# design 1

==> design_1/met2.png <==
The bar under the picture is 20 µm long.
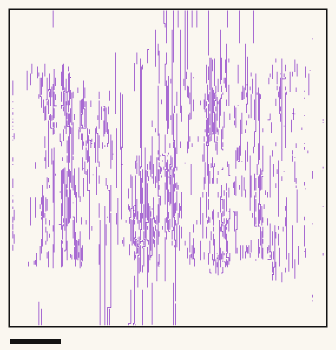

$ cat src/rtl/video_timing_gen.sv
`default_nettype none
//==============================================================================
// Module : video_timing_gen
// Desc   : Raster timing generator: H/V counters, blank/sync strobes, line and
//          frame pulses, flip-capable framebuffer address and frame phase.
// Rev    : 1.0 - initial release
//==============================================================================
module video_timing_gen #(
    parameter int HCNT_W       = 10,
    parameter int VCNT_W       = 9,
    parameter int H_ACTIVE     = 640,
    parameter int H_TOTAL      = 800,
    parameter int HS_START     = 655,
    parameter int HS_W_15K     = 64,
    parameter int HS_W_31K     = 96,
    parameter int BLANK_DLY    = 2,
    parameter int V_TOTAL_PAL  = 312,
    parameter int V_TOTAL_NTSC = 262,
    parameter int VS_LEAD      = 3,
    parameter int VB_TOP       = 2,
    parameter int VB_BOT       = 5,
    parameter int ADDR_W       = 23,
    parameter int BPP_SHIFT    = 2,
    parameter int FLIP_V       = 1,
    parameter int PHASE_STEP   = 6,
    parameter int PHASE_W      = 10
) (
    input  logic              clk_pix,
    input  logic              reset_n,
    input  logic              ce_pix,
    input  logic              ntsc,
    output logic [HCNT_W-1:0] hc,
    output logic [VCNT_W-1:0] vc,
    output logic [VCNT_W-1:0] line_max,
    output logic              hblank,
    output logic              vblank,
    output logic              hsync,
    output logic              hsync_vga,
    output logic              vsync,
    output logic              line_start,
    output logic              frame_start,
    output logic [ADDR_W-1:0] pix_addr,
    output logic [PHASE_W-1:0] phase,
    output logic [15:0]       frame_cnt
);

    localparam logic [HCNT_W-1:0] c_H_ONE    = HCNT_W'(1);
    localparam logic [HCNT_W-1:0] c_H_LAST   = HCNT_W'(H_TOTAL - 1);
    localparam logic [HCNT_W-1:0] c_HB_SET   = HCNT_W'(H_ACTIVE + BLANK_DLY);
    localparam logic [HCNT_W-1:0] c_HB_CLR   = HCNT_W'(BLANK_DLY);
    localparam logic [HCNT_W-1:0] c_HS_SET   = HCNT_W'(HS_START);
    localparam logic [HCNT_W-1:0] c_HS_CLR   = HCNT_W'(HS_START + HS_W_15K);
    localparam logic [HCNT_W-1:0] c_HSV_CLR  = HCNT_W'(HS_START + HS_W_31K);
    localparam logic [VCNT_W-1:0] c_V_ONE    = VCNT_W'(1);
    localparam logic [VCNT_W-1:0] c_VT_PAL   = VCNT_W'(V_TOTAL_PAL);
    localparam logic [VCNT_W-1:0] c_VT_NTSC  = VCNT_W'(V_TOTAL_NTSC);
    localparam logic [VCNT_W-1:0] c_VB_TOP   = VCNT_W'(VB_TOP);
    localparam logic [VCNT_W-1:0] c_VB_BOT   = VCNT_W'(VB_BOT);
    localparam logic [VCNT_W-1:0] c_VS_LEAD  = VCNT_W'(VS_LEAD);
    localparam logic [PHASE_W-1:0] c_PHASE_STEP = PHASE_W'(PHASE_STEP);

    localparam int c_MATH_MIN = VCNT_W + HCNT_W + BPP_SHIFT + 1;
    localparam int c_MATH_W   = (ADDR_W > c_MATH_MIN) ? ADDR_W : c_MATH_MIN;

    // Video standard, latched only at the frame wrap
    localparam logic [0:0] S_PAL  = 1'b0;
    localparam logic [0:0] S_NTSC = 1'b1;

    if (H_ACTIVE + BLANK_DLY >= H_TOTAL) begin : g_chk_hblank
        $error("video_timing_gen: H_ACTIVE+BLANK_DLY must be below H_TOTAL");
    end
    if (HS_START + HS_W_31K >= H_TOTAL) begin : g_chk_hsync
        $error("video_timing_gen: HS_START+HS_W_31K must be below H_TOTAL");
    end

    logic [0:0]        r_mode;
    logic [0:0]        w_mode_next;
    logic [VCNT_W-1:0] w_line_max;

    logic [HCNT_W-1:0] r_hc;
    logic [VCNT_W-1:0] r_vc;
    logic              r_hblank;
    logic              r_vblank;
    logic              r_hsync;
    logic              r_hsync_vga;
    logic              r_vsync;
    logic              r_line_start;
    logic              r_frame_start;
    logic [ADDR_W-1:0] r_pix_addr;
    logic [PHASE_W-1:0] r_phase;
    logic [15:0]       r_frame_cnt;

    logic              w_h_wrap;
    logic              w_v_wrap;
    logic              w_frame_wrap;
    logic [VCNT_W-1:0] w_vb_set_line;
    logic [VCNT_W-1:0] w_vs_set_line;
    logic [VCNT_W-1:0] w_row;
    logic [ADDR_W-1:0] w_addr_next;

    // Mode state machine: register / next-state / output
    always_ff @(posedge clk_pix or negedge reset_n) begin
        if (!reset_n) begin
            r_mode <= S_PAL;
        end else begin
            r_mode <= w_mode_next;
        end
    end

    always_comb begin
        w_mode_next = r_mode;
        if (ce_pix && w_frame_wrap) begin
            w_mode_next = ntsc ? S_NTSC : S_PAL;
        end
    end

    always_comb begin
        w_line_max = c_VT_PAL;
        case (r_mode)
            S_NTSC:  w_line_max = c_VT_NTSC;
            default: w_line_max = c_VT_PAL;
        endcase
    end

    assign w_h_wrap      = (r_hc == c_H_LAST);
    assign w_v_wrap      = (r_vc == (w_line_max - c_V_ONE));
    assign w_frame_wrap  = w_h_wrap && w_v_wrap;
    assign w_vb_set_line = w_line_max - c_VB_BOT;
    assign w_vs_set_line = w_line_max - c_VS_LEAD;

    always_ff @(posedge clk_pix or negedge reset_n) begin
        if (!reset_n) begin
            r_hc <= '0;
            r_vc <= '0;
        end else if (ce_pix) begin
            if (w_h_wrap) begin
                r_hc <= '0;
                if (w_v_wrap) begin
                    r_vc <= '0;
                end else begin
                    r_vc <= r_vc + c_V_ONE;
                end
            end else begin
                r_hc <= r_hc + c_H_ONE;
            end
        end
    end

    // Strobes compare the pre-increment counts, so each edge lands one ce late
    always_ff @(posedge clk_pix or negedge reset_n) begin
        if (!reset_n) begin
            r_hblank    <= 1'b1;
            r_vblank    <= 1'b1;
            r_hsync     <= 1'b0;
            r_hsync_vga <= 1'b0;
            r_vsync     <= 1'b0;
        end else if (ce_pix) begin
            if (r_hc == c_HB_SET) begin
                r_hblank <= 1'b1;
            end else if (r_hc == c_HB_CLR) begin
                r_hblank <= 1'b0;
            end

            if ((r_hc == c_HB_SET) && (r_vc == w_vb_set_line)) begin
                r_vblank <= 1'b1;
            end else if ((r_hc == c_HB_CLR) && (r_vc == c_VB_TOP)) begin
                r_vblank <= 1'b0;
            end

            if (r_hc == c_HS_SET) begin
                r_hsync <= 1'b1;
            end else if (r_hc == c_HS_CLR) begin
                r_hsync <= 1'b0;
            end

            if (r_hc == c_HS_SET) begin
                r_hsync_vga <= 1'b1;
            end else if (r_hc == c_HSV_CLR) begin
                r_hsync_vga <= 1'b0;
            end

            if ((r_hc == c_HS_SET) && (r_vc == w_vs_set_line)) begin
                r_vsync <= 1'b1;
            end else if ((r_hc == c_HSV_CLR) && (r_vc == '0)) begin
                r_vsync <= 1'b0;
            end
        end
    end

    always_ff @(posedge clk_pix or negedge reset_n) begin
        if (!reset_n) begin
            r_line_start  <= 1'b0;
            r_frame_start <= 1'b0;
        end else begin
            r_line_start  <= ce_pix && w_h_wrap;
            r_frame_start <= ce_pix && w_frame_wrap;
        end
    end

    // Bottom-up BMP rows: line 0 reads the last stored row
    if (FLIP_V != 0) begin : g_flip
        assign w_row = w_line_max - c_V_ONE - r_vc;
    end else begin : g_noflip
        assign w_row = r_vc;
    end

    assign w_addr_next = ADDR_W'(((c_MATH_W'(w_row) * c_MATH_W'(H_ACTIVE))
                                  + c_MATH_W'(r_hc)) << BPP_SHIFT);

    always_ff @(posedge clk_pix or negedge reset_n) begin
        if (!reset_n) begin
            r_pix_addr <= '0;
        end else if (ce_pix) begin
            r_pix_addr <= w_addr_next;
        end
    end

    always_ff @(posedge clk_pix or negedge reset_n) begin
        if (!reset_n) begin
            r_phase     <= '0;
            r_frame_cnt <= '0;
        end else if (ce_pix && w_frame_wrap) begin
            r_phase     <= r_phase + c_PHASE_STEP;
            r_frame_cnt <= r_frame_cnt + 16'd1;
        end
    end

    assign hc          = r_hc;
    assign vc          = r_vc;
    assign line_max    = w_line_max;
    assign hblank      = r_hblank;
    assign vblank      = r_vblank;
    assign hsync       = r_hsync;
    assign hsync_vga   = r_hsync_vga;
    assign vsync       = r_vsync;
    assign line_start  = r_line_start;
    assign frame_start = r_frame_start;
    assign pix_addr    = r_pix_addr;
    assign phase       = r_phase;
    assign frame_cnt   = r_frame_cnt;

endmodule
`default_nettype wire

$ cat config.mk
export PLATFORM = sky130hd
export DESIGN_NAME = video_timing_gen
export DESIGN_NICKNAME = d
export VERILOG_FILES = /design/src/rtl/video_timing_gen.sv
export SDC_FILE = /design/constraint.sdc
export NUM_CORES = 1
export LEC_CHECK = 0
export ABC_AREA = 1
export ABC_CLOCK_PERIOD_IN_PS = 4050
export CORE_MARGIN = 5
export CORE_UTILIZATION = 35
export DETAILED_ROUTE_END_ITERATION = 12
export SKIP_CTS_REPAIR_TIMING = 1
export SLEW_MARGIN = 10
export SYNTH_ARGS = -nofsm -noshare
export SYNTH_HDL_FRONTEND = slang
export SYNTH_SLANG_ARGS = --single-unit
$ cat constraint.sdc
create_clock -name clk_pix -period 4.05 [get_ports clk_pix]
set_input_delay 0.81 -clock clk_pix [delete_from_list [all_inputs] [get_ports clk_pix]]
set_output_delay 0.81 -clock clk_pix [all_outputs]
set_load 0.02 [all_outputs]
# design 2

**config.mk**
```make
export PLATFORM = sky130hd
export DESIGN_NAME = k005297_stopreq_ctrl
export DESIGN_NICKNAME = d
export VERILOG_FILES = /design/src/rtl/k005297_pkg.sv /design/src/rtl/k005297_stopreq_ch.sv /design/src/rtl/k005297_stopreq_ctrl.sv
export SDC_FILE = /design/constraint.sdc
export NUM_CORES = 1
export LEC_CHECK = 0
export CAP_MARGIN = 15
export CORE_UTILIZATION = 38
export CTS_BUF_LIST = sky130_fd_sc_hd__clkbuf_2
export CTS_CLUSTER_SIZE = 10
export DETAILED_ROUTE_END_ITERATION = 12
export PLACE_DENSITY = 0.81
export SYNTH_ARGS = -nofsm -noshare
export SYNTH_HDL_FRONTEND = slang
export SYNTH_HIERARCHICAL = 1
export SYNTH_SLANG_ARGS = --single-unit
```
**constraint.sdc**
```tcl
create_clock -name i_MCLK -period 1.4 [get_ports i_MCLK]
set_input_delay 0.21 -clock i_MCLK [delete_from_list [all_inputs] [get_ports i_MCLK]]
set_output_delay 0.21 -clock i_MCLK [all_outputs]
set_load 0.03 [all_outputs]
```
**src/rtl/k005297_pkg.sv**
```systemverilog
// k005297_pkg: shared types and constants for the K005297 subclock stop-request logic
// Contents: stopreq_state_t channel FSM states, ROT20_LEN rotator width, WDT_W watchdog width
package k005297_pkg;
    localparam int ROT20_LEN = 20;
    localparam int WDT_W     = 8;
    typedef enum logic [2:0] {IDLE, ARM, REQ, HOLD, REL} stopreq_state_t;
endpackage

```
**src/rtl/k005297_stopreq_ch.sv**
```systemverilog
// k005297_stopreq_ch: one channel of the 2 MHz subclock stop-request handshake
// Ports: i_MCLK/i_MRST_n clock and async active-low reset; i_CLK4M_PCEN_n 4 MHz enable (active-low);
//        i_ROT_SLOT_n rotator bit at the stop slot; i_SYS_RUN_FLAG supervisor run flag;
//        i_CLK2M_STOP_n/i_CLK2M_STOP_DLYD_n supervisor stop flags; i_REQ hold request;
//        i_SIB_STOPRQ_n sibling channel stop line; o_ACK freeze acknowledge;
//        o_CLK2M_STOPRQ_n stop request (active-low); o_WDT_PULSE watchdog timeout (one enable)
// Build option: K005297_STOPRQ_WDT_EN adds the REQ-state watchdog counter.
module k005297_stopreq_ch
    import k005297_pkg::*;
#(
    parameter logic [WDT_W-1:0] WDT_LIMIT = 8'd255
) (
    input  logic i_MCLK,
    input  logic i_MRST_n,
    input  logic i_CLK4M_PCEN_n,
    input  logic i_ROT_SLOT_n,
    input  logic i_SYS_RUN_FLAG,
    input  logic i_CLK2M_STOP_n,
    input  logic i_CLK2M_STOP_DLYD_n,
    input  logic i_REQ,
    input  logic i_SIB_STOPRQ_n,
    output logic o_ACK,
    output logic o_CLK2M_STOPRQ_n,
    output logic o_WDT_PULSE
);
    stopreq_state_t state, state_nx;
    logic wdt_hit;
    logic frozen;

    assign frozen = !(i_CLK2M_STOP_n | i_CLK2M_STOP_DLYD_n);

`ifdef K005297_STOPRQ_WDT_EN
    logic [WDT_W-1:0] wdt_cnt;

    // counts enables spent in REQ; zero on every entry into REQ
    always_ff @(posedge i_MCLK or negedge i_MRST_n) begin
        if (!i_MRST_n)
            wdt_cnt <= '0;
        else if (!i_CLK4M_PCEN_n)
            wdt_cnt <= (state == REQ && state_nx == REQ) ? wdt_cnt + 1'b1 : '0;
    end

    assign wdt_hit = wdt_cnt == WDT_LIMIT - 1'b1;
`else
    logic unused_lim;
    assign unused_lim = ^WDT_LIMIT;
    assign wdt_hit    = 1'b0;
`endif

    always_comb begin
        state_nx    = state;
        o_WDT_PULSE = 1'b0;
        if (!i_SYS_RUN_FLAG)
            state_nx = IDLE;
        else
            case (state)
                IDLE: state_nx = i_REQ ? ARM : IDLE;
                ARM:  state_nx = !i_REQ ? IDLE : !i_ROT_SLOT_n ? REQ : ARM;
                REQ: begin
                    state_nx    = !i_REQ ? REL : frozen ? HOLD : wdt_hit ? REL : REQ;
                    o_WDT_PULSE = i_REQ & !frozen & wdt_hit;
                end
                HOLD: state_nx = i_REQ ? HOLD : REL;
                // a low sibling line means the sibling still owns the freeze
                REL:  state_nx = (i_CLK2M_STOP_DLYD_n || !i_SIB_STOPRQ_n) ? IDLE : REL;
                default: state_nx = IDLE;
            endcase
    end

    always_ff @(posedge i_MCLK or negedge i_MRST_n) begin
        if (!i_MRST_n) begin
            state            <= IDLE;
            o_CLK2M_STOPRQ_n <= 1'b1;
            o_ACK            <= 1'b0;
        end else if (!i_CLK4M_PCEN_n) begin
            state            <= state_nx;
            o_CLK2M_STOPRQ_n <= !(state_nx == REQ || state_nx == HOLD);
            o_ACK            <= state_nx == HOLD;
        end
    end
endmodule

```
**src/rtl/k005297_stopreq_ctrl.sv**
```systemverilog
// k005297_stopreq_ctrl: two-channel initiator of the K005297 2 MHz subclock stop handshake
// Ports: i_MCLK/i_MRST_n clock and async active-low reset; i_CLK4M_PCEN_n 4 MHz enable (active-low);
//        i_ROT20_n one-hot active-low rotator; i_SYS_RUN_FLAG run flag;
//        i_CLK2M_STOP_n/i_CLK2M_STOP_DLYD_n supervisor stop flags; i_REQ[1:0] hold requests;
//        o_ACK[1:0] freeze acknowledges; o_CLK2M_STOPRQ0_n/o_CLK2M_STOPRQ1_n stop requests;
//        i_WDT_CLR clears o_WDT_ERR; o_WDT_ERR sticky watchdog error
// Build option: K005297_STOPRQ_WDT_EN enables the watchdog; otherwise o_WDT_ERR is tied low.
module k005297_stopreq_ctrl
    import k005297_pkg::*;
#(
    parameter int unsigned      STOP_SLOT = 19,
    parameter logic [WDT_W-1:0] WDT_LIMIT = 8'd255
) (
    input  logic                 i_MCLK,
    input  logic                 i_MRST_n,
    input  logic                 i_CLK4M_PCEN_n,
    input  logic [ROT20_LEN-1:0] i_ROT20_n,
    input  logic                 i_SYS_RUN_FLAG,
    input  logic                 i_CLK2M_STOP_n,
    input  logic                 i_CLK2M_STOP_DLYD_n,
    input  logic [1:0]           i_REQ,
    output logic [1:0]           o_ACK,
    output logic                 o_CLK2M_STOPRQ0_n,
    output logic                 o_CLK2M_STOPRQ1_n,
    input  logic                 i_WDT_CLR,
    output logic                 o_WDT_ERR
);
    logic [1:0] wdt_pulse;
    logic       unused_ok;

    k005297_stopreq_ch #(.WDT_LIMIT(WDT_LIMIT)) u_ch0 (
        .i_MCLK              (i_MCLK),
        .i_MRST_n            (i_MRST_n),
        .i_CLK4M_PCEN_n      (i_CLK4M_PCEN_n),
        .i_ROT_SLOT_n        (i_ROT20_n[STOP_SLOT]),
        .i_SYS_RUN_FLAG      (i_SYS_RUN_FLAG),
        .i_CLK2M_STOP_n      (i_CLK2M_STOP_n),
        .i_CLK2M_STOP_DLYD_n (i_CLK2M_STOP_DLYD_n),
        .i_REQ               (i_REQ[0]),
        .i_SIB_STOPRQ_n      (o_CLK2M_STOPRQ1_n),
        .o_ACK               (o_ACK[0]),
        .o_CLK2M_STOPRQ_n    (o_CLK2M_STOPRQ0_n),
        .o_WDT_PULSE         (wdt_pulse[0])
    );

    k005297_stopreq_ch #(.WDT_LIMIT(WDT_LIMIT)) u_ch1 (
        .i_MCLK              (i_MCLK),
        .i_MRST_n            (i_MRST_n),
        .i_CLK4M_PCEN_n      (i_CLK4M_PCEN_n),
        .i_ROT_SLOT_n        (i_ROT20_n[STOP_SLOT]),
        .i_SYS_RUN_FLAG      (i_SYS_RUN_FLAG),
        .i_CLK2M_STOP_n      (i_CLK2M_STOP_n),
        .i_CLK2M_STOP_DLYD_n (i_CLK2M_STOP_DLYD_n),
        .i_REQ               (i_REQ[1]),
        .i_SIB_STOPRQ_n      (o_CLK2M_STOPRQ0_n),
        .o_ACK               (o_ACK[1]),
        .o_CLK2M_STOPRQ_n    (o_CLK2M_STOPRQ1_n),
        .o_WDT_PULSE         (wdt_pulse[1])
    );

`ifdef K005297_STOPRQ_WDT_EN
    // a timeout on the same enable as a clear wins
    always_ff @(posedge i_MCLK or negedge i_MRST_n) begin
        if (!i_MRST_n)
            o_WDT_ERR <= 1'b0;
        else if (!i_CLK4M_PCEN_n)
            o_WDT_ERR <= |wdt_pulse | (o_WDT_ERR & ~i_WDT_CLR);
    end

    assign unused_ok = &{1'b0, i_ROT20_n};
`else
    assign o_WDT_ERR = 1'b0;
    assign unused_ok = &{1'b0, i_ROT20_n, i_WDT_CLR, wdt_pulse};
`endif
endmodule

```
# design 3

<file path="src/rtl/mod_arith_pkg.sv">
// Shared modular-arithmetic definitions: the operation mode, the constant
// reduction used at elaboration and the residue width derivation.
package mod_arith_pkg;

    typedef enum logic {
        MODE_ADD = 1'b0,
        MODE_SUB = 1'b1
    } mode_e;

    // Bits needed to hold residues 0..m-1 (never less than one bit).
    function automatic int mod_width(input longint m);
        return (m <= 2) ? 1 : $clog2(m);
    endfunction

    // Constant folded into 0..m-1, negative constants wrap upwards.
    function automatic longint reduce_const(input longint c, input longint m);
        longint r;
        r = c % m;
        if (r < 0) begin
            r = r + m;
        end
        return r;
    endfunction

endpackage

</file>
<file path="src/rtl/mod_add_const_lane.sv">
// One residue lane: stage 1 forms the raw sum/difference and its wrapped
// alternative, stage 2 picks the one that lands in range.
// Optional range check on the operand when MOD_ADD_ERR_CHK_EN is defined.
module mod_add_const_lane
    import mod_arith_pkg::*;
#(
    parameter int MODULUS = 17,
    parameter int CONST_R = 0,
    parameter int WIDTH   = 5
) (
    input  logic             clk,
    input  logic             rst_n,
    input  logic             en_p1,
    input  logic             en_p2,
    input  mode_e            mode,
    input  logic [WIDTH-1:0] a,
    output logic [WIDTH-1:0] sum,
    output logic             err
);

    // Two guard bits: one for the carry of a + CONST_R, one for the sign.
    localparam int XW = WIDTH + 2;
    localparam logic signed [XW-1:0] M_S = XW'(MODULUS);
    localparam logic signed [XW-1:0] C_S = XW'(CONST_R);

    // Add wraps when the sum reaches M, subtract wraps when it goes negative.
    function automatic logic [WIDTH-1:0] mod_select(input mode_e m,
                                                   input logic signed [XW-1:0] s,
                                                   input logic signed [XW-1:0] t);
        logic wrap;
        wrap = (m == MODE_SUB) ? s[XW-1] : (s >= M_S);
        return wrap ? t[WIDTH-1:0] : s[WIDTH-1:0];
    endfunction

    logic signed [XW-1:0] a_x;
    logic signed [XW-1:0] s_c;
    logic signed [XW-1:0] t_c;
    logic signed [XW-1:0] s_p1;
    logic signed [XW-1:0] t_p1;
    mode_e                mode_p1;
    logic [WIDTH-1:0]     sum_p2;

    assign a_x = signed'(XW'(a));

    // Raw result and its one-modulus correction for the selected mode.
    always_comb begin
        if (mode == MODE_SUB) begin
            s_c = a_x - C_S;
            t_c = s_c + M_S;
        end else begin
            s_c = a_x + C_S;
            t_c = s_c - M_S;
        end
    end

    // ---- stage 1 boundary ----
    // Stage 1 data register, loaded only on an accepted beat.
    always_ff @(posedge clk) begin
        if (en_p1) begin
            s_p1    <= s_c;
            t_p1    <= t_c;
            mode_p1 <= mode;
        end
    end

    // ---- stage 2 boundary ----
    // Stage 2 result register, cleared by reset so the output reads 0.
    always_ff @(posedge clk or negedge rst_n) begin
        if (!rst_n) begin
            sum_p2 <= '0;
        end else if (en_p2) begin
            sum_p2 <= mod_select(mode_p1, s_p1, t_p1);
        end
    end

    assign sum = sum_p2;

`ifdef MOD_ADD_ERR_CHK_EN
    logic err_p1;
    logic err_p2;

    // Out-of-range operand flag captured alongside the stage 1 data.
    always_ff @(posedge clk) begin
        if (en_p1) begin
            err_p1 <= (a_x >= M_S);
        end
    end

    // Flag follows the beat into stage 2.
    always_ff @(posedge clk or negedge rst_n) begin
        if (!rst_n) begin
            err_p2 <= 1'b0;
        end else if (en_p2) begin
            err_p2 <= err_p1;
        end
    end

    assign err = err_p2;
`else
    assign err = 1'b0;
`endif

endmodule

</file>
<file path="src/rtl/mod_add_const_pipe.sv">
// Two-stage pipelined (a +/- CONST) mod MODULUS over NUM_CH lanes with a
// single valid/ready handshake. MOD_ADD_ERR_CHK_EN enables the operand range
// check, out_err and err_sticky; without it those outputs are tied low.
module mod_add_const_pipe
    import mod_arith_pkg::*;
#(
    parameter int MODULUS = 17,
    parameter int CONST   = 0,
    parameter int WIDTH   = mod_width(MODULUS),
    parameter int NUM_CH  = 1
) (
    input  logic                    clk,
    input  logic                    rst_n,
    input  logic                    in_valid,
    output logic                    in_ready,
    input  logic                    in_mode,
    input  logic [NUM_CH*WIDTH-1:0] in_a,
    output logic                    out_valid,
    input  logic                    out_ready,
    output logic [NUM_CH*WIDTH-1:0] out_sum,
    output logic [NUM_CH-1:0]       out_err,
    output logic                    err_sticky,
    input  logic                    err_clr
);

    localparam int CONST_R = int'(reduce_const(CONST, MODULUS));

    logic vld_p1;
    logic vld_p2;
    logic adv_p2;
    logic acc_p0;
    logic en_p2;

    assign adv_p2   = !vld_p2 || out_ready;
    assign in_ready = !vld_p1 || adv_p2;
    assign acc_p0   = in_valid && in_ready;
    assign en_p2    = adv_p2 && vld_p1;
    assign out_valid = vld_p2;

    // Valid bits: stage 1 refills whenever it can move, stage 2 on advance.
    always_ff @(posedge clk or negedge rst_n) begin
        if (!rst_n) begin
            vld_p1 <= 1'b0;
            vld_p2 <= 1'b0;
        end else begin
            if (in_ready) begin
                vld_p1 <= in_valid;
            end
            if (adv_p2) begin
                vld_p2 <= vld_p1;
            end
        end
    end

    for (genvar k = 0; k < NUM_CH; k++) begin : g_lane
        mod_add_const_lane #(
            .MODULUS (MODULUS),
            .CONST_R (CONST_R),
            .WIDTH   (WIDTH)
        ) u_lane (
            .clk   (clk),
            .rst_n (rst_n),
            .en_p1 (acc_p0),
            .en_p2 (en_p2),
            .mode  (mode_e'(in_mode)),
            .a     (in_a[k*WIDTH +: WIDTH]),
            .sum   (out_sum[k*WIDTH +: WIDTH]),
            .err   (out_err[k])
        );
    end

`ifdef MOD_ADD_ERR_CHK_EN
    // Sticky error: a flagged consume wins over a clear in the same cycle.
    always_ff @(posedge clk or negedge rst_n) begin
        if (!rst_n) begin
            err_sticky <= 1'b0;
        end else if (out_valid && out_ready && (|out_err)) begin
            err_sticky <= 1'b1;
        end else if (err_clr) begin
            err_sticky <= 1'b0;
        end
    end
`else
    logic unused_err_clr;
    assign unused_err_clr = err_clr;
    assign err_sticky     = 1'b0;
`endif

endmodule

</file>
<file path="config.mk">
export PLATFORM = sky130hd
export DESIGN_NAME = mod_add_const_pipe
export DESIGN_NICKNAME = d
export VERILOG_FILES = /design/src/rtl/mod_arith_pkg.sv /design/src/rtl/mod_add_const_lane.sv /design/src/rtl/mod_add_const_pipe.sv
export SDC_FILE = /design/constraint.sdc
export NUM_CORES = 1
export LEC_CHECK = 0
export CAP_MARGIN = 20
export CORE_MARGIN = 4
export CORE_UTILIZATION = 25
export CTS_CLUSTER_SIZE = 28
export DETAILED_ROUTE_END_ITERATION = 12
export SYNTH_ARGS = -nofsm -noshare
export SYNTH_HDL_FRONTEND = slang
export SYNTH_SLANG_ARGS = --single-unit
</file>
<file path="constraint.sdc">
create_clock -name clk -period 1.4 [get_ports clk]
set_input_delay 0.28 -clock clk [delete_from_list [all_inputs] [get_ports clk]]
set_output_delay 0.28 -clock clk [all_outputs]
set_load 0.1 [all_outputs]
</file>
==> design_1/final_congestion.png <==
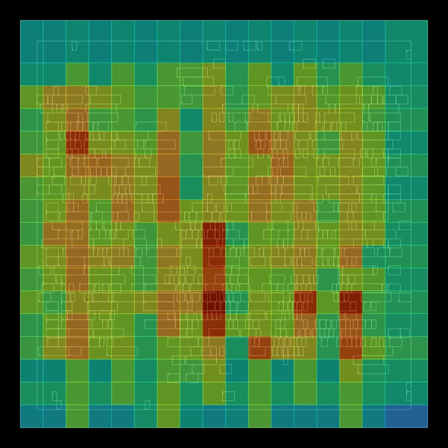
gr usage total: 14.83%
WL/cell: 13.27 µm
grt met1 use: 18.85%
met2 Usage GRT: 24.19%

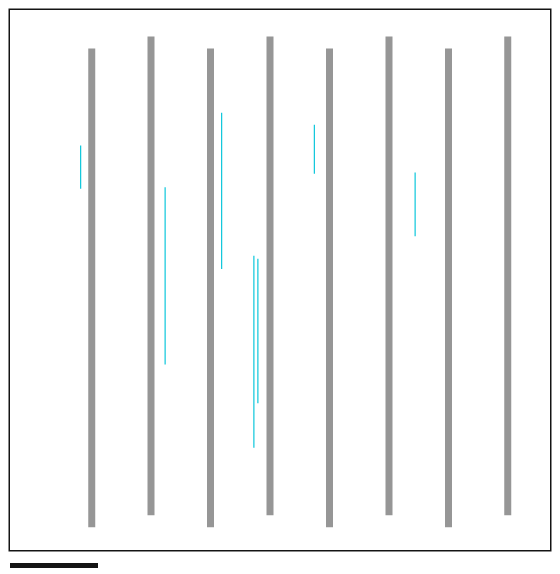
(design_1/met4.png)
The bar under the picture is 20 µm long. Supply wires on this layer in grey.
The wires run mostly vertical. The layer carries 186 µm of wire. The longest straight run is 43.5 µm. The layer holds 1.8% of the routed length.

About design_1/met2.png:
The wires run mostly vertical. 540 nets have wire on it. The layer holds 47% of the routed length.

==> run summary, design 1 <==
status -> complete, no violations
boundary pin count -> 88
Diodes inserted -> 0
Critical Path Start Type -> flop
Setup CP Type -> flop to flop
Clk power -> 0.000838 W
Synth Seq Share -> 40.20%
Post-synth EDFFs -> 0
final worst setup slack -> 0.6288 ns
Top cell excl fill/tap -> nand2_1
Placer Congestion -> 0.9068
sequential power -> 0.000959 W
area of placed instances -> 5316 µm²
grt ovf -> 0
Worst R2R Path Depth -> 19
max frequency -> 292.3 MHz
Worst setup EP type -> flop
# Cells Yosys -> 558
total net switching power -> 0.0009659 W
Buffers on Ports -> 79
worst r2r dst -> pix_addr[20]$_DFFE_PN0P_
Inverters -> 72
design 1: sequential cells by signal, summed over array words and instances, names as in the netlist:
name and count:
hsync_vga 1, phase 9, frame_start 1, frame_cnt 16
vc 9, r_mode 1, hblank 1, pix_addr 20
line_start 1, vsync 1, hc 10, vblank 1
hsync 1
design 1: metal layers:
metal / GRT usage (%) / wire length (µm) / vias to the layer above
met5: 0 / 0 / -
met4: 4.291 / 186 / 0
met3: 4.803 / 688 / 16
met2: 24.19 / 4956 / 96
met1: 18.85 / 4808 / 1741
li1: - / - / 1905
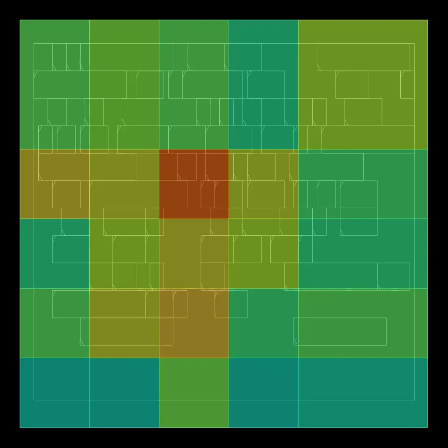
(design_2/final_congestion.png)
met2 Usage GRT: 19.44%
WL/cell: 12.71 µm
final core utilization: 54.13%
gr usage total: 15.68%

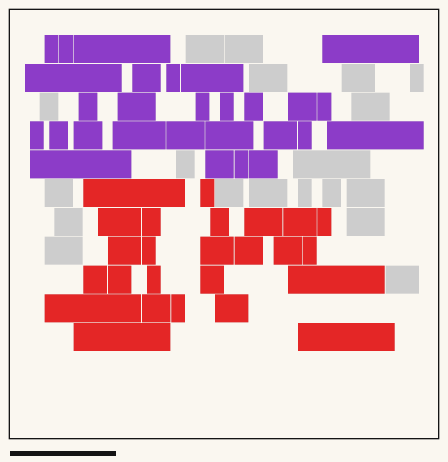
(design_2/hierarchy.png)
The bar under the picture is 10 µm long. Other cells in grey.
Key: red = `u_ch0` [cells 25]; purple = `u_ch1` [cells 28]
Another 19 cells are not coloured.

==> run summary, design 2 <==
status -> complete, no violations
GRT Max-Usage Layer -> met1
Clock Tree Buf Depth -> 2
Chip Width -> 40.41 µm
Root Driver -> clkbuf_2
wire length on met2 -> 489 µm
floorplan utilization -> 42.03%
period utilization -> 86.26%
hold slack -> 0.2672 ns
Logic Gate Count -> 40
tool warnings -> 46
Met1 Wirelength -> 549 µm
pin count of the biggest net entering global routing -> 13
Final Critical Period -> 1.208 ns
Placer Congestion -> 0.7221
maximum VDD drop -> 0.0004379 V
Worst Hold Class -> input port to async pin
Reg area -> 252.7 µm²
flop-to-flop setup slack -> 0.25 ns
top routing layer used -> met3
switch share -> 27.25%
Max-Cap Viols -> 0
Hold Fails Final Rpt -> 0
MI comb area -> 272.8 µm²
placed cell count -> 83
worst r2r dst -> u_ch1/state[2]$_DFFE_PN0N_
ANT nets after route -> 0
Area Growth Syn to Fin -> 28.79%
Pre-antenna DRT Iters -> 3
Critical Path Start Type -> flop
clock buf count -> 3
pre-CTS setup slack -> 0.02107 ns
met3 wire length -> 68 µm
CTS tree -> done
CP cell instances -> dlygate4sd2_1
clk sinks -> 10
crit-path max cell delay -> 0.40 ns
area of placed instances -> 705.7 µm²
Worst Skew -> 0.004097 ns
Crit path required time -> 1.19 ns
final worst setup slack -> 0.1924 ns
tapcell count -> 15
final setup fails -> 0
Chip Height -> 40.41 µm
Slowest-stage cell, CP -> dlygate4sd2_1
Cell Rows -> 13
fraction of area in multi-input gates -> 37.78%
CP bufs+invs -> 1
Post-Syn Instances -> 56
proportion of power drawn by combinational gates -> 18.5%
Stages on worst setup path -> 1
Leading cell kind -> logic gates
Worst R2R Path Depth -> 3
max frequency -> 828.1 MHz
cell-internal power -> 0.0004207 W
later-pin clock latency in the skew report -> 0.25 ns
pwr dens -> 801.1 nW/µm²
DRC Markers -> 0
worst setup path startpoint -> u_ch1/o_ACK$_DFFE_PN0N_
## design 2: power by group through the flow
stage / sequential (W) / clock [W] / combinational (W)
after floorplan: 0.000322 / 0 / 0.0000525
after global placement: 0.000319 / 0 / 0.000107
after detailed placement: 0.000320 / 0 / 0.000107
after CTS: 0.000314 / 0.000169 / 0.000108
after global routing: 0.000317 / 0.000181 / 0.000117
final: 0.000314 / 0.000157 / 0.000107
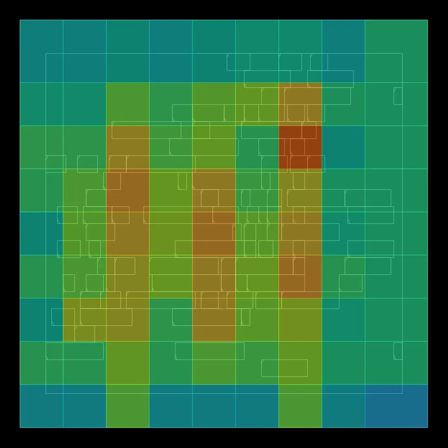
(design_3/final_congestion.png)
GRT Max-Usage Layer: met2
WL/cell: 11.33 µm
final core utilization: 40.04%

==> run summary, design 3 <==
Top cell excl fill/tap -> edfxtp_1
status -> complete, but fails checks
cell-internal power -> 0.001029 W
area fraction in mux cells -> 1.376%
proportion of power drawn by combinational gates -> 37.9%
layout cells sized above 1 -> 35.48%
failing checks -> negative setup slack
Cell Rows -> 20
CP Max Fanout -> 2
top cells, area -> edfxtp_1 (40%), dfrtp_1 (21%), ha_1 (4.6%), a21oi_1 (3.7%), a31oi_1 (3.1%)
top routing layer used -> met3
Met1 Wirelength -> 621 µm
Reg area -> 510.5 µm²
MI comb area -> 325.3 µm²
final setup fails -> 1
final worst setup slack -> -0.08683 ns
## design 3: stage by stage
step | TNS (ns) | power (W) | area, µm²
floorplan | -9.468 | 0.001042 | 834.6
global placement | -2.247 | 0.001264 | 1142
detailed placement | -2.517 | 0.001278 | 1142
CTS | -0.07430 | 0.001610 | 1229
global route | -0.1266 | 0.001680 | 1242
finish | -0.08683 | 0.001604 | 1242
## design 3: sequential cells by signal, indices dropped and copies added (netlist names)
register,cells
g_lane.u_lane.s_p1,5
g_lane.u_lane.sum,5
g_lane.u_lane.t_p1,5
g_lane.u_lane.mode_p1,1
out_valid,1
vld_p1,1

==> screenshots <==
Metal 3.
Cells faint in the background.
picture 1
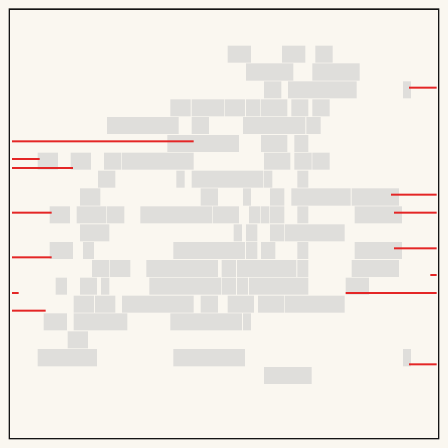
picture 2
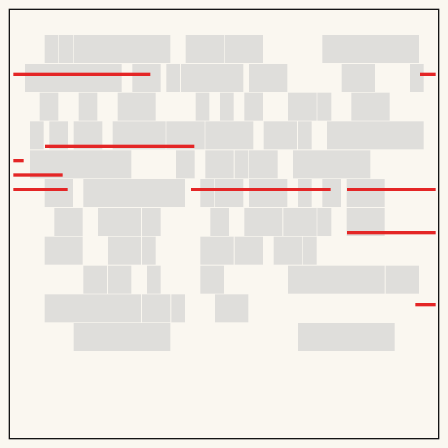
picture 3
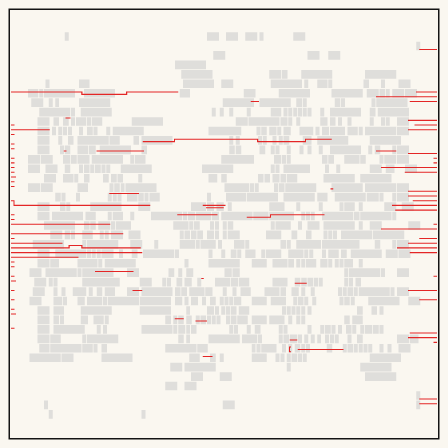
- design 1 = picture 3
- design 3 = picture 1
- design 2 = picture 2


# design 4

$ cat config.mk
export PLATFORM = sky130hd
export DESIGN_NAME = maxpool_window_sequencer
export DESIGN_NICKNAME = d
export VERILOG_FILES = /design/src/rtl/pool_pkg.sv /design/src/rtl/window_addr_gen.sv /design/src/rtl/maxpool_window_sequencer.sv
export SDC_FILE = /design/constraint.sdc
export NUM_CORES = 1
export LEC_CHECK = 0
export CORE_AREA = 4 4 168 170
export CTS_CLUSTER_DIAMETER = 200
export DETAILED_ROUTE_END_ITERATION = 12
export DIE_AREA = 0 0 172 174
export DONT_BUFFER_PORTS = 1
export GPL_ROUTABILITY_DRIVEN = 0
export MAX_ROUTING_LAYER = met4
export PLACE_DENSITY = 0.71
export SLEW_MARGIN = 0
export SYNTH_ARGS = -nofsm -noshare
export SYNTH_HDL_FRONTEND = slang
export SYNTH_SLANG_ARGS = --single-unit
$ cat constraint.sdc
create_clock -name clk -period 9.7 [get_ports clk]
set_input_delay 2.425 -clock clk [delete_from_list [all_inputs] [get_ports clk]]
set_output_delay 2.425 -clock clk [all_outputs]
set_load 0.01 [all_outputs]
$ cat src/rtl/pool_pkg.sv
// Shared definitions for the max-pool window sequencer: default sizes, FSM state codes
// and the row-major window sample address helper.
package pool_pkg;

    localparam int DATA_W   = 22;
    localparam int WIN      = 4;
    localparam int WIN_AREA = WIN * WIN;

    typedef logic [2:0] state_t;

    localparam state_t ST_IDLE  = 3'd0;
    localparam state_t ST_FETCH = 3'd1;
    localparam state_t ST_POOL  = 3'd2;
    localparam state_t ST_WRITE = 3'd3;
    localparam state_t ST_DONE  = 3'd4;

    // Address of sample k (row-major inside the window) of window (wx, wy); caller truncates.
    function automatic int unsigned win_sample_addr(
        input int unsigned wx,
        input int unsigned wy,
        input int unsigned k,
        input int unsigned img_w,
        input int unsigned win
    );
        win_sample_addr = (wy * win + k / win) * img_w + wx * win + k % win;
    endfunction

endpackage

$ cat src/rtl/window_addr_gen.sv
// Owns the window (wx, wy) and fetch (k) counters; issues the registered read strobe/address
// and the slot index that the returning read data belongs to.
module window_addr_gen #(
    parameter int IMG_W  = 8,
    parameter int IMG_H  = 8,
    parameter int WIN    = 4,
    parameter int ADDR_W = 6,
    parameter int KW     = 5,
    parameter int SW     = 4,
    parameter int XW     = 1,
    parameter int YW     = 1
) (
    input  logic              clk,
    input  logic              rst_n,
    input  logic              clr,
    input  logic              k_inc,
    input  logic              win_adv,
    input  logic              fetch_nx,
    output logic              rd_en,
    output logic [ADDR_W-1:0] rd_addr,
    output logic [KW-1:0]     k,
    output logic [SW-1:0]     slot,
    output logic [XW-1:0]     wx,
    output logic [YW-1:0]     wy,
    output logic              last_win
);
    import pool_pkg::*;

    localparam int AREA = WIN * WIN;
    localparam int NWX  = IMG_W / WIN;
    localparam int NWY  = IMG_H / WIN;

    logic [KW-1:0]     k_r, k_nx_s;
    logic [XW-1:0]     wx_r, wx_nx_s;
    logic [YW-1:0]     wy_r, wy_nx_s;
    logic              rd_en_r, rd_nx_s;
    logic [ADDR_W-1:0] rd_addr_r;

    // Next values of the fetch counter and the raster window position
    always_comb begin
        k_nx_s  = k_r;
        wx_nx_s = wx_r;
        wy_nx_s = wy_r;
        if (clr) begin
            k_nx_s  = KW'(0);
            wx_nx_s = XW'(0);
            wy_nx_s = YW'(0);
        end else if (k_inc) begin
            k_nx_s = k_r + KW'(1);
        end else if (win_adv) begin
            k_nx_s = KW'(0);
            if (wx_r == XW'(NWX - 1)) begin
                wx_nx_s = XW'(0);
                wy_nx_s = wy_r + YW'(1);
            end else begin
                wx_nx_s = wx_r + XW'(1);
                wy_nx_s = wy_r;
            end
        end else begin
            k_nx_s  = k_r;
            wx_nx_s = wx_r;
            wy_nx_s = wy_r;
        end
    end

    assign rd_nx_s = fetch_nx && (k_nx_s < KW'(AREA));

    // Counter state plus read strobe/address registered one cycle ahead of use
    always_ff @(posedge clk) begin
        if (!rst_n) begin
            k_r       <= KW'(0);
            wx_r      <= XW'(0);
            wy_r      <= YW'(0);
            rd_en_r   <= 1'b0;
            rd_addr_r <= ADDR_W'(0);
        end else begin
            k_r     <= k_nx_s;
            wx_r    <= wx_nx_s;
            wy_r    <= wy_nx_s;
            rd_en_r <= rd_nx_s;
            if (rd_nx_s) begin
                rd_addr_r <= ADDR_W'(win_sample_addr(32'(wx_nx_s), 32'(wy_nx_s), 32'(k_nx_s),
                                                     IMG_W, WIN));
            end
        end
    end

    assign rd_en    = rd_en_r;
    assign rd_addr  = rd_addr_r;
    assign k        = k_r;
    assign slot     = SW'(k_r - KW'(1));
    assign wx       = wx_r;
    assign wy       = wy_r;
    assign last_win = (wx_r == XW'(NWX - 1)) && (wy_r == YW'(NWY - 1));

endmodule

$ cat src/rtl/maxpool_window_sequencer.sv
// Walks the feature map window by window, gathers each window into a register file,
// hands it to the shared pooling unit and writes the pooled value to the output buffer.
module maxpool_window_sequencer #(
    parameter int DATA_W  = pool_pkg::DATA_W,
    parameter int IMG_W   = 8,
    parameter int IMG_H   = 8,
    parameter int WIN     = pool_pkg::WIN,
    parameter int ADDR_W  = 6,
    parameter int OADDR_W = 2
) (
    input  logic                      clk,
    input  logic                      rst_n,
    input  logic                      start,
    output logic                      busy,
    output logic                      done,
    output logic                      mem_rd_en,
    output logic [ADDR_W-1:0]         mem_rd_addr,
    input  logic [DATA_W-1:0]         mem_rd_data,
    output logic [WIN*WIN*DATA_W-1:0] win_data,
    output logic                      pool_en,
    input  logic                      pool_done,
    input  logic [DATA_W-1:0]         pool_result,
    output logic                      out_wr_en,
    output logic [OADDR_W-1:0]        out_wr_addr,
    output logic [DATA_W-1:0]         out_wr_data
);
    import pool_pkg::*;

    localparam int AREA = WIN * WIN;
    localparam int KW   = $clog2(AREA + 1);
    localparam int SW   = (AREA > 1) ? $clog2(AREA) : 1;
    localparam int NWX  = IMG_W / WIN;
    localparam int NWY  = IMG_H / WIN;
    localparam int XW   = (NWX > 1) ? $clog2(NWX) : 1;
    localparam int YW   = (NWY > 1) ? $clog2(NWY) : 1;

    state_t             state_r, state_nx_s;
    logic               clr_s, k_inc_s, win_adv_s, fetch_nx_s;
    logic [KW-1:0]      k_s;
    logic [SW-1:0]      slot_s;
    logic [XW-1:0]      wx_s;
    logic [YW-1:0]      wy_s;
    logic               last_win_s;
    logic [DATA_W-1:0]  win_r [AREA];
    logic               busy_r, done_r, pool_en_r, out_wr_en_r;
    logic [OADDR_W-1:0] out_wr_addr_r;
    logic [DATA_W-1:0]  out_wr_data_r;

    window_addr_gen #(
        .IMG_W (IMG_W),
        .IMG_H (IMG_H),
        .WIN   (WIN),
        .ADDR_W(ADDR_W),
        .KW    (KW),
        .SW    (SW),
        .XW    (XW),
        .YW    (YW)
    ) u_addr_gen (
        .clk     (clk),
        .rst_n   (rst_n),
        .clr     (clr_s),
        .k_inc   (k_inc_s),
        .win_adv (win_adv_s),
        .fetch_nx(fetch_nx_s),
        .rd_en   (mem_rd_en),
        .rd_addr (mem_rd_addr),
        .k       (k_s),
        .slot    (slot_s),
        .wx      (wx_s),
        .wy      (wy_s),
        .last_win(last_win_s)
    );

    // FSM next state and counter control strobes
    always_comb begin
        state_nx_s = state_r;
        clr_s      = 1'b0;
        k_inc_s    = 1'b0;
        win_adv_s  = 1'b0;
        case (state_r)
            ST_IDLE: begin
                if (start) begin
                    clr_s      = 1'b1;
                    state_nx_s = ST_FETCH;
                end else begin
                    state_nx_s = ST_IDLE;
                end
            end
            ST_FETCH: begin
                if (k_s == KW'(AREA)) begin
                    state_nx_s = ST_POOL;
                end else begin
                    k_inc_s    = 1'b1;
                    state_nx_s = ST_FETCH;
                end
            end
            ST_POOL: begin
                if (pool_done) begin
                    state_nx_s = ST_WRITE;
                end else begin
                    state_nx_s = ST_POOL;
                end
            end
            ST_WRITE: begin
                win_adv_s = 1'b1;
                if (last_win_s) begin
                    state_nx_s = ST_DONE;
                end else begin
                    state_nx_s = ST_FETCH;
                end
            end
            ST_DONE:  state_nx_s = ST_IDLE;
            default:  state_nx_s = ST_IDLE;
        endcase
    end

    assign fetch_nx_s = (state_nx_s == ST_FETCH);

    // State register; handshake outputs are registered from the next state so they align with it
    always_ff @(posedge clk) begin
        if (!rst_n) begin
            state_r       <= ST_IDLE;
            busy_r        <= 1'b0;
            done_r        <= 1'b0;
            pool_en_r     <= 1'b0;
            out_wr_en_r   <= 1'b0;
            out_wr_addr_r <= OADDR_W'(0);
            out_wr_data_r <= DATA_W'(0);
        end else begin
            state_r     <= state_nx_s;
            busy_r      <= (state_nx_s != ST_IDLE);
            done_r      <= (state_nx_s == ST_DONE);
            pool_en_r   <= (state_nx_s == ST_POOL);
            out_wr_en_r <= (state_nx_s == ST_WRITE);
            if ((state_r == ST_POOL) && pool_done) begin
                out_wr_data_r <= pool_result;
                out_wr_addr_r <= OADDR_W'(int'(wy_s) * NWX + int'(wx_s));
            end
        end
    end

    // Read data returns one cycle after its strobe, so it lands in the slot one behind k
    always_ff @(posedge clk) begin
        if (!rst_n) begin
            for (int i = 0; i < AREA; i++) begin
                win_r[i] <= DATA_W'(0);
            end
        end else if ((state_r == ST_FETCH) && (k_s != KW'(0))) begin
            win_r[slot_s] <= mem_rd_data;
        end
    end

    for (genvar g = 0; g < AREA; g++) begin : g_win_pack
        assign win_data[g*DATA_W +: DATA_W] = win_r[g];
    end

    assign busy        = busy_r;
    assign done        = done_r;
    assign pool_en     = pool_en_r;
    assign out_wr_en   = out_wr_en_r;
    assign out_wr_addr = out_wr_addr_r;
    assign out_wr_data = out_wr_data_r;

endmodule

# design 5

--- src/rtl/tiny_pkg.sv ---
// Shared definitions for the TINY pipeline front end.
//   INST_W        : instruction and PC width
//   PC_INC        : byte increment between sequential fetches
//   fetch_state_t : fetch FSM state, tracking the single outstanding memory request
//   fetch_entry_t : one prefetch queue entry {pc, inst}
package tiny_pkg;

    localparam int unsigned INST_W = 32;
    localparam logic [INST_W-1:0] PC_INC = 32'd4;

    typedef enum logic [1:0] {
        RUN   = 2'd0,  // no request outstanding
        WAIT  = 2'd1,  // a request is outstanding and its data will be kept
        DRAIN = 2'd2   // a request is outstanding but its data is stale
    } fetch_state_t;

    typedef struct packed {
        logic [INST_W-1:0] pc;
        logic [INST_W-1:0] inst;
    } fetch_entry_t;

endpackage

--- src/rtl/fetch_queue.sv ---
// Prefetch FIFO of {pc, inst} entries.
//   clk        : clock, all state on rising edge
//   clr        : synchronous active-high reset, empties the queue
//   flush      : synchronous flush, same effect as clr
//   push       : write push_entry at the tail this cycle
//   push_entry : entry to write
//   pop        : drop the head entry this cycle
//   count      : number of valid entries
//   empty      : count == 0
//   head       : entry at the head (undefined contents when empty)
module fetch_queue
    import tiny_pkg::*;
#(
    parameter int unsigned QDEPTH = 2,
    localparam int unsigned PTR_W = (QDEPTH > 1) ? $clog2(QDEPTH) : 1,
    localparam int unsigned CNT_W = $clog2(QDEPTH + 1)
) (
    input  logic             clk,
    input  logic             clr,
    input  logic             flush,
    input  logic             push,
    input  fetch_entry_t     push_entry,
    input  logic             pop,
    output logic [CNT_W-1:0] count,
    output logic             empty,
    output fetch_entry_t     head
);

    fetch_entry_t     mem_q [QDEPTH];
    logic [PTR_W-1:0] rd_ptr_q;
    logic [PTR_W-1:0] wr_ptr_q;
    logic [CNT_W-1:0] count_q;
    logic             pop_en;
    logic             push_en;

    function automatic logic [PTR_W-1:0] next_ptr(input logic [PTR_W-1:0] p);
        if (p == PTR_W'(QDEPTH - 1)) begin
            return '0;
        end
        return p + PTR_W'(1);
    endfunction

    // A push into a full queue is only legal when the head leaves in the same cycle.
    always_comb begin
        pop_en  = pop && (count_q != '0);
        push_en = push && ((count_q < CNT_W'(QDEPTH)) || pop_en);
    end

    always_ff @(posedge clk) begin
        if (clr || flush) begin
            rd_ptr_q <= '0;
            wr_ptr_q <= '0;
            count_q  <= '0;
        end else begin
            if (push_en) begin
                wr_ptr_q <= next_ptr(wr_ptr_q);
            end
            if (pop_en) begin
                rd_ptr_q <= next_ptr(rd_ptr_q);
            end
            case ({push_en, pop_en})
                2'b10:   count_q <= count_q + CNT_W'(1);
                2'b01:   count_q <= count_q - CNT_W'(1);
                default: count_q <= count_q;
            endcase
        end
    end

    // Storage needs no reset; validity is tracked by the pointers and count.
    always_ff @(posedge clk) begin
        if (push_en && !clr && !flush) begin
            mem_q[wr_ptr_q] <= push_entry;
        end
    end

    always_comb begin
        count = count_q;
        empty = (count_q == '0);
        head  = mem_q[rd_ptr_q];
    end

endmodule

--- src/rtl/fetch_unit.sv ---
// Instruction fetch front end: issues word reads, buffers returned instructions with
// their PCs in a prefetch queue, and presents the head to decode.
//   clk           : clock, all state on rising edge
//   clr           : synchronous active-high reset
//   imemReq       : one-cycle read request strobe
//   imemAddr      : byte address, valid with imemReq
//   imemValid     : read data return strobe
//   imemData      : instruction word, valid with imemValid
//   readInst      : instruction at queue head (0 when empty or in reset)
//   presentPC     : PC of readInst (0 when empty or in reset)
//   ldInst        : decode loads readInst this cycle (queue pop)
//   clrInst       : decode clears its instruction register this cycle
//   stall         : decode cannot accept, hold the head
//   isBranchTaken : redirect pulse, flushes queue and in-flight fetch
//   branchTarget  : redirect address, valid with isBranchTaken
module fetch_unit
    import tiny_pkg::*;
#(
    parameter logic [INST_W-1:0] RESET_PC = 32'h0,
    parameter int unsigned       QDEPTH   = 2
) (
    input  logic              clk,
    input  logic              clr,
    output logic              imemReq,
    output logic [INST_W-1:0] imemAddr,
    input  logic              imemValid,
    input  logic [INST_W-1:0] imemData,
    output logic [INST_W-1:0] readInst,
    output logic [INST_W-1:0] presentPC,
    output logic              ldInst,
    output logic              clrInst,
    input  logic              stall,
    input  logic              isBranchTaken,
    input  logic [INST_W-1:0] branchTarget
);

    localparam int unsigned CNT_W = $clog2(QDEPTH + 1);

    fetch_state_t      state_q;
    logic [INST_W-1:0] fetch_pc_q;
    logic [INST_W-1:0] req_pc_q;

    logic [CNT_W-1:0]  q_count;
    logic              q_empty;
    fetch_entry_t      q_head;
    fetch_entry_t      q_push_entry;
    logic              q_push;
    logic              pop;
    logic              issue;
    logic [CNT_W:0]    occ_after; // queue occupancy after this cycle's push and pop

    fetch_queue #(
        .QDEPTH (QDEPTH)
    ) u_queue (
        .clk        (clk),
        .clr        (clr),
        .flush      (isBranchTaken),
        .push       (q_push),
        .push_entry (q_push_entry),
        .pop        (pop),
        .count      (q_count),
        .empty      (q_empty),
        .head       (q_head)
    );

    always_comb begin
        pop     = !q_empty && !stall && !isBranchTaken && !clr;
        ldInst  = pop;
        clrInst = isBranchTaken | clr;

        occ_after = {1'b0, q_count} + (CNT_W + 1)'(1) - (CNT_W + 1)'(pop);

        issue = 1'b0;
        case (state_q)
            RUN:     issue = (q_count < CNT_W'(QDEPTH));
            WAIT:    issue = imemValid && (occ_after < (CNT_W + 1)'(QDEPTH));
            default: issue = 1'b0;
        endcase
        if (clr || isBranchTaken) begin
            issue = 1'b0;
        end

        imemReq  = issue;
        imemAddr = fetch_pc_q;

        q_push            = (state_q == WAIT) && imemValid && !isBranchTaken && !clr;
        q_push_entry.pc   = req_pc_q;
        q_push_entry.inst = imemData;

        if (q_empty || clr) begin
            readInst  = '0;
            presentPC = '0;
        end else begin
            readInst  = q_head.inst;
            presentPC = q_head.pc;
        end
    end

    always_ff @(posedge clk) begin
        if (clr) begin
            state_q    <= RUN;
            fetch_pc_q <= RESET_PC;
            req_pc_q   <= RESET_PC;
        end else begin
            if (issue) begin
                req_pc_q   <= fetch_pc_q;
                fetch_pc_q <= fetch_pc_q + PC_INC;
            end
            // Redirect wins over the increment; issue is already suppressed.
            if (isBranchTaken) begin
                fetch_pc_q <= branchTarget;
            end

            case (state_q)
                RUN: begin
                    if (issue) begin
                        state_q <= WAIT;
                    end
                end
                WAIT: begin
                    if (isBranchTaken) begin
                        state_q <= imemValid ? RUN : DRAIN;
                    end else if (imemValid) begin
                        state_q <= issue ? WAIT : RUN;
                    end
                end
                DRAIN: begin
                    if (imemValid) begin
                        state_q <= RUN;
                    end
                end
                default: state_q <= RUN;
            endcase
        end
    end

endmodule
--- config.mk ---
export PLATFORM = sky130hd
export DESIGN_NAME = fetch_unit
export DESIGN_NICKNAME = d
export VERILOG_FILES = /design/src/rtl/tiny_pkg.sv /design/src/rtl/fetch_queue.sv /design/src/rtl/fetch_unit.sv
export SDC_FILE = /design/constraint.sdc
export NUM_CORES = 1
export LEC_CHECK = 0
export CAP_MARGIN = 20
export CORE_ASPECT_RATIO = 1.25
export CORE_MARGIN = 2
export CORE_UTILIZATION = 50
export CTS_CLUSTER_SIZE = 24
export DETAILED_ROUTE_END_ITERATION = 10
export GPL_TIMING_DRIVEN = 0
export PLACE_DENSITY_LB_ADDON = 0.05
export SYNTH_ARGS = -nofsm -noshare
export SYNTH_HDL_FRONTEND = slang
export SYNTH_SLANG_ARGS = --single-unit
--- constraint.sdc ---
create_clock -name clk -period 6 [get_ports clk]
set_input_delay 1.2 -clock clk [delete_from_list [all_inputs] [get_ports clk]]
set_output_delay 1.2 -clock clk [all_outputs]
set_load 0.1 [all_outputs]
==> design_5/met1.png <==
The bar under the picture is 20 µm long. Supply wires on this layer in grey.
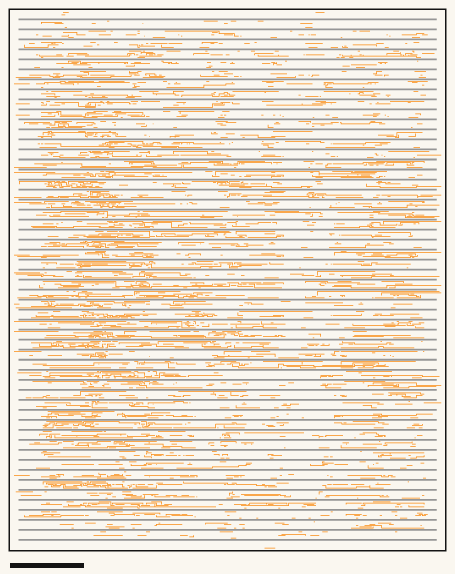
The wires run mostly horizontal. The longest straight run is 33.1 µm. The layer holds 41% of the routed length.
vias: 5727
grt met1 use: 25.86%

==> run summary, design 5 <==
GRT Max-Usage Layer -> met2
adder share -> 0.3073%
Signal buffers -> 210
Crit path max-delay family -> buffers and inverters
Root Driver -> clkbuf_16
Reg area -> 5265 µm²
Area Growth Syn to Fin -> 32.54%
Pleak -> 3.559 nW
Setup CP Type -> input port to output port
area of placed instances -> 10190 µm²
# Cells Yosys -> 676
pwr dens -> 274.1 nW/µm²
Die Size -> 17330 µm²
met3 wire length -> 1014 µm
pre-CTS setup slack -> 0.6501 ns
cell-internal power -> 0.002271 W
Leading cell kind -> flip-flops and latches
share of cell area taken by flip-flops and latches -> 48.78%
post-CTS sizing -> 0
sequential share of power -> 51.2%
Layout Cell Area excl Fill -> 10790 µm²
Top cell excl fill/tap -> clkdlybuf4s50_1
wire length on met2 -> 9622 µm
Worst Max-Slew Pin Slew -> 1.031 ns
pin count of the biggest net entering global routing -> 32
FFs w/ async S/R, synth -> 0%
Inverters -> 6
top cells, area -> edfxtp_1 (47%), dfxtp_1 (17%), mux2i_1 (8.2%), nor2_1 (4.1%), nand2_1 (3.0%)
Hold Fails Final Rpt -> 0
total setup buffers inserted after CTS -> 0
period utilization -> 89.34%
yosys warns -> 0
Filler cells -> 1237
DRT Wirelength -> 18640 µm
Non-clock buffer share -> 17.86%
Met1 Wirelength -> 7618 µm
max frequency -> 186.5 MHz
Post-Syn Instances -> 676
sequential power -> 0.00151 W
placed cell count -> 1062
Post-Syn Nets -> 747
CTS tree -> done
Placeable Area -> 16070 µm²
Largest register FFs -> 128
area fraction in mux cells -> 9.064%
non-filler instance count after layout -> 1092
WL/cell -> 17.07 µm
Logic Gate Count -> 431
status -> complete, no violations
aoi share -> 6.099%
vias in the first global route -> 5762
Cell Rows -> 52
Clock Tree Buf Depth -> 2
Slowest-stage cell, CP -> clkdlybuf4s50_1
crit-path max cell delay -> 1.16 ns
maximum VDD drop -> 0.0001893 V
Buffers on Ports -> 166
Clock-cell share -> 5.633%
Max-area cell share -> 47.20%
first-iteration detailed-routing DRC count -> 418
Cell Type Count -> 54
first-pass GRT wire length -> 29850 µm
Worst setup EP type -> output port
## design 5: path summary, 6_finish.rpt
kind | start | cells past startpoint | slack [ns] | to
max | stall | 8 | 0.64 | imemReq
min | req_pc_q[8]$_SDFFE_PP0P_ | 0 | 0.46 | u_queue.mem_q[1][40]$_DFFE_PP_
max reg2reg | imemAddr[2]$_SDFFE_PP0P_ | 6 | 3.62 | imemAddr[26]$_SDFFE_PP0P_
min reg2reg | req_pc_q[8]$_SDFFE_PP0P_ | 0 | 0.46 | u_queue.mem_q[1][40]$_DFFE_PP_
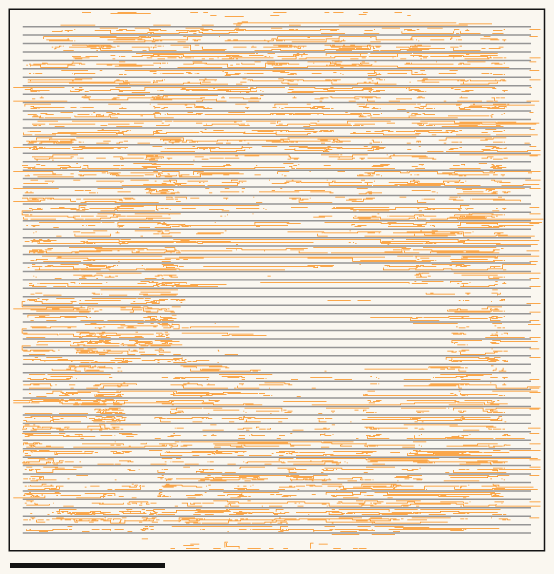
(design_4/met1.png)
The bar under the picture is 50 µm long. Supply wires on this layer in grey.
The wires run mostly horizontal. The layer carries 14400 µm of wire. The longest straight run is 92.5 µm. The layer holds 38% of the routed length.
grt met1 use: 32.23%
DRT Wirelength: 37810 µm
vias: 7950

==> run summary, design 4 <==
status -> complete, no violations
antenna violations before repair -> 1
tool warnings -> 30
period utilization -> 44.35%
area of placed instances -> 15440 µm²
synthesized area -> 15070 µm²
Buffers on Ports -> 0
Synth top cell by count -> and2_1
WL/cell -> 27.34 µm
met3 wire length -> 3513 µm
Crit path required time -> 9.84 ns
Worst Max-Slew Pin Slew -> 1.129 ns
leading area contributor after synthesis -> edfxtp_1
top cells, area -> edfxtp_1 (70%), and2_1 (15%), dfxtp_1 (6.0%), clkbuf_1 (1.6%), nand2_1 (1.3%)
top cells by count -> and2_1 (358), edfxtp_1 (352), clkbuf_1 (65), nand2_1 (53), dfxtp_1 (45)
Cell Rows -> 60
maximum VDD drop -> 0.0001196 V
Worst Hold Class -> flop to flop
Worst setup EP type -> flop
Dominant combinational family -> simple AND/OR/NAND/NOR gates
Chip Height -> 174 µm
yosys xor share -> 0.1163%
Clk power -> 0.00146 W
sum of negative setup slack -> 0 ns
final setup fails -> 0
floorplan utilization -> 56.37%
Hold Path Origin -> u_addr_gen.wy$_SDFF_PN0_
Arrival @ worst endpoint -> 4.44 ns
-- design 4: worst max-delay path, delay by kind of cell --
kind               cells  cell delay (ns)
AOI/OAI and AO/OA      1             0.76
and+or+nand+nor        2             1.22
-- design 4: area by class of cell --
type | instances | area (µm²)
Multi-Input combinational cell | 547 | 3356
Inverter | 7 | 26.28
Clock buffer | 55 | 1081
Timing Repair Buffer | 21 | 157.7
Fill cell | 1895 | 10050
Tap cell | 341 | 426.7
Clock inverter | 13 | 152.6
Sequential cell | 397 | 11470
Antenna cell | 2 | 5.005

# design 6

==> design_6/met4.png <==
The bar under the picture is 50 µm long. Supply wires on this layer in grey.
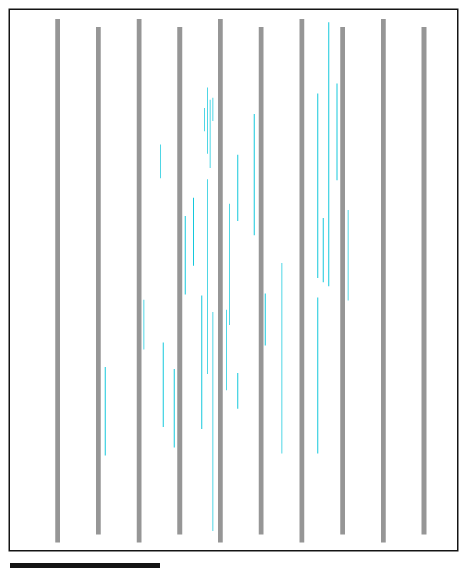

## config.mk

```make
export PLATFORM = sky130hd
export DESIGN_NAME = randomizer_mc_flat
export DESIGN_NICKNAME = d
export VERILOG_FILES = /design/src/rtl/randomizer_mc_if.sv /design/src/rtl/randomizer_mc.sv /design/src/flat_wrapper.sv
export SDC_FILE = /design/constraint.sdc
export NUM_CORES = 1
export LEC_CHECK = 0
export CAP_MARGIN = 15
export CORE_AREA = 2 2 147 178
export DETAILED_ROUTE_END_ITERATION = 12
export DIE_AREA = 0 0 149 180
export GPL_TIMING_DRIVEN = 1
export PLACE_DENSITY = 0.65
export SKIP_CTS_REPAIR_TIMING = 1
export SLEW_MARGIN = 20
export SYNTH_ARGS = -nofsm -noshare
export SYNTH_HDL_FRONTEND = slang
export SYNTH_SLANG_ARGS = --single-unit
```

## constraint.sdc

```tcl
create_clock -name clk -period 9.2 [get_ports clk]
set_input_delay 2.76 -clock clk [delete_from_list [all_inputs] [get_ports clk]]
set_output_delay 2.76 -clock clk [all_outputs]
set_load 0.01 [all_outputs]
```

## src/rtl/randomizer_mc_if.sv

```systemverilog
// Request/seed/output bus of the multi-channel LFSR noise generator.
// The generator is the slave; the traffic source and sink form the master.
interface randomizer_mc_if #(
    parameter int NR_CHANNELS  = 4,
    parameter int OUTPUT_WIDTH = 32
);
    localparam int CHANNEL_WIDTH = (NR_CHANNELS > 1) ? $clog2(NR_CHANNELS) : 1;

    logic                     seed_valid;
    logic [CHANNEL_WIDTH-1:0] seed_ch;
    logic [OUTPUT_WIDTH-1:0]  seed;
    logic                     rndm_valid;
    logic [CHANNEL_WIDTH-1:0] rndm_ch;
    logic                     rndm_ready;
    logic [OUTPUT_WIDTH-1:0]  rndm_out;
    logic [CHANNEL_WIDTH-1:0] rndm_out_ch;
    logic                     rndm_out_valid;
    logic                     rndm_out_ready;
    logic                     init_busy;

    modport master (
        output seed_valid, seed_ch, seed, rndm_valid, rndm_ch, rndm_out_ready,
        input  rndm_ready, rndm_out, rndm_out_ch, rndm_out_valid, init_busy
    );

    modport slave (
        input  seed_valid, seed_ch, seed, rndm_valid, rndm_ch, rndm_out_ready,
        output rndm_ready, rndm_out, rndm_out_ch, rndm_out_valid, init_busy
    );
endinterface

```

## src/rtl/randomizer_mc.sv

```systemverilog
// Multi-channel Galois-XNOR LFSR noise generator: per-channel state, seed load, 1-cycle tagged output.
// Optional macro RANDOMIZER_TPDF_EN switches the output to triangular-PDF dither.
module randomizer_mc #(
    parameter int NR_CHANNELS      = 4,
    parameter int OUTPUT_WIDTH     = 32,
    parameter int STEPS_PER_SAMPLE = 1
) (
    input  logic           clk,
    input  logic           rst,
    randomizer_mc_if.slave bus
);
    localparam int W  = OUTPUT_WIDTH;
    localparam int CW = (NR_CHANNELS > 1) ? $clog2(NR_CHANNELS) : 1;
    localparam logic [CW-1:0] LAST_CH = CW'(NR_CHANNELS - 1);

    generate
        if (OUTPUT_WIDTH < 3 || OUTPUT_WIDTH > 64) begin : g_bad_width
            $error("randomizer_mc: OUTPUT_WIDTH must be within 3..64");
        end
        if (NR_CHANNELS < 1 || NR_CHANNELS > 256) begin : g_bad_channels
            $error("randomizer_mc: NR_CHANNELS must be within 1..256");
        end
        if (STEPS_PER_SAMPLE < 1 || STEPS_PER_SAMPLE > OUTPUT_WIDTH) begin : g_bad_steps
            $error("randomizer_mc: STEPS_PER_SAMPLE must be within 1..OUTPUT_WIDTH");
        end
    endgenerate

    typedef enum logic {ST_INIT, ST_RUN} state_t;

    function automatic logic [63:0] taps(input int t0, input int t1, input int t2,
                                         input int t3, input int t4);
        return ((64'd1 << t0) | (64'd1 << t1) | (64'd1 << t2) | (64'd1 << t3) | (64'd1 << t4))
               & ~64'd1;
    endfunction

    // Maximal-length XNOR taps (XAPP052), the top tap W itself is implicit in the shift.
    function automatic logic [W-1:0] tap_table(input int w);
        logic [63:0] m;
        case (w)
            3:  m = taps(2,0,0,0,0);     4:  m = taps(3,0,0,0,0);     5:  m = taps(3,0,0,0,0);
            6:  m = taps(5,0,0,0,0);     7:  m = taps(6,0,0,0,0);     8:  m = taps(6,5,4,0,0);
            9:  m = taps(5,0,0,0,0);     10: m = taps(7,0,0,0,0);     11: m = taps(9,0,0,0,0);
            12: m = taps(6,4,1,0,0);     13: m = taps(4,3,1,0,0);     14: m = taps(5,3,1,0,0);
            15: m = taps(14,0,0,0,0);    16: m = taps(15,13,4,0,0);   17: m = taps(14,0,0,0,0);
            18: m = taps(11,0,0,0,0);    19: m = taps(6,2,1,0,0);     20: m = taps(17,0,0,0,0);
            21: m = taps(19,0,0,0,0);    22: m = taps(21,0,0,0,0);    23: m = taps(18,0,0,0,0);
            24: m = taps(23,22,17,0,0);  25: m = taps(22,0,0,0,0);    26: m = taps(6,2,1,0,0);
            27: m = taps(5,2,1,0,0);     28: m = taps(25,0,0,0,0);    29: m = taps(27,0,0,0,0);
            30: m = taps(6,4,1,0,0);     31: m = taps(28,0,0,0,0);    32: m = taps(22,2,1,0,0);
            33: m = taps(20,0,0,0,0);    34: m = taps(27,2,1,0,0);    35: m = taps(33,0,0,0,0);
            36: m = taps(25,0,0,0,0);    37: m = taps(5,4,3,2,1);     38: m = taps(6,5,1,0,0);
            39: m = taps(35,0,0,0,0);    40: m = taps(38,21,19,0,0);  41: m = taps(38,0,0,0,0);
            42: m = taps(41,20,19,0,0);  43: m = taps(42,38,37,0,0);  44: m = taps(43,18,17,0,0);
            45: m = taps(44,42,41,0,0);  46: m = taps(45,26,25,0,0);  47: m = taps(42,0,0,0,0);
            48: m = taps(47,21,20,0,0);  49: m = taps(40,0,0,0,0);    50: m = taps(49,24,23,0,0);
            51: m = taps(50,36,35,0,0);  52: m = taps(49,0,0,0,0);    53: m = taps(52,38,37,0,0);
            54: m = taps(53,18,17,0,0);  55: m = taps(31,0,0,0,0);    56: m = taps(55,35,34,0,0);
            57: m = taps(50,0,0,0,0);    58: m = taps(39,0,0,0,0);    59: m = taps(58,38,37,0,0);
            60: m = taps(59,0,0,0,0);    61: m = taps(60,46,45,0,0);  62: m = taps(61,6,5,0,0);
            63: m = taps(62,0,0,0,0);    64: m = taps(63,61,60,0,0);
            default: m = '0;
        endcase
        return m[W-1:0];
    endfunction

    localparam logic [W-1:0] TAP = tap_table(W);

    function automatic logic [W-1:0] lfsr_step(input logic [W-1:0] s);
        logic [W-1:0] n;
        n[W-1] = s[0];
        for (int i = W - 1; i >= 1; i--) begin
            n[i-1] = TAP[i] ? ~(s[i] ^ s[0]) : s[i];
        end
        if (&n) n = '0;
        return n;
    endfunction

    function automatic logic [W-1:0] lfsr_sample(input logic [W-1:0] s);
        logic [W-1:0] v;
        v = s;
        for (int k = 0; k < STEPS_PER_SAMPLE; k++) v = lfsr_step(v);
        return v;
    endfunction

    state_t        r_fsm, w_fsm_nxt;
    logic          w_run;
    logic [CW-1:0] r_init_cnt;
    logic [W-1:0]  r_state [NR_CHANNELS];
    logic [W-1:0]  r_out_p1;
    logic [CW-1:0] r_out_ch_p1;
    logic          r_vld_p1;
    logic          w_init_wr, w_adv, w_rdy, w_acc, w_req_ok, w_seed_ok;
    logic [W-1:0]  w_cur, w_new, w_out, w_seed_val;

    always_ff @(posedge clk) begin
        if (rst) r_fsm <= ST_INIT;
        else     r_fsm <= w_fsm_nxt;
    end

    always_comb begin
        w_fsm_nxt = r_fsm;
        w_run     = 1'b0;
        case (r_fsm)
            ST_INIT: if (r_init_cnt == LAST_CH) w_fsm_nxt = ST_RUN;
            ST_RUN:  w_run = !rst;
        endcase
    end

    always_ff @(posedge clk) begin
        if (rst)                   r_init_cnt <= '0;
        else if (r_fsm == ST_INIT) r_init_cnt <= r_init_cnt + 1'b1;
    end

    assign w_init_wr  = (r_fsm == ST_INIT) && !rst;
    assign w_adv      = !r_vld_p1 || bus.rndm_out_ready;
    assign w_rdy      = w_run && w_adv;
    assign w_acc      = bus.rndm_valid && w_rdy;
    assign w_req_ok   = w_acc && (32'(bus.rndm_ch) < NR_CHANNELS);
    assign w_seed_ok  = w_run && bus.seed_valid && (32'(bus.seed_ch) < NR_CHANNELS);
    assign w_seed_val = (&bus.seed) ? '0 : bus.seed;
    assign w_cur      = r_state[bus.rndm_ch];
    assign w_new      = lfsr_sample(w_cur);

    // Seed beats the request for the state write; the sample itself uses the old state.
    always_ff @(posedge clk) begin
        for (int n = 0; n < NR_CHANNELS; n++) begin
            if (w_init_wr && r_init_cnt == CW'(n))         r_state[n] <= W'(n);
            else if (w_seed_ok && bus.seed_ch == CW'(n))   r_state[n] <= w_seed_val;
            else if (w_req_ok && bus.rndm_ch == CW'(n))    r_state[n] <= w_new;
        end
    end

`ifdef RANDOMIZER_TPDF_EN
    logic [W-1:0]        r_prev [NR_CHANNELS];
    logic signed [W-1:0] w_new_s, w_prev_s;

    assign w_new_s  = w_new;
    assign w_prev_s = r_prev[bus.rndm_ch];
    assign w_out    = (w_new_s >>> 1) + (w_prev_s >>> 1);

    always_ff @(posedge clk) begin
        for (int n = 0; n < NR_CHANNELS; n++) begin
            if (w_init_wr && r_init_cnt == CW'(n))         r_prev[n] <= '0;
            else if (w_seed_ok && bus.seed_ch == CW'(n))   r_prev[n] <= '0;
            else if (w_req_ok && bus.rndm_ch == CW'(n))    r_prev[n] <= w_cur;
        end
    end
`else
    assign w_out = w_new;
`endif

    // Output stage p1: one cycle after acceptance, held while downstream stalls.
    always_ff @(posedge clk) begin
        if (rst) begin
            r_vld_p1    <= 1'b0;
            r_out_p1    <= '0;
            r_out_ch_p1 <= '0;
        end else if (w_adv) begin
            r_vld_p1 <= w_req_ok;
            if (w_req_ok) begin
                r_out_p1    <= w_out;
                r_out_ch_p1 <= bus.rndm_ch;
            end
        end
    end

    assign bus.rndm_ready     = w_rdy;
    assign bus.rndm_out       = r_out_p1;
    assign bus.rndm_out_ch    = r_out_ch_p1;
    assign bus.rndm_out_valid = r_vld_p1;
    assign bus.init_busy      = rst || (r_fsm == ST_INIT);
endmodule

```

## src/flat_wrapper.sv

```systemverilog
// flat-port wrapper written by rule: the top's interface ports become plain ports
module randomizer_mc_flat 
#(
    parameter int NR_CHANNELS      = 4,
    parameter int OUTPUT_WIDTH     = 32,
    parameter int STEPS_PER_SAMPLE = 1
)
  (clk, rst, bus_seed_valid, bus_seed_ch, bus_seed, bus_rndm_valid, bus_rndm_ch, bus_rndm_out_ready, bus_rndm_ready, bus_rndm_out, bus_rndm_out_ch, bus_rndm_out_valid, bus_init_busy);
  randomizer_mc_if #(.NR_CHANNELS(NR_CHANNELS), .OUTPUT_WIDTH(OUTPUT_WIDTH)) bus_i ();
  input  logic clk;
  input  logic rst;
  input wire logic [$bits(bus_i.seed_valid)-1:0] bus_seed_valid;
  input wire logic [$bits(bus_i.seed_ch)-1:0] bus_seed_ch;
  input wire logic [$bits(bus_i.seed)-1:0] bus_seed;
  input wire logic [$bits(bus_i.rndm_valid)-1:0] bus_rndm_valid;
  input wire logic [$bits(bus_i.rndm_ch)-1:0] bus_rndm_ch;
  input wire logic [$bits(bus_i.rndm_out_ready)-1:0] bus_rndm_out_ready;
  output wire logic [$bits(bus_i.rndm_ready)-1:0] bus_rndm_ready;
  output wire logic [$bits(bus_i.rndm_out)-1:0] bus_rndm_out;
  output wire logic [$bits(bus_i.rndm_out_ch)-1:0] bus_rndm_out_ch;
  output wire logic [$bits(bus_i.rndm_out_valid)-1:0] bus_rndm_out_valid;
  output wire logic [$bits(bus_i.init_busy)-1:0] bus_init_busy;
  assign bus_i.seed_valid = bus_seed_valid;
  assign bus_i.seed_ch = bus_seed_ch;
  assign bus_i.seed = bus_seed;
  assign bus_i.rndm_valid = bus_rndm_valid;
  assign bus_i.rndm_ch = bus_rndm_ch;
  assign bus_i.rndm_out_ready = bus_rndm_out_ready;
  assign bus_rndm_ready = bus_i.rndm_ready;
  assign bus_rndm_out = bus_i.rndm_out;
  assign bus_rndm_out_ch = bus_i.rndm_out_ch;
  assign bus_rndm_out_valid = bus_i.rndm_out_valid;
  assign bus_init_busy = bus_i.init_busy;
  randomizer_mc #(.NR_CHANNELS(NR_CHANNELS), .OUTPUT_WIDTH(OUTPUT_WIDTH), .STEPS_PER_SAMPLE(STEPS_PER_SAMPLE)) u_core (.clk(clk), .rst(rst), .bus(bus_i));
endmodule
```

# design 7

**config.mk**
```make
export PLATFORM = sky130hd
export DESIGN_NAME = wb_ram_arbiter_flat
export DESIGN_NICKNAME = d
export VERILOG_FILES = /design/src/rtl/wb_ram_arbiter_pkg.sv /design/src/rtl/wb_ram_arbiter_if.sv /design/src/rtl/wb_ram_arbiter_watchdog.sv /design/src/rtl/wb_ram_arbiter.sv /design/src/flat_wrapper.sv
export SDC_FILE = /design/constraint.sdc
export NUM_CORES = 1
export LEC_CHECK = 0
export CORE_AREA = 2 2 122 124
export CTS_BUF_LIST = sky130_fd_sc_hd__clkbuf_8
export DETAILED_ROUTE_END_ITERATION = 10
export DIE_AREA = 0 0 124 126
export PLACE_DENSITY = 0.65
export SYNTH_ARGS = -nofsm -noshare
export SYNTH_HDL_FRONTEND = slang
export SYNTH_SLANG_ARGS = --single-unit
```
**constraint.sdc**
```tcl
create_clock -name clk -period 2.3 [get_ports clk]
set_input_delay 0.23 -clock clk [delete_from_list [all_inputs] [get_ports clk]]
set_output_delay 0.23 -clock clk [all_outputs]
set_load 0.01 [all_outputs]
```
**src/rtl/wb_ram_arbiter_pkg.sv**
```systemverilog
// Shared encodings for the two-master Wishbone RAM arbiter: grant states double as the one-hot gnt vector.
// Also holds the bus widths and the request bundle used for output muxing.
package wb_ram_arbiter_pkg;

  localparam int ADDR_W = 32;
  localparam int DATA_W = 32;
  localparam int SEL_W  = 4;

  localparam logic [1:0] IDLE = 2'b00;
  localparam logic [1:0] GNT0 = 2'b01;
  localparam logic [1:0] GNT1 = 2'b10;

  typedef struct packed {
    logic [ADDR_W-1:0] addr;
    logic [DATA_W-1:0] wdata;
    logic [SEL_W-1:0]  sel;
    logic              we;
    logic              cyc;
    logic              stb;
  } wb_req_t;

  // Tie-break: round-robin hands the bus to whoever was not served last; fixed priority favours the data port.
  function automatic logic [1:0] tie_pick(input logic rr, input logic last);
    return (rr && last) ? GNT0 : GNT1;
  endfunction

endpackage

```
**src/rtl/wb_ram_arbiter_if.sv**
```systemverilog
// Bundle of both master ports, the shared slave port and the grant vector.
// The arbiter uses the slave modport; the requesters and RAM model use the master modport.
interface wb_ram_arbiter_if;
  import wb_ram_arbiter_pkg::*;

  logic [ADDR_W-1:0] m0_addr,  m1_addr;
  logic [DATA_W-1:0] m0_wdata, m1_wdata;
  logic [SEL_W-1:0]  m0_sel,   m1_sel;
  logic              m0_we,    m1_we;
  logic              m0_cyc,   m1_cyc;
  logic              m0_stb,   m1_stb;
  logic [DATA_W-1:0] m0_rdata, m1_rdata;
  logic              m0_ack,   m1_ack;
  logic              m0_err,   m1_err;

  logic [ADDR_W-1:0] s_addr;
  logic [DATA_W-1:0] s_wdata;
  logic [SEL_W-1:0]  s_sel;
  logic              s_we;
  logic              s_cyc;
  logic              s_stb;
  logic [DATA_W-1:0] s_rdata;
  logic              s_ack;

  logic [1:0]        gnt;

  modport slave (
    input  m0_addr, m0_wdata, m0_sel, m0_we, m0_cyc, m0_stb,
    input  m1_addr, m1_wdata, m1_sel, m1_we, m1_cyc, m1_stb,
    output m0_rdata, m0_ack, m0_err, m1_rdata, m1_ack, m1_err,
    output s_addr, s_wdata, s_sel, s_we, s_cyc, s_stb, gnt,
    input  s_rdata, s_ack
  );

  modport master (
    output m0_addr, m0_wdata, m0_sel, m0_we, m0_cyc, m0_stb,
    output m1_addr, m1_wdata, m1_sel, m1_we, m1_cyc, m1_stb,
    input  m0_rdata, m0_ack, m0_err, m1_rdata, m1_ack, m1_err,
    input  s_addr, s_wdata, s_sel, s_we, s_cyc, s_stb, gnt,
    output s_rdata, s_ack
  );

endinterface

```
**src/rtl/wb_ram_arbiter_watchdog.sv**
```systemverilog
// Saturating count of unanswered strobe cycles; expired is high while the count sits at TIMEOUT.
// TIMEOUT=0 keeps the counter at zero so expired never fires.
module wb_ack_watchdog #(
  parameter int TIMEOUT = 255,
  parameter int CNT_W   = 8
) (
  input  logic clk,
  input  logic reset,
  input  logic clr,
  input  logic count_en,
  output logic expired
);

  localparam logic [CNT_W-1:0] LIMIT = CNT_W'(TIMEOUT);

  logic [CNT_W-1:0] cnt;

  always_ff @(posedge clk or negedge reset) begin
    if (!reset) begin
      cnt <= '0;
    end else if (clr) begin
      cnt <= '0;
    end else if (count_en && (cnt != LIMIT)) begin
      cnt <= cnt + CNT_W'(1);
    end
  end

  assign expired = (TIMEOUT > 0) && (cnt == LIMIT);

endmodule

```
**src/rtl/wb_ram_arbiter.sv**
```systemverilog
// Two-master single-slave Wishbone classic arbiter: grant one cycle after request, held for the whole cyc.
// Losers wait with ack/err/rdata low; an unanswered strobe is cut off with a one-cycle err pulse.
module wb_ram_arbiter
  import wb_ram_arbiter_pkg::*;
#(
  parameter bit ROUND_ROBIN = 1'b1,
  parameter int TIMEOUT     = 255,
  parameter int CNT_W       = (TIMEOUT > 0) ? $clog2(TIMEOUT + 1) : 1
) (
  input  logic                   clk,
  input  logic                   reset,
  wb_ram_arbiter_if.slave        bus
);

  logic [1:0] state, state_nxt;
  logic       last;
  logic       expired;
  logic       rq0, rq1;
  logic       granted;
  wb_req_t    req0, req1, greq;

  assign req0 = '{addr: bus.m0_addr, wdata: bus.m0_wdata, sel: bus.m0_sel,
                  we: bus.m0_we, cyc: bus.m0_cyc, stb: bus.m0_stb};
  assign req1 = '{addr: bus.m1_addr, wdata: bus.m1_wdata, sel: bus.m1_sel,
                  we: bus.m1_we, cyc: bus.m1_cyc, stb: bus.m1_stb};

  assign rq0     = bus.m0_cyc & bus.m0_stb;
  assign rq1     = bus.m1_cyc & bus.m1_stb;
  assign granted = (state != IDLE);

  always_comb begin
    state_nxt = state;
    case (state)
      IDLE: begin
        if (rq0 && rq1)  state_nxt = tie_pick(ROUND_ROBIN, last);
        else if (rq1)    state_nxt = GNT1;
        else if (rq0)    state_nxt = GNT0;
      end
      GNT0:    if (expired || !bus.m0_cyc) state_nxt = IDLE;
      GNT1:    if (expired || !bus.m1_cyc) state_nxt = IDLE;
      default: state_nxt = IDLE;
    endcase
  end

  always_ff @(posedge clk or negedge reset) begin
    if (!reset) begin
      state <= IDLE;
      last  <= 1'b0;
    end else begin
      state <= state_nxt;
      if (state == IDLE && state_nxt == GNT0)      last <= 1'b0;
      else if (state == IDLE && state_nxt == GNT1) last <= 1'b1;
    end
  end

  always_comb begin
    greq = '0;
    if (state == GNT0)      greq = req0;
    else if (state == GNT1) greq = req1;
  end

  // Any state change also clears the counter, so a timed-out master starts fresh on its next grant.
  wb_ack_watchdog #(
    .TIMEOUT (TIMEOUT),
    .CNT_W   (CNT_W)
  ) u_wdog (
    .clk      (clk),
    .reset    (reset),
    .clr      (!granted || bus.s_ack || !greq.stb || (state_nxt != state)),
    .count_en (granted && greq.stb && !bus.s_ack),
    .expired  (expired)
  );

  assign bus.s_addr  = greq.addr;
  assign bus.s_wdata = greq.wdata;
  assign bus.s_sel   = greq.sel;
  assign bus.s_we    = greq.we;
  assign bus.s_cyc   = greq.cyc & ~expired;
  assign bus.s_stb   = greq.stb & ~expired;
  assign bus.gnt     = state;

  assign bus.m0_ack   = (state == GNT0) & bus.s_ack & ~expired;
  assign bus.m1_ack   = (state == GNT1) & bus.s_ack & ~expired;
  assign bus.m0_err   = (state == GNT0) & expired;
  assign bus.m1_err   = (state == GNT1) & expired;
  assign bus.m0_rdata = (state == GNT0) ? bus.s_rdata : '0;
  assign bus.m1_rdata = (state == GNT1) ? bus.s_rdata : '0;

endmodule

```
**src/flat_wrapper.sv**
```systemverilog
// flat-port wrapper written by rule: the top's interface ports become plain ports
module wb_ram_arbiter_flat import wb_ram_arbiter_pkg::*;
#(
  parameter bit ROUND_ROBIN = 1'b1,
  parameter int TIMEOUT     = 255,
  parameter int CNT_W       = (TIMEOUT > 0) ? $clog2(TIMEOUT + 1) : 1
)
  (clk, reset, bus_m0_addr, bus_m0_wdata, bus_m0_sel, bus_m0_we, bus_m0_cyc, bus_m0_stb, bus_m1_addr, bus_m1_wdata, bus_m1_sel, bus_m1_we, bus_m1_cyc, bus_m1_stb, bus_m0_rdata, bus_m0_ack, bus_m0_err, bus_m1_rdata, bus_m1_ack, bus_m1_err, bus_s_addr, bus_s_wdata, bus_s_sel, bus_s_we, bus_s_cyc, bus_s_stb, bus_gnt, bus_s_rdata, bus_s_ack);
  wb_ram_arbiter_if bus_i ();
  input  logic clk;
  input  logic reset;
  input wire logic [$bits(bus_i.m0_addr)-1:0] bus_m0_addr;
  input wire logic [$bits(bus_i.m0_wdata)-1:0] bus_m0_wdata;
  input wire logic [$bits(bus_i.m0_sel)-1:0] bus_m0_sel;
  input wire logic [$bits(bus_i.m0_we)-1:0] bus_m0_we;
  input wire logic [$bits(bus_i.m0_cyc)-1:0] bus_m0_cyc;
  input wire logic [$bits(bus_i.m0_stb)-1:0] bus_m0_stb;
  input wire logic [$bits(bus_i.m1_addr)-1:0] bus_m1_addr;
  input wire logic [$bits(bus_i.m1_wdata)-1:0] bus_m1_wdata;
  input wire logic [$bits(bus_i.m1_sel)-1:0] bus_m1_sel;
  input wire logic [$bits(bus_i.m1_we)-1:0] bus_m1_we;
  input wire logic [$bits(bus_i.m1_cyc)-1:0] bus_m1_cyc;
  input wire logic [$bits(bus_i.m1_stb)-1:0] bus_m1_stb;
  output wire logic [$bits(bus_i.m0_rdata)-1:0] bus_m0_rdata;
  output wire logic [$bits(bus_i.m0_ack)-1:0] bus_m0_ack;
  output wire logic [$bits(bus_i.m0_err)-1:0] bus_m0_err;
  output wire logic [$bits(bus_i.m1_rdata)-1:0] bus_m1_rdata;
  output wire logic [$bits(bus_i.m1_ack)-1:0] bus_m1_ack;
  output wire logic [$bits(bus_i.m1_err)-1:0] bus_m1_err;
  output wire logic [$bits(bus_i.s_addr)-1:0] bus_s_addr;
  output wire logic [$bits(bus_i.s_wdata)-1:0] bus_s_wdata;
  output wire logic [$bits(bus_i.s_sel)-1:0] bus_s_sel;
  output wire logic [$bits(bus_i.s_we)-1:0] bus_s_we;
  output wire logic [$bits(bus_i.s_cyc)-1:0] bus_s_cyc;
  output wire logic [$bits(bus_i.s_stb)-1:0] bus_s_stb;
  output wire logic [$bits(bus_i.gnt)-1:0] bus_gnt;
  input wire logic [$bits(bus_i.s_rdata)-1:0] bus_s_rdata;
  input wire logic [$bits(bus_i.s_ack)-1:0] bus_s_ack;
  assign bus_i.m0_addr = bus_m0_addr;
  assign bus_i.m0_wdata = bus_m0_wdata;
  assign bus_i.m0_sel = bus_m0_sel;
  assign bus_i.m0_we = bus_m0_we;
  assign bus_i.m0_cyc = bus_m0_cyc;
  assign bus_i.m0_stb = bus_m0_stb;
  assign bus_i.m1_addr = bus_m1_addr;
  assign bus_i.m1_wdata = bus_m1_wdata;
  assign bus_i.m1_sel = bus_m1_sel;
  assign bus_i.m1_we = bus_m1_we;
  assign bus_i.m1_cyc = bus_m1_cyc;
  assign bus_i.m1_stb = bus_m1_stb;
  assign bus_m0_rdata = bus_i.m0_rdata;
  assign bus_m0_ack = bus_i.m0_ack;
  assign bus_m0_err = bus_i.m0_err;
  assign bus_m1_rdata = bus_i.m1_rdata;
  assign bus_m1_ack = bus_i.m1_ack;
  assign bus_m1_err = bus_i.m1_err;
  assign bus_s_addr = bus_i.s_addr;
  assign bus_s_wdata = bus_i.s_wdata;
  assign bus_s_sel = bus_i.s_sel;
  assign bus_s_we = bus_i.s_we;
  assign bus_s_cyc = bus_i.s_cyc;
  assign bus_s_stb = bus_i.s_stb;
  assign bus_gnt = bus_i.gnt;
  assign bus_i.s_rdata = bus_s_rdata;
  assign bus_i.s_ack = bus_s_ack;
  wb_ram_arbiter #(.ROUND_ROBIN(ROUND_ROBIN), .TIMEOUT(TIMEOUT), .CNT_W(CNT_W)) u_core (.clk(clk), .reset(reset), .bus(bus_i));
endmodule
```
==> design_7/met2.png <==
The bar under the picture is 20 µm long.
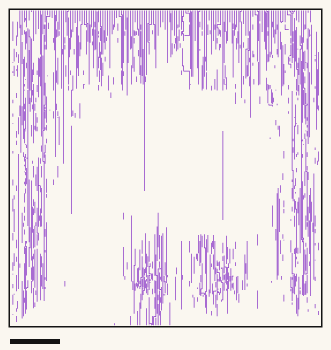
The layer carries 6230 µm of wire. The layer holds 52% of the routed length. The longest straight run is 71.9 µm. 635 nets have wire on it.

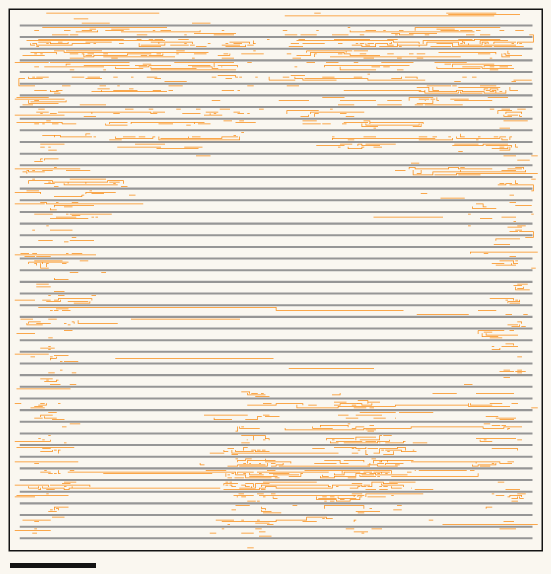
(design_7/met1.png)
The bar under the picture is 20 µm long. Supply wires on this layer in grey.
The wires run mostly horizontal. The layer holds 35% of the routed length. The longest straight run is 55.4 µm. 567 nets have wire on it. The layer carries 4170 µm of wire.

==> run summary, design 7 <==
final core utilization -> 37.64%
Arrival @ worst endpoint -> 2.01 ns
worst setup path startpoint -> u_core.bus.gnt[0]$_DFF_PN0_
top cells, area -> a22o_1 (33%), and2_1 (22%), dfrtp_1 (15%), buf_2 (3.6%), nand2_1 (2.7%)
#FFs+latches synth -> 11
Filler cells -> 1426
Buffers on Ports -> 317
Power Total -> 0.001923 W
wire length on met2 -> 6226 µm
WL/cell -> 16.56 µm
Met1 Wirelength -> 4174 µm
GRT met3 Usage -> 4.620%
synthesized area -> 1829 µm²
DRC Markers -> 0
post-CTS sizing -> 4
non-filler instance count after layout -> 727
Rel. slew slack -> 63.88%
Post-Syn Nets -> 414
Max-Cap Viols -> 0
total setup buffers inserted after CTS -> 0
Mean Syn Cell Area -> 7.751 µm²
Hold Fails Final Rpt -> 0
hold slack -> 0.3427 ns
Crit path required time -> 2.07 ns
placed cell count -> 717
Root Driver -> clkbuf_8
grt ovf -> 0
htree depth -> 1
tapcell count -> 184
top routing layer used -> met4
Worst Hold Class -> input port to async pin
first-iteration detailed-routing DRC count -> 100
Critical Path Start Type -> flop
Worst Skew -> 0.0003430 ns
Synth Seq Share -> 15.05%
fin. max-slew vios -> 0
pin count of the biggest net entering global routing -> 54
Layout Cell Area excl Fill -> 5388 µm²
final setup fails -> 0
Diodes inserted -> 0
Crit path max-delay family -> buffers and inverters
leading area contributor after synthesis -> a22o_1
floorplan utilization -> 12.78%
status -> complete, no violations
FFs w/ async S/R, synth -> 100.0%
yosys warns -> 0
top cells by count -> a22o_1 (69), and2_1 (64), buf_2 (13), nand2_1 (13), clkbuf_1 (12)
Top reg by flops -> u_core.u_wdog.cnt
Post-Syn Instances -> 236
GRT Max-Usage Layer -> met2
Reg-to-Reg Start -> u_core.u_wdog.cnt[1]$_DFFE_PN0P_
ANT nets after route -> 0
clock buf count -> 3
Pre-antenna DRT Iters -> 4
layout cells sized above 1 -> 5.341%
vias -> 3111
CTS tree -> done
Post-synth EDFFs -> 0
antenna violations before repair -> 0
boundary pin count -> 318
clk sinks -> 11
design 7: kinds of logic (layout without fill, tap and decap cells):
kind of cell,count (synthesis),in the layout,share of synthesized area [%]
AND-OR/OR-AND,85,85,40.90
XOR/XNOR,1,1,0.4789
adder cells (fa/ha/maj),1,1,0.6839
buffers and inverters,29,336,7.250
flip-flops,11,11,15.05
multiplexers,1,1,0.5472
AND/OR/NAND/NOR,108,108,35.09
design 7: report_power, final:
part	switching (W)	internal, W	total (W)
Clock	0.0000780	0.000118	0.000196
Sequential	0.0000168	0.000208	0.000225
Combinational	0.000564	0.000938	0.00150
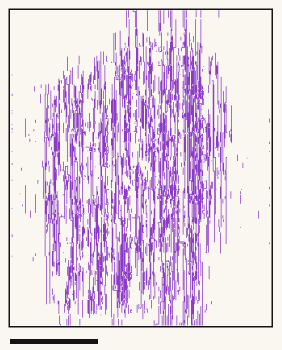
(design_6/met2.png)
The bar under the picture is 50 µm long.
The layer carries 13400 µm of wire. 722 nets have wire on it. The longest straight run is 70.7 µm. The wires run mostly vertical.
met2 Usage GRT: 33.99%
DRT Wirelength: 26350 µm
vias: 7057

Notes on design_6/met4.png above:
The layer carries 903 µm of wire. The wires run mostly vertical. 21 nets have wire on it. The layer holds 3.4% of the routed length.

==> run summary, design 6 <==
sequential power -> 0.000895 W
pwr dens -> 174.5 nW/µm²
# Cells Yosys -> 808
wire length on met2 -> 13450 µm
Root Driver -> clkbuf_16
Cell Type Count -> 43
ANT nets after route -> 0
Filler cells -> 2418
antenna violations before repair -> 0
GRT met3 Usage -> 3.426%
Slowest-stage cell, CP -> clkdlybuf4s50_1
Worst setup EP type -> output port
final worst setup slack -> 2.037 ns
Top cells excl fill/tap -> nand2_1 (162), o31ai_1 (154), edfxtp_1 (128), clkdlybuf4s50_1 (75), dfxtp_1 (38)
status -> complete, no violations
floorplan utilization -> 36.43%
worst setup path startpoint -> rst
first-pass GRT wire length -> 41240 µm
gr usage total -> 20.09%
MI comb area -> 4135 µm²
Critical Path Start Type -> input port
boundary pin count -> 78
RSZ-0062 raised after global routing -> false
aoi share -> 15.71%
top cells, area -> edfxtp_1 (42%), o31ai_1 (13%), dfxtp_1 (8.3%), mux4_2 (7.4%), nand2_1 (6.7%)
period utilization -> 77.86%
fin. max-slew vios -> 0
FFs w/ async S/R, synth -> 0%
cell-internal power -> 0.001370 W
DRC Markers -> 0
area fraction in mux cells -> 14.55%
Setup CP Type -> input port to output port
tool warnings -> 31
CP Max Fanout -> 45
-- design 6: registers in the layout, summed over array words and instances, names as in the netlist --
register / cells
u_core.bus.rndm_out_ch: 2
u_core.bus.rndm_out_valid: 1
u_core.r_fsm: 1
u_core.r_init_cnt: 2
u_core.r_state: 128
u_core.bus.rndm_out: 32
-- design 6: layout make-up --
cell class                 count  share of cell area (%)
timing repair buffer          98                   8.737
tap                          330                   3.865
clock buffer                  17                   3.982
sequential                   166                   43.10
clock inverter                15                   1.429
inverter                       5                  0.1757
multi-input combinational    561                   38.71

# design 8

$ cat config.mk
export PLATFORM = sky130hd
export DESIGN_NAME = capture_sequencer
export DESIGN_NICKNAME = d
export VERILOG_FILES = /design/src/rtl/capture_pkg.sv /design/src/rtl/trig_combine.sv /design/src/rtl/capture_sequencer.sv
export SDC_FILE = /design/constraint.sdc
export NUM_CORES = 1
export LEC_CHECK = 0
export CELL_PAD_IN_SITES_DETAIL_PLACEMENT = 0
export CELL_PAD_IN_SITES_GLOBAL_PLACEMENT = 1
export CORE_MARGIN = 5
export CORE_UTILIZATION = 35
export CTS_BUF_LIST = sky130_fd_sc_hd__clkbuf_4 sky130_fd_sc_hd__clkbuf_8 sky130_fd_sc_hd__clkbuf_16
export CTS_CLUSTER_DIAMETER = 100
export DETAILED_ROUTE_END_ITERATION = 12
export PLACE_DENSITY_LB_ADDON = 0.1
export SYNTH_ARGS = -nofsm -noshare
export SYNTH_HDL_FRONTEND = slang
export SYNTH_SLANG_ARGS = --single-unit
$ cat constraint.sdc
create_clock -name clk -period 4.1 [get_ports clk]
set_input_delay 1.025 -clock clk [delete_from_list [all_inputs] [get_ports clk]]
set_output_delay 1.025 -clock clk [all_outputs]
set_load 0.02 [all_outputs]
$ cat src/rtl/capture_pkg.sv
// Shared types and constants for the capture sequencer and its trigger combiner.
package capture_pkg;

   typedef enum logic [1:0] {
      IDLE    = 2'd0,
      CAPTURE = 2'd1,
      DONE    = 2'd2
   } cap_state_t;

   localparam int CAP_DEPTH   = 512;
   localparam int NUM_TRIG_SRC = 6;

endpackage

$ cat src/rtl/trig_combine.sv
// Registered AND of all trigger sources, held at zero while the sequencer is not armed.
module trig_combine #(
   parameter int NUM_SRC = 6
) (
   input  logic               clk,
   input  logic               rst_n,
   input  logic               armed,
   input  logic [NUM_SRC-1:0] src,
   output logic               trig_all
);

   // Gating with armed also flushes any stale agreement left from before arming.
   always_ff @(posedge clk or negedge rst_n) begin
      if (!rst_n) trig_all <= 1'b0;
      else        trig_all <= armed & (&src);
   end

endmodule

$ cat src/rtl/capture_sequencer.sv
// Runs one logic-analyzer acquisition: circular pre-trigger capture, trigger latch,
// post-trigger count, then freezes the buffer until readout releases it.
module capture_sequencer
   import capture_pkg::*;
#(
   parameter int DEPTH = CAP_DEPTH,
   parameter int AW    = $clog2(DEPTH)
) (
   input  logic          clk,
   input  logic          rst_n,
   input  logic          run,
   input  logic          smpl_en,
   input  logic          CH1Trig,
   input  logic          CH2Trig,
   input  logic          CH3Trig,
   input  logic          CH4Trig,
   input  logic          CH5Trig,
   input  logic          protTrig,
   input  logic [AW-1:0] trig_pos,
   input  logic          rd_done,
   output logic          armed,
   output logic          triggered,
   output logic          we,
   output logic [AW-1:0] waddr,
   output logic [AW-1:0] trig_addr,
   output logic          capture_done
);

   localparam logic [AW:0]   DEPTH_C   = (AW+1)'(DEPTH);
   localparam logic [AW:0]   MAX_TP    = DEPTH_C - 1'b1;
   localparam logic [AW-1:0] LAST_ADDR = AW'(DEPTH - 1);
   localparam logic [AW-1:0] ONE       = AW'(1);

   cap_state_t    state, state_nxt;
   logic [AW:0]   smpl_cnt, smpl_cnt_nxt;
   logic [AW-1:0] post_cnt, post_cnt_nxt;
   logic [AW-1:0] waddr_nxt, trig_addr_nxt;
   logic [AW-1:0] tp;
   logic          armed_nxt, triggered_nxt;
   logic          trig_all, fire, post_wr, last_wr;

   trig_combine #(.NUM_SRC(NUM_TRIG_SRC)) u_trig_combine (
      .clk      (clk),
      .rst_n    (rst_n),
      .armed    (armed),
      .src      ({protTrig, CH5Trig, CH4Trig, CH3Trig, CH2Trig, CH1Trig}),
      .trig_all (trig_all)
   );

   // A zero post count still keeps the trigger sample itself; at least one
   // pre-trigger slot is always left in the ring.
   always_comb begin
      tp = trig_pos;
      if (trig_pos == '0)                tp = ONE;
      else if ({1'b0, trig_pos} > MAX_TP) tp = MAX_TP[AW-1:0];
   end

   assign we           = (state == CAPTURE) & smpl_en;
   assign capture_done = (state == DONE);

   assign fire    = (state == CAPTURE) & armed & trig_all & ~triggered;
   assign post_wr = we & (triggered | fire);
   assign last_wr = post_wr & ((post_cnt + ONE) == tp);

   always_comb begin
      state_nxt     = state;
      smpl_cnt_nxt  = smpl_cnt;
      post_cnt_nxt  = post_cnt;
      waddr_nxt     = waddr;
      trig_addr_nxt = trig_addr;
      armed_nxt     = armed;
      triggered_nxt = triggered;
      case (state)
         IDLE: begin
            if (run) begin
               waddr_nxt    = '0;
               smpl_cnt_nxt = '0;
               post_cnt_nxt = '0;
               state_nxt    = CAPTURE;
            end
         end
         CAPTURE: begin
            if (we) begin
               waddr_nxt = (waddr == LAST_ADDR) ? '0 : waddr + ONE;
               if (smpl_cnt != DEPTH_C) smpl_cnt_nxt = smpl_cnt + 1'b1;
            end
            if (fire)    triggered_nxt = 1'b1;
            if (post_wr) post_cnt_nxt  = post_cnt + ONE;
            // Compare against the updated count so armed rises right after
            // the write that completes the pre-trigger history.
            armed_nxt = armed | (smpl_cnt_nxt >= (DEPTH_C - {1'b0, tp}));
            if (last_wr) begin
               trig_addr_nxt = waddr;
               armed_nxt     = 1'b0;
               state_nxt     = DONE;
            end
         end
         DONE: begin
            if (rd_done) begin
               triggered_nxt = 1'b0;
               state_nxt     = IDLE;
            end
         end
         default: state_nxt = IDLE;
      endcase
   end

   always_ff @(posedge clk or negedge rst_n) begin
      if (!rst_n) begin
         state     <= IDLE;
         smpl_cnt  <= '0;
         post_cnt  <= '0;
         waddr     <= '0;
         trig_addr <= '0;
         armed     <= 1'b0;
         triggered <= 1'b0;
      end else begin
         state     <= state_nxt;
         smpl_cnt  <= smpl_cnt_nxt;
         post_cnt  <= post_cnt_nxt;
         waddr     <= waddr_nxt;
         trig_addr <= trig_addr_nxt;
         armed     <= armed_nxt;
         triggered <= triggered_nxt;
      end
   end

endmodule

# design 9

[src/rtl/mem_port_arbiter_pkg.sv]
// Shared types for the memory-port arbiter: FSM state encodings, access size
// codes and the I/D fairness decision.
package mem_port_arbiter_pkg;

  typedef enum logic [1:0] {
    ST_IDLE   = 2'd0,
    ST_BUSY_I = 2'd1,
    ST_BUSY_D = 2'd2
  } state_t;

  typedef enum logic [1:0] {
    SIZE_BYTE = 2'b00,
    SIZE_HALF = 2'b01,
    SIZE_WORD = 2'b10
  } size_t;

  // Returns 1 when an arbitration with at least one request present picks I:
  // I wins alone, or when D has already starved it for starve_lim grants.
  function automatic logic mem_port_grant(
    input logic       i_req,
    input logic       d_req,
    input logic [2:0] starve_cnt,
    input logic [2:0] starve_lim
  );
    return i_req && (!d_req || (starve_cnt == starve_lim));
  endfunction

endpackage

[src/rtl/mem_port_arbiter.sv]
// Arbitrates the single external memory port between instruction fetch (I)
// and the memory-access stage (D); holds the request until dready_n and
// returns read data through registers.
module mem_port_arbiter #(
  parameter int unsigned STARVE_MAX = 4
) (
  input  logic        clk,
  input  logic        rst,
  input  logic        i_req,
  input  logic [31:0] i_addr,
  output logic [31:0] i_rdata,
  output logic        i_done,
  input  logic        d_req,
  input  logic        d_write,
  input  logic [1:0]  d_size,
  input  logic [31:0] d_addr,
  input  logic [31:0] d_wdata,
  output logic [31:0] d_rdata,
  output logic        d_done,
  output logic [31:0] daddr,
  output logic        dreq,
  output logic        dwrite,
  output logic [1:0]  dsize,
  output logic [31:0] input_ddata,
  input  logic [31:0] output_ddata,
  input  logic        dready_n,
  input  logic        dbusy,
  output logic        keep_if,
  output logic        keep_mem
);
  import mem_port_arbiter_pkg::*;

  localparam logic [2:0] STARVE_LIM = 3'(STARVE_MAX);

  state_t     state;
  logic [2:0] starve_cnt;
  logic       grant_any;
  logic       grant_i;

  // NOTE: every signal assigned in always_comb gets a value on every path,
  // otherwise synthesis infers a latch to remember the old value.
  always_comb begin
    grant_any = (state == ST_IDLE) && !dbusy && (i_req || d_req);
    grant_i   = grant_any && mem_port_grant(i_req, d_req, starve_cnt, STARVE_LIM);
  end

  // A stage stays frozen until the cycle its done pulse is visible.
  assign keep_if  = i_req & ~i_done;
  assign keep_mem = d_req & ~d_done;

  // NOTE: sequential state uses non-blocking assignments so every register
  // samples pre-edge values, independent of statement order.
  always_ff @(posedge clk) begin
    if (rst) begin
      state       <= ST_IDLE;
      starve_cnt  <= '0;
      dreq        <= 1'b0;
      dwrite      <= 1'b0;
      daddr       <= '0;
      dsize       <= SIZE_BYTE;
      input_ddata <= '0;
      i_done      <= 1'b0;
      d_done      <= 1'b0;
      i_rdata     <= '0;
      d_rdata     <= '0;
    end else begin
      i_done <= 1'b0;
      d_done <= 1'b0;

      if (!i_req || grant_i)
        starve_cnt <= '0;
      else if (grant_any && (starve_cnt != STARVE_LIM))
        starve_cnt <= starve_cnt + 3'd1;

      case (state)
        ST_IDLE: begin
          if (grant_any) begin
            dreq <= 1'b1;
            if (grant_i) begin
              state       <= ST_BUSY_I;
              daddr       <= i_addr;
              dwrite      <= 1'b0;
              dsize       <= SIZE_WORD;
              input_ddata <= '0;
            end else begin
              state       <= ST_BUSY_D;
              daddr       <= d_addr;
              dwrite      <= d_write;
              dsize       <= d_size;
              input_ddata <= d_write ? d_wdata : '0;
            end
          end
        end

        ST_BUSY_I, ST_BUSY_D: begin
          if (!dready_n) begin
            state       <= ST_IDLE;
            dreq        <= 1'b0;
            dwrite      <= 1'b0;
            input_ddata <= '0;
            if (state == ST_BUSY_I) begin
              i_rdata <= output_ddata;
              i_done  <= 1'b1;
            end else begin
              if (!dwrite)
                d_rdata <= output_ddata;
              d_done <= 1'b1;
            end
          end
        end

        default: begin
          state <= ST_IDLE;
          dreq  <= 1'b0;
        end
      endcase
    end
  end

endmodule

[config.mk]
export PLATFORM = sky130hd
export DESIGN_NAME = mem_port_arbiter
export DESIGN_NICKNAME = d
export VERILOG_FILES = /design/src/rtl/mem_port_arbiter_pkg.sv /design/src/rtl/mem_port_arbiter.sv
export SDC_FILE = /design/constraint.sdc
export NUM_CORES = 1
export LEC_CHECK = 0
export CORE_UTILIZATION = 41
export DETAILED_ROUTE_END_ITERATION = 12
export PLACE_DENSITY_LB_ADDON = 0.08
export SYNTH_ARGS = -nofsm -noshare
export SYNTH_HDL_FRONTEND = slang
export SYNTH_SLANG_ARGS = --single-unit
[constraint.sdc]
create_clock -name clk -period 2.61 [get_ports clk]
set_clock_uncertainty 0.15 [all_clocks]
set_input_delay 0.3915 -clock clk [delete_from_list [all_inputs] [get_ports clk]]
set_output_delay 0.3915 -clock clk [all_outputs]
set_load 0.01 [all_outputs]
==> design_9/met2.png <==
The bar under the picture is 20 µm long.
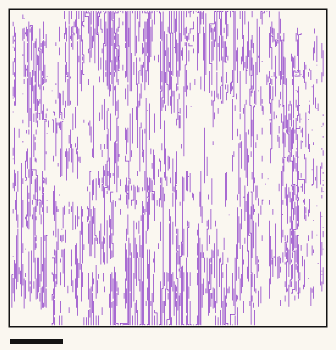
The wires run mostly vertical. The layer carries 8660 µm of wire.

==> run summary, design 9 <==
status -> complete, no violations
MI comb area -> 2486 µm²
boundary pin count -> 273
total setup buffers inserted after CTS -> 0
Power Total -> 0.005700 W
Diodes inserted -> 0
final worst setup slack -> 0.2513 ns
Signal buffers -> 290
grt met1 use -> 25.80%
Hold EP -> i_rdata[13]$_SDFFE_PP0P_
Final Critical Period -> 2.359 ns
top cells, area -> dfxtp_1 (49%), nand2_1 (8.9%), o32ai_2 (8.4%), a21oi_1 (6.1%), o2bb2ai_1 (4.8%)
area fraction in mux cells -> 0.3560%
clock buf count -> 22
sum of negative setup slack -> 0 ns
non-filler instance count after layout -> 1084
Slowest-stage cell, CP -> clkdlybuf4s50_1
FFs w/ async S/R, synth -> 0%
Most common reg cell -> dfxtp_1
final setup fails -> 0
period utilization -> 90.37%
Worst R2R Path Depth -> 7
maximum VDD drop -> 0.0004872 V
GRT Max-Usage Layer -> met2
Stages on worst setup path -> 3
ANT nets after route -> 0
Chip Height -> 119.1 µm
Arrival @ worst endpoint -> 1.82 ns
# Cells Yosys -> 637
Logic Gate Count -> 410
Layout Cell Area excl Fill -> 9150 µm²
Hold Path Origin -> i_rdata[13]$_SDFFE_PP0P_
Dominant combinational family -> AND-OR/OR-AND gates
CP bufs+invs -> 2
Filler cells -> 1057
Post-synth EDFFs -> 0
Crit path max-delay family -> buffers and inverters
Area Growth Syn to Fin -> 62.73%
first-pass GRT wire length -> 26930 µm
DRC Markers -> 0
Layout Nets -> 1036
Mean Syn Cell Area -> 8.827 µm²
CTS tree -> done
met2 Usage GRT -> 43.82%
pwr dens -> 623.0 nW/µm²
crit-path max cell delay -> 0.64 ns
Clock-cell share -> 7.152%
max frequency -> 424.0 MHz
flop-to-flop setup slack -> 0.45 ns
first-iteration detailed-routing DRC count -> 235
GRT met3 Usage -> 7.807%
Worst Setup EP -> keep_if
synthesized area -> 5623 µm²
Synth top cell by count -> dfxtp_1
#FFs+latches synth -> 139
fin. max-slew vios -> 0
DRT Wirelength -> 17080 µm
CP most frequent cell -> clkdlybuf4s50_1
floorplan utilization -> 42.29%
Placer Congestion -> 0.7754
tapcell count -> 176
layout cells sized above 1 -> 9.692%
Post-Syn Nets -> 778
clk sinks -> 139
vias in the first global route -> 5581
adder share -> 0.8901%
[design 9: registers in the layout, summed over array words and instances, names as in the netlist]
name,count
starve_cnt,3
state,2
d_rdata,32
input_ddata,32
daddr,32
i_rdata,32
i_done,1
dsize,2
dreq,1
d_done,1
dwrite,1
[design 9: where the power goes]
part	internal, W	switching, W	total [W]
combinational	0.000459	0.000361	0.000821
sequential	0.00221	0.0000499	0.00226
clock	0.00173	0.000892	0.00262
total	0.00440	0.00130	0.00570
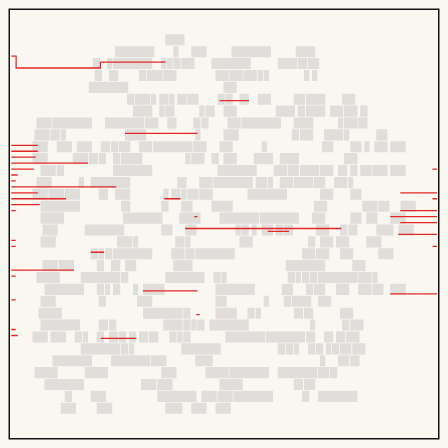
(design_8/met3.png)
Cells faint in the background.
The wires run mostly horizontal. 35 nets have wire on it. The longest straight run is 35.4 µm. The layer carries 292 µm of wire. The layer holds 4.5% of the routed length.

==> run summary, design 8 <==
status -> complete, no violations
Rel. slew slack -> 35.50%
Filler cells -> 735
Non-clock buffer share -> 14.72%
yosys warns -> 0
sum of negative setup slack -> 0 ns
Worst Max-Slew Pin Slew -> 0.9675 ns
top cells, area -> dfrtp_1 (39%), ha_1 (7.4%), o21ai_0 (5.2%), xnor2_1 (5.2%), xor2_1 (4.5%)
Cell Type Count -> 50
synthesized area -> 2706 µm²
Root Driver -> clkbuf_8
Layout Cell Area excl Fill -> 3366 µm²
clock-pin slew on the worst setup and hold paths -> 0.08 ns
vias per inst -> 5.009
Critical Path Start Type -> input port
vias in the first global route -> 2249
worst r2r dst -> armed$_DFFE_PN0P_
Final Critical Period -> 3.787 ns
grt met1 use -> 18.94%
Hold Path Origin -> trig_addr[0]$_DFFE_PN0P_
Worst setup EP type -> flop
count of hold-fix buffers inserted at cts -> 0
Logic Gate Count -> 219
Top cells excl fill/tap -> dfrtp_1 (42), clkdlybuf4s50_1 (40), o21ai_0 (28), nand2_1 (19)
Reg area -> 1051 µm²
Max-Cap Viols -> 0
CTS tree -> done
Diodes inserted -> 0
Worst Setup EP -> armed$_DFFE_PN0P_
Inserted Clock Buffers -> 5
pre-CTS setup slack -> -0.01421 ns
Buffers on Ports -> 41
Logic power comb -> 0.000440 W
Crit path required time -> 4.28 ns
Pre-antenna DRT Iters -> 4
hold slack -> 0.5095 ns
Dominant combinational family -> simple AND/OR/NAND/NOR gates
Signal buffers -> 53
FFs w/ async S/R, synth -> 100.0%
Area Growth Syn to Fin -> 24.36%
Clk power -> 0.000284 W
WL/cell -> 14.92 µm
clock buf count -> 7
maximum VDD drop -> 0.0001796 V
Stages on worst setup path -> 15
post-synthesis simple-gate area fraction -> 18.86%
CP Max Fanout -> 3
ANT nets after route -> 0
max frequency -> 264.1 MHz
Power Total -> 0.001321 W
[design 8: synth_stat cells, drive strengths merged, types with 8 or more instances]
| master | instances |
|---|---|
| dfrtp | 42 |
| o21ai | 29 |
| nand3 | 14 |
| clkbuf | 9 |
| nor2 | 14 |
| xor2 | 14 |
| inv | 10 |
| nand2 | 19 |
| mux2 | 9 |
| xnor2 | 16 |
| nor3 | 8 |
| ha | 16 |
[design 8: routing by layer]
| layer | vias up | routed length (µm) |
|---|---|---|
| met5 | - | 0 |
| met4 | 0 | 72 |
| met3 | 6 | 291 |
| met2 | 44 | 2941 |
| met1 | 1019 | 3169 |
| li1 | 1105 | - |

## Gallery

Routing congestion.
Plate I
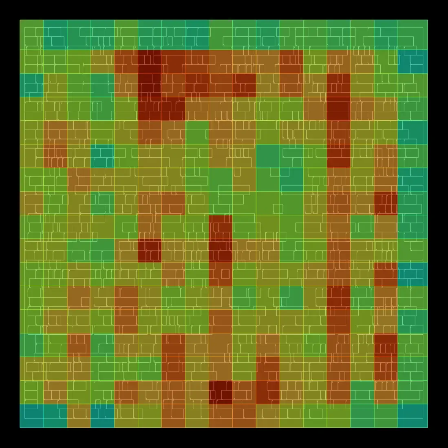
Plate II
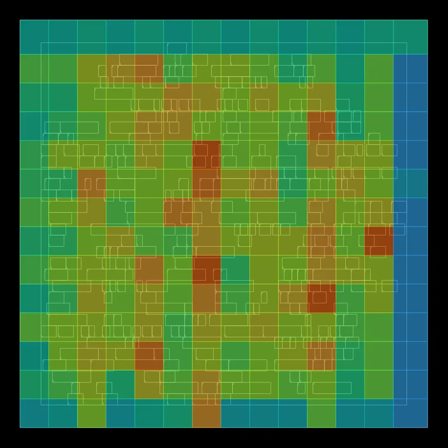
Plate I is design 9.
Plate II is design 8.
Of these, highest track usage: Plate I


# design 10

--- src/rtl/wb_rr_arbiter.sv ---
// N-master to 1-slave classic Wishbone arbiter: round-robin grant held for a whole cyc, watchdog abort on hung slaves.
// Latency: grant one cycle after a request in IDLE, one idle turnaround cycle between owners; data path is combinational.
// Backpressure: the slave's ack/err is routed back to the owner; other masters stall on their own cyc until they are granted.
module wb_rr_arbiter #(
    parameter int NUM_MASTERS = 4,
    parameter int ADR_W       = 30,
    parameter int DAT_W       = 32,
    parameter int TIMEOUT     = 256
) (
    input  logic                                sys_clk,
    input  logic                                sys_rst_n,
    input  logic [NUM_MASTERS*ADR_W-1:0]        m_adr_i,
    input  logic [NUM_MASTERS*DAT_W-1:0]        m_dat_i,
    input  logic [NUM_MASTERS*(DAT_W/8)-1:0]    m_sel_i,
    input  logic [NUM_MASTERS-1:0]              m_we_i,
    input  logic [NUM_MASTERS-1:0]              m_cyc_i,
    input  logic [NUM_MASTERS-1:0]              m_stb_i,
    output logic [DAT_W-1:0]                    m_dat_o,
    output logic [NUM_MASTERS-1:0]              m_ack_o,
    output logic [NUM_MASTERS-1:0]              m_err_o,
    output logic [ADR_W-1:0]                    s_adr_o,
    output logic [DAT_W-1:0]                    s_dat_o,
    output logic [DAT_W/8-1:0]                  s_sel_o,
    output logic                                s_we_o,
    output logic                                s_cyc_o,
    output logic                                s_stb_o,
    input  logic [DAT_W-1:0]                    s_dat_i,
    input  logic                                s_ack_i,
    input  logic                                s_err_i,
    output logic [NUM_MASTERS-1:0]              grant_o
);

    localparam int SEL_W = DAT_W / 8;
    localparam int GW    = (NUM_MASTERS > 1) ? $clog2(NUM_MASTERS) : 1;
    localparam int WW    = ($clog2(TIMEOUT + 1) > 1) ? $clog2(TIMEOUT + 1) : 1;
    localparam logic [GW-1:0] LAST_RST = GW'(NUM_MASTERS - 1);
    localparam logic [WW-1:0] WD_LIMIT = WW'((TIMEOUT > 0) ? TIMEOUT - 1 : 0);

    typedef enum logic [1:0] {
        IDLE  = 2'd0,
        BUSY  = 2'd1,
        ABORT = 2'd2
    } state_t;

    state_t               state, state_nxt;
    logic [GW-1:0]        gnt, gnt_nxt;
    logic [GW-1:0]        last, last_nxt;
    logic [WW-1:0]        wdog, wdog_nxt;

    logic [GW-1:0]        rr_pick;
    logic                 rr_any;
    logic [NUM_MASTERS-1:0] gnt_oh;
    logic                 cur_cyc;
    logic                 cur_stb;
    logic [ADR_W-1:0]     mux_adr;
    logic [DAT_W-1:0]     mux_dat;
    logic [SEL_W-1:0]     mux_sel;
    logic                 mux_we;

    // Wrapped candidates (at or below last) go first so any requester above last overrides them.
    always_comb begin
        rr_any  = |m_cyc_i;
        rr_pick = '0;
        for (int k = NUM_MASTERS - 1; k >= 0; k--) begin
            if (m_cyc_i[k] && (k <= int'(last))) begin
                rr_pick = GW'(k);
            end
        end
        for (int k = NUM_MASTERS - 1; k >= 0; k--) begin
            if (m_cyc_i[k] && (k > int'(last))) begin
                rr_pick = GW'(k);
            end
        end
    end

    always_comb begin
        gnt_oh  = '0;
        mux_adr = '0;
        mux_dat = '0;
        mux_sel = '0;
        mux_we  = 1'b0;
        for (int k = 0; k < NUM_MASTERS; k++) begin
            gnt_oh[k] = (int'(gnt) == k);
            if (int'(gnt) == k) begin
                mux_adr = m_adr_i[k*ADR_W +: ADR_W];
                mux_dat = m_dat_i[k*DAT_W +: DAT_W];
                mux_sel = m_sel_i[k*SEL_W +: SEL_W];
                mux_we  = m_we_i[k];
            end
        end
    end

    assign cur_cyc = |(m_cyc_i & gnt_oh);
    assign cur_stb = |(m_stb_i & gnt_oh);

    always_ff @(posedge sys_clk or negedge sys_rst_n) begin
        if (!sys_rst_n) begin
            state <= IDLE;
            gnt   <= '0;
            last  <= LAST_RST;
            wdog  <= '0;
        end else begin
            state <= state_nxt;
            gnt   <= gnt_nxt;
            last  <= last_nxt;
            wdog  <= wdog_nxt;
        end
    end

    always_comb begin
        state_nxt = state;
        gnt_nxt   = gnt;
        last_nxt  = last;
        wdog_nxt  = '0;
        case (state)
            IDLE: begin
                if (rr_any) begin
                    gnt_nxt   = rr_pick;
                    state_nxt = BUSY;
                end
            end
            BUSY: begin
                if (!cur_cyc) begin
                    state_nxt = IDLE;
                    last_nxt  = gnt;
                end else if (cur_stb && !s_ack_i && !s_err_i) begin
                    // A stalled strobe that reaches the limit is cut off; an ack on that same cycle never gets here.
                    if ((TIMEOUT != 0) && (wdog == WD_LIMIT)) begin
                        state_nxt = ABORT;
                    end else begin
                        wdog_nxt = wdog + 1'b1;
                    end
                end
            end
            ABORT: begin
                state_nxt = IDLE;
                last_nxt  = gnt;
            end
            default: begin
                state_nxt = IDLE;
            end
        endcase
    end

    assign m_dat_o = s_dat_i;

    always_comb begin
        s_adr_o = '0;
        s_dat_o = '0;
        s_sel_o = '0;
        s_we_o  = 1'b0;
        s_cyc_o = 1'b0;
        s_stb_o = 1'b0;
        m_ack_o = '0;
        m_err_o = '0;
        grant_o = '0;
        case (state)
            BUSY: begin
                s_adr_o = mux_adr;
                s_dat_o = mux_dat;
                s_sel_o = mux_sel;
                s_we_o  = mux_we;
                s_cyc_o = cur_cyc;
                s_stb_o = cur_stb;
                m_ack_o = gnt_oh & {NUM_MASTERS{s_ack_i}};
                m_err_o = gnt_oh & {NUM_MASTERS{s_err_i}};
                grant_o = gnt_oh;
            end
            ABORT: begin
                m_err_o = gnt_oh;
                grant_o = gnt_oh;
            end
            default: begin
            end
        endcase
    end

endmodule

--- config.mk ---
export PLATFORM = sky130hd
export DESIGN_NAME = wb_rr_arbiter
export DESIGN_NICKNAME = d
export VERILOG_FILES = /design/src/rtl/wb_rr_arbiter.sv
export SDC_FILE = /design/constraint.sdc
export NUM_CORES = 1
export LEC_CHECK = 0
export CAP_MARGIN = 20
export CELL_PAD_IN_SITES_DETAIL_PLACEMENT = 0
export CELL_PAD_IN_SITES_GLOBAL_PLACEMENT = 2
export CORE_UTILIZATION = 12
export CTS_CLUSTER_DIAMETER = 200
export DETAILED_ROUTE_END_ITERATION = 6
export PLACE_DENSITY_LB_ADDON = 0.15
export SLEW_MARGIN = 10
export SYNTH_ARGS = -nofsm -noshare
export SYNTH_HDL_FRONTEND = slang
export SYNTH_SLANG_ARGS = --single-unit
--- constraint.sdc ---
create_clock -name sys_clk -period 1.93 [get_ports sys_clk]
set_input_delay 0.386 -clock sys_clk [delete_from_list [all_inputs] [get_ports sys_clk]]
set_output_delay 0.386 -clock sys_clk [all_outputs]
set_load 0.005 [all_outputs]
==> run summary <==
Clock Tree Buf Depth -> 2
Diodes inserted -> 4
Cell Rows -> 60
wire length on met2 -> 11120 µm
vias in the first global route -> 4235
clk sinks -> 15
total setup buffers inserted after CTS -> 12
vias per inst -> 3.975
Layout Nets -> 979
final setup fails -> 88
FFs w/ async S/R, synth -> 100.0%
hold slack -> 0.4585 ns
Met1 Wirelength -> 8287 µm
Post-Syn Nets -> 609
Synth Seq Share -> 11.56%
boundary pin count -> 425
Signal buffers -> 422
Slowest-stage cell, CP -> dfrtp_4
max frequency -> 414.8 MHz
clock-pin slew on the worst setup and hold paths -> 0.05 ns
status -> complete, but fails checks
share of cell area taken by flip-flops and latches -> 5.034%
pre-CTS setup slack -> -0.4567 ns
synthesized area -> 3269 µm²
pin count of the biggest net entering global routing -> 37
Setup CP Type -> flop to output port
Inserted Clock Buffers -> 3
CP most frequent cell -> buf_12
worst r2r dst -> wdog[5]$_DFF_PN0_
layout cells sized above 1 -> 39.88%
ANT nets after route -> 0
Die Size -> 27910 µm²
first-iteration detailed-routing DRC count -> 99
Crit path required time -> 1.54 ns
final worst setup slack -> -0.4809 ns
Worst R2R Path Depth -> 8
Synth top cell by count -> mux4_2
Dominant combinational family -> multiplexers
Power Total -> 0.008275 W
Top cells excl fill/tap -> clkdlybuf4s50_1 (279), mux4_2 (69), clkbuf_2 (48)
Placeable Area -> 26880 µm²
post-CTS sizing -> 119
failing checks -> negative setup slack
Worst Hold Class -> input port to async pin
CTS tree -> done
leading area contributor after synthesis -> mux4_2
Leading cell kind -> non-clock buffers
Stages on worst setup path -> 6
pwr dens -> 1081 nW/µm²
antenna violations before repair -> 5
grt ovf -> 0
top cells, area -> mux4_2 (48%), and2_1 (13%), dfrtp_1 (10%), buf_4 (7.3%), buf_6 (2.4%)
Worst setup EP type -> output port
tool warnings -> 30
post-synthesis simple-gate area fraction -> 20.55%
area of placed instances -> 7276 µm²
Arrival @ worst endpoint -> 2.02 ns
Logic Gate Count -> 215
Reg area -> 385.4 µm²
Area Growth Syn to Fin -> 134.2%
Root Driver -> clkbuf_16
CP bufs+invs -> 4
Chip Width -> 167.1 µm
Chip Height -> 167.1 µm
-- report_power, final --
| part | leakage, nW | switching, W | internal (W) |
|---|---|---|---|
| Sequential | 0.194 | 0.000104 | 0.000403 |
| Combinational | 2.88 | 0.00275 | 0.00460 |
| Clock | 0.0382 | 0.000130 | 0.000280 |
| Total | 3.11 | 0.00299 | 0.00529 |
-- per-layer routing --
layer / GRT usage, % / up-vias
met5: 0 / -
met4: 1.449 / 2
met3: 3.660 / 16
met2: 27.20 / 178
met1: 16.59 / 1990
li1: - / 1817
-- registers in the layout (all words and copies together) (netlist names) --
signal,flops
last,2
wdog,9
state,2
gnt,2
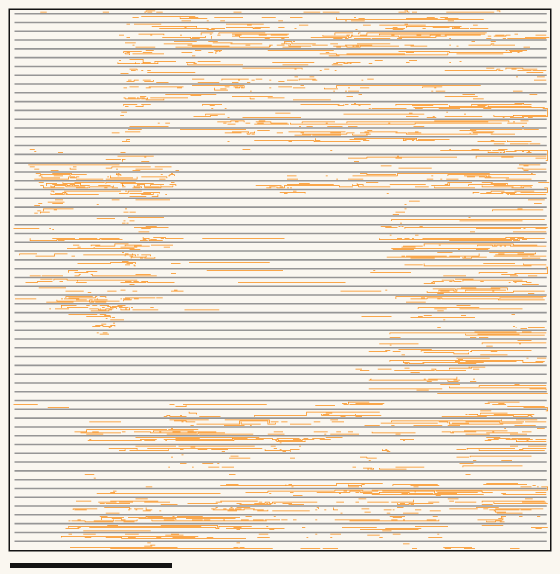
(design_10/met1.png)
The bar under the picture is 50 µm long. Supply wires on this layer in grey.
855 nets have wire on it. The longest straight run is 54.3 µm. The layer holds 39% of the routed length. The wires run mostly horizontal.

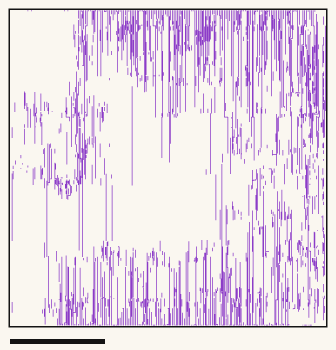
(design_10/met2.png)
The bar under the picture is 50 µm long.
The wires run mostly vertical. 906 nets have wire on it. The layer holds 53% of the routed length.



==> notes/layouts.md <==
Pictures saved along the way, in no particular order.

Met4 routing.
shot_01.png
The bar under the picture is 50 µm long. Supply wires on this layer in grey.
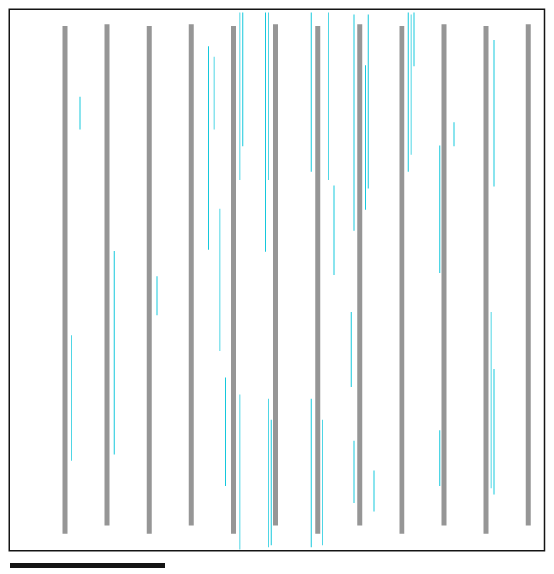
shot_02.png
The bar under the picture is 20 µm long. Supply wires on this layer in grey.
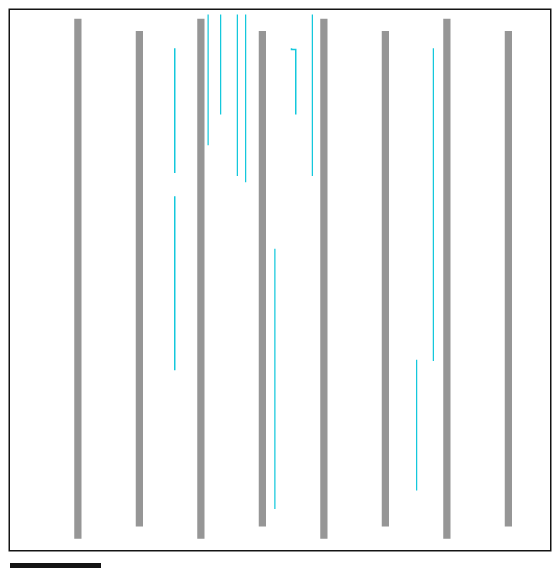
shot_03.png
The bar under the picture is 50 µm long. Supply wires on this layer in grey.
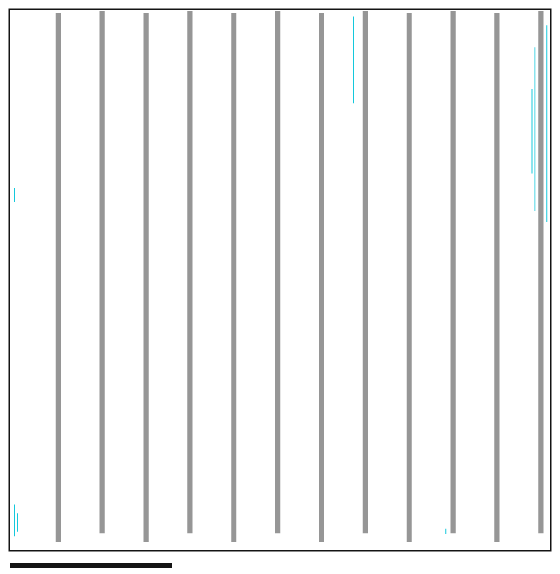
shot_04.png
The bar under the picture is 20 µm long. Supply wires on this layer in grey.
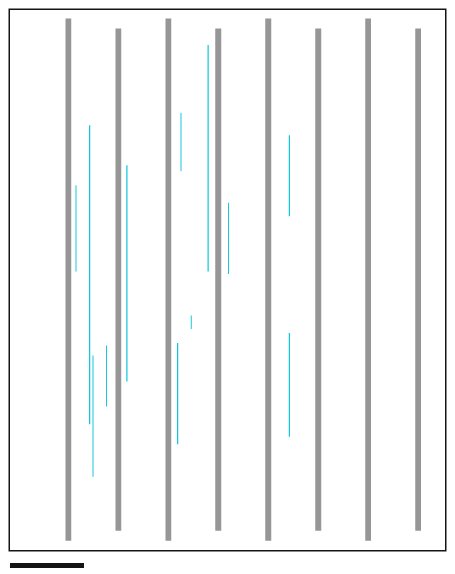
shot_02.png -> design 9
shot_01.png -> design 4
shot_03.png -> design 10
shot_04.png -> design 5
- smallest die: shot_02.png

Key to shot_01.png:
The layer carries 1430 µm of wire. The longest straight run is 76.8 µm. The layer holds 3.8% of the routed length.


==> screenshots <==
Metal 3.
Cells faint in the background.
panel A
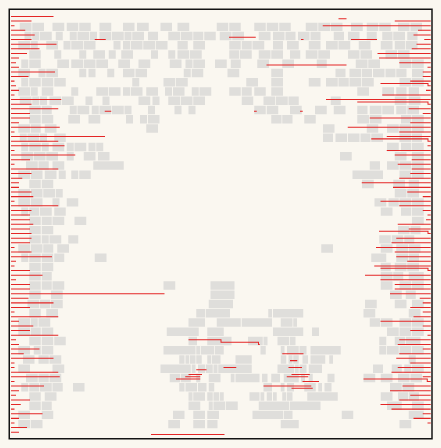
panel B
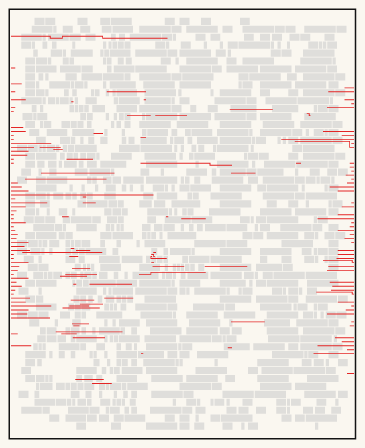
panel C
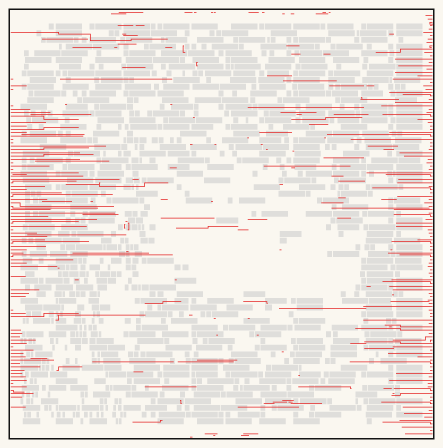
panel D
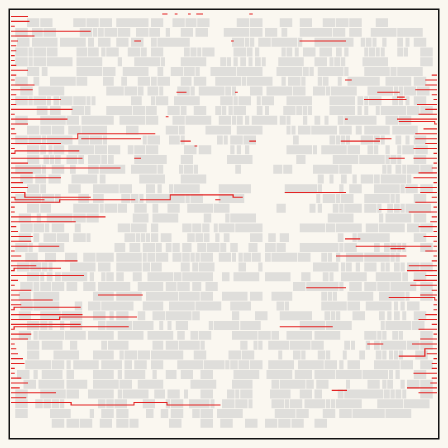
panel E
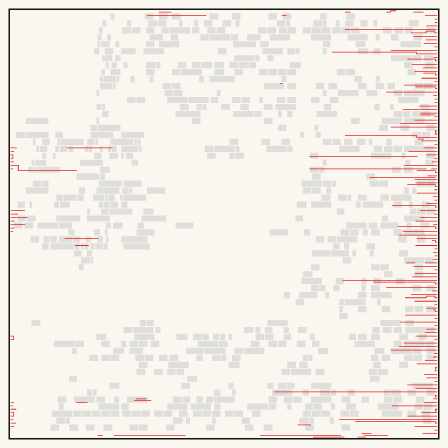
panel F
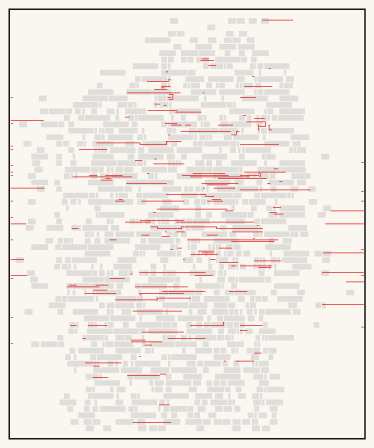
- panel A = design 7
- panel B = design 5
- panel D = design 9
- panel F = design 6
- panel E = design 10
- panel C = design 4

Power figures rest on the tool's default switching activity, not on a simulated workload.
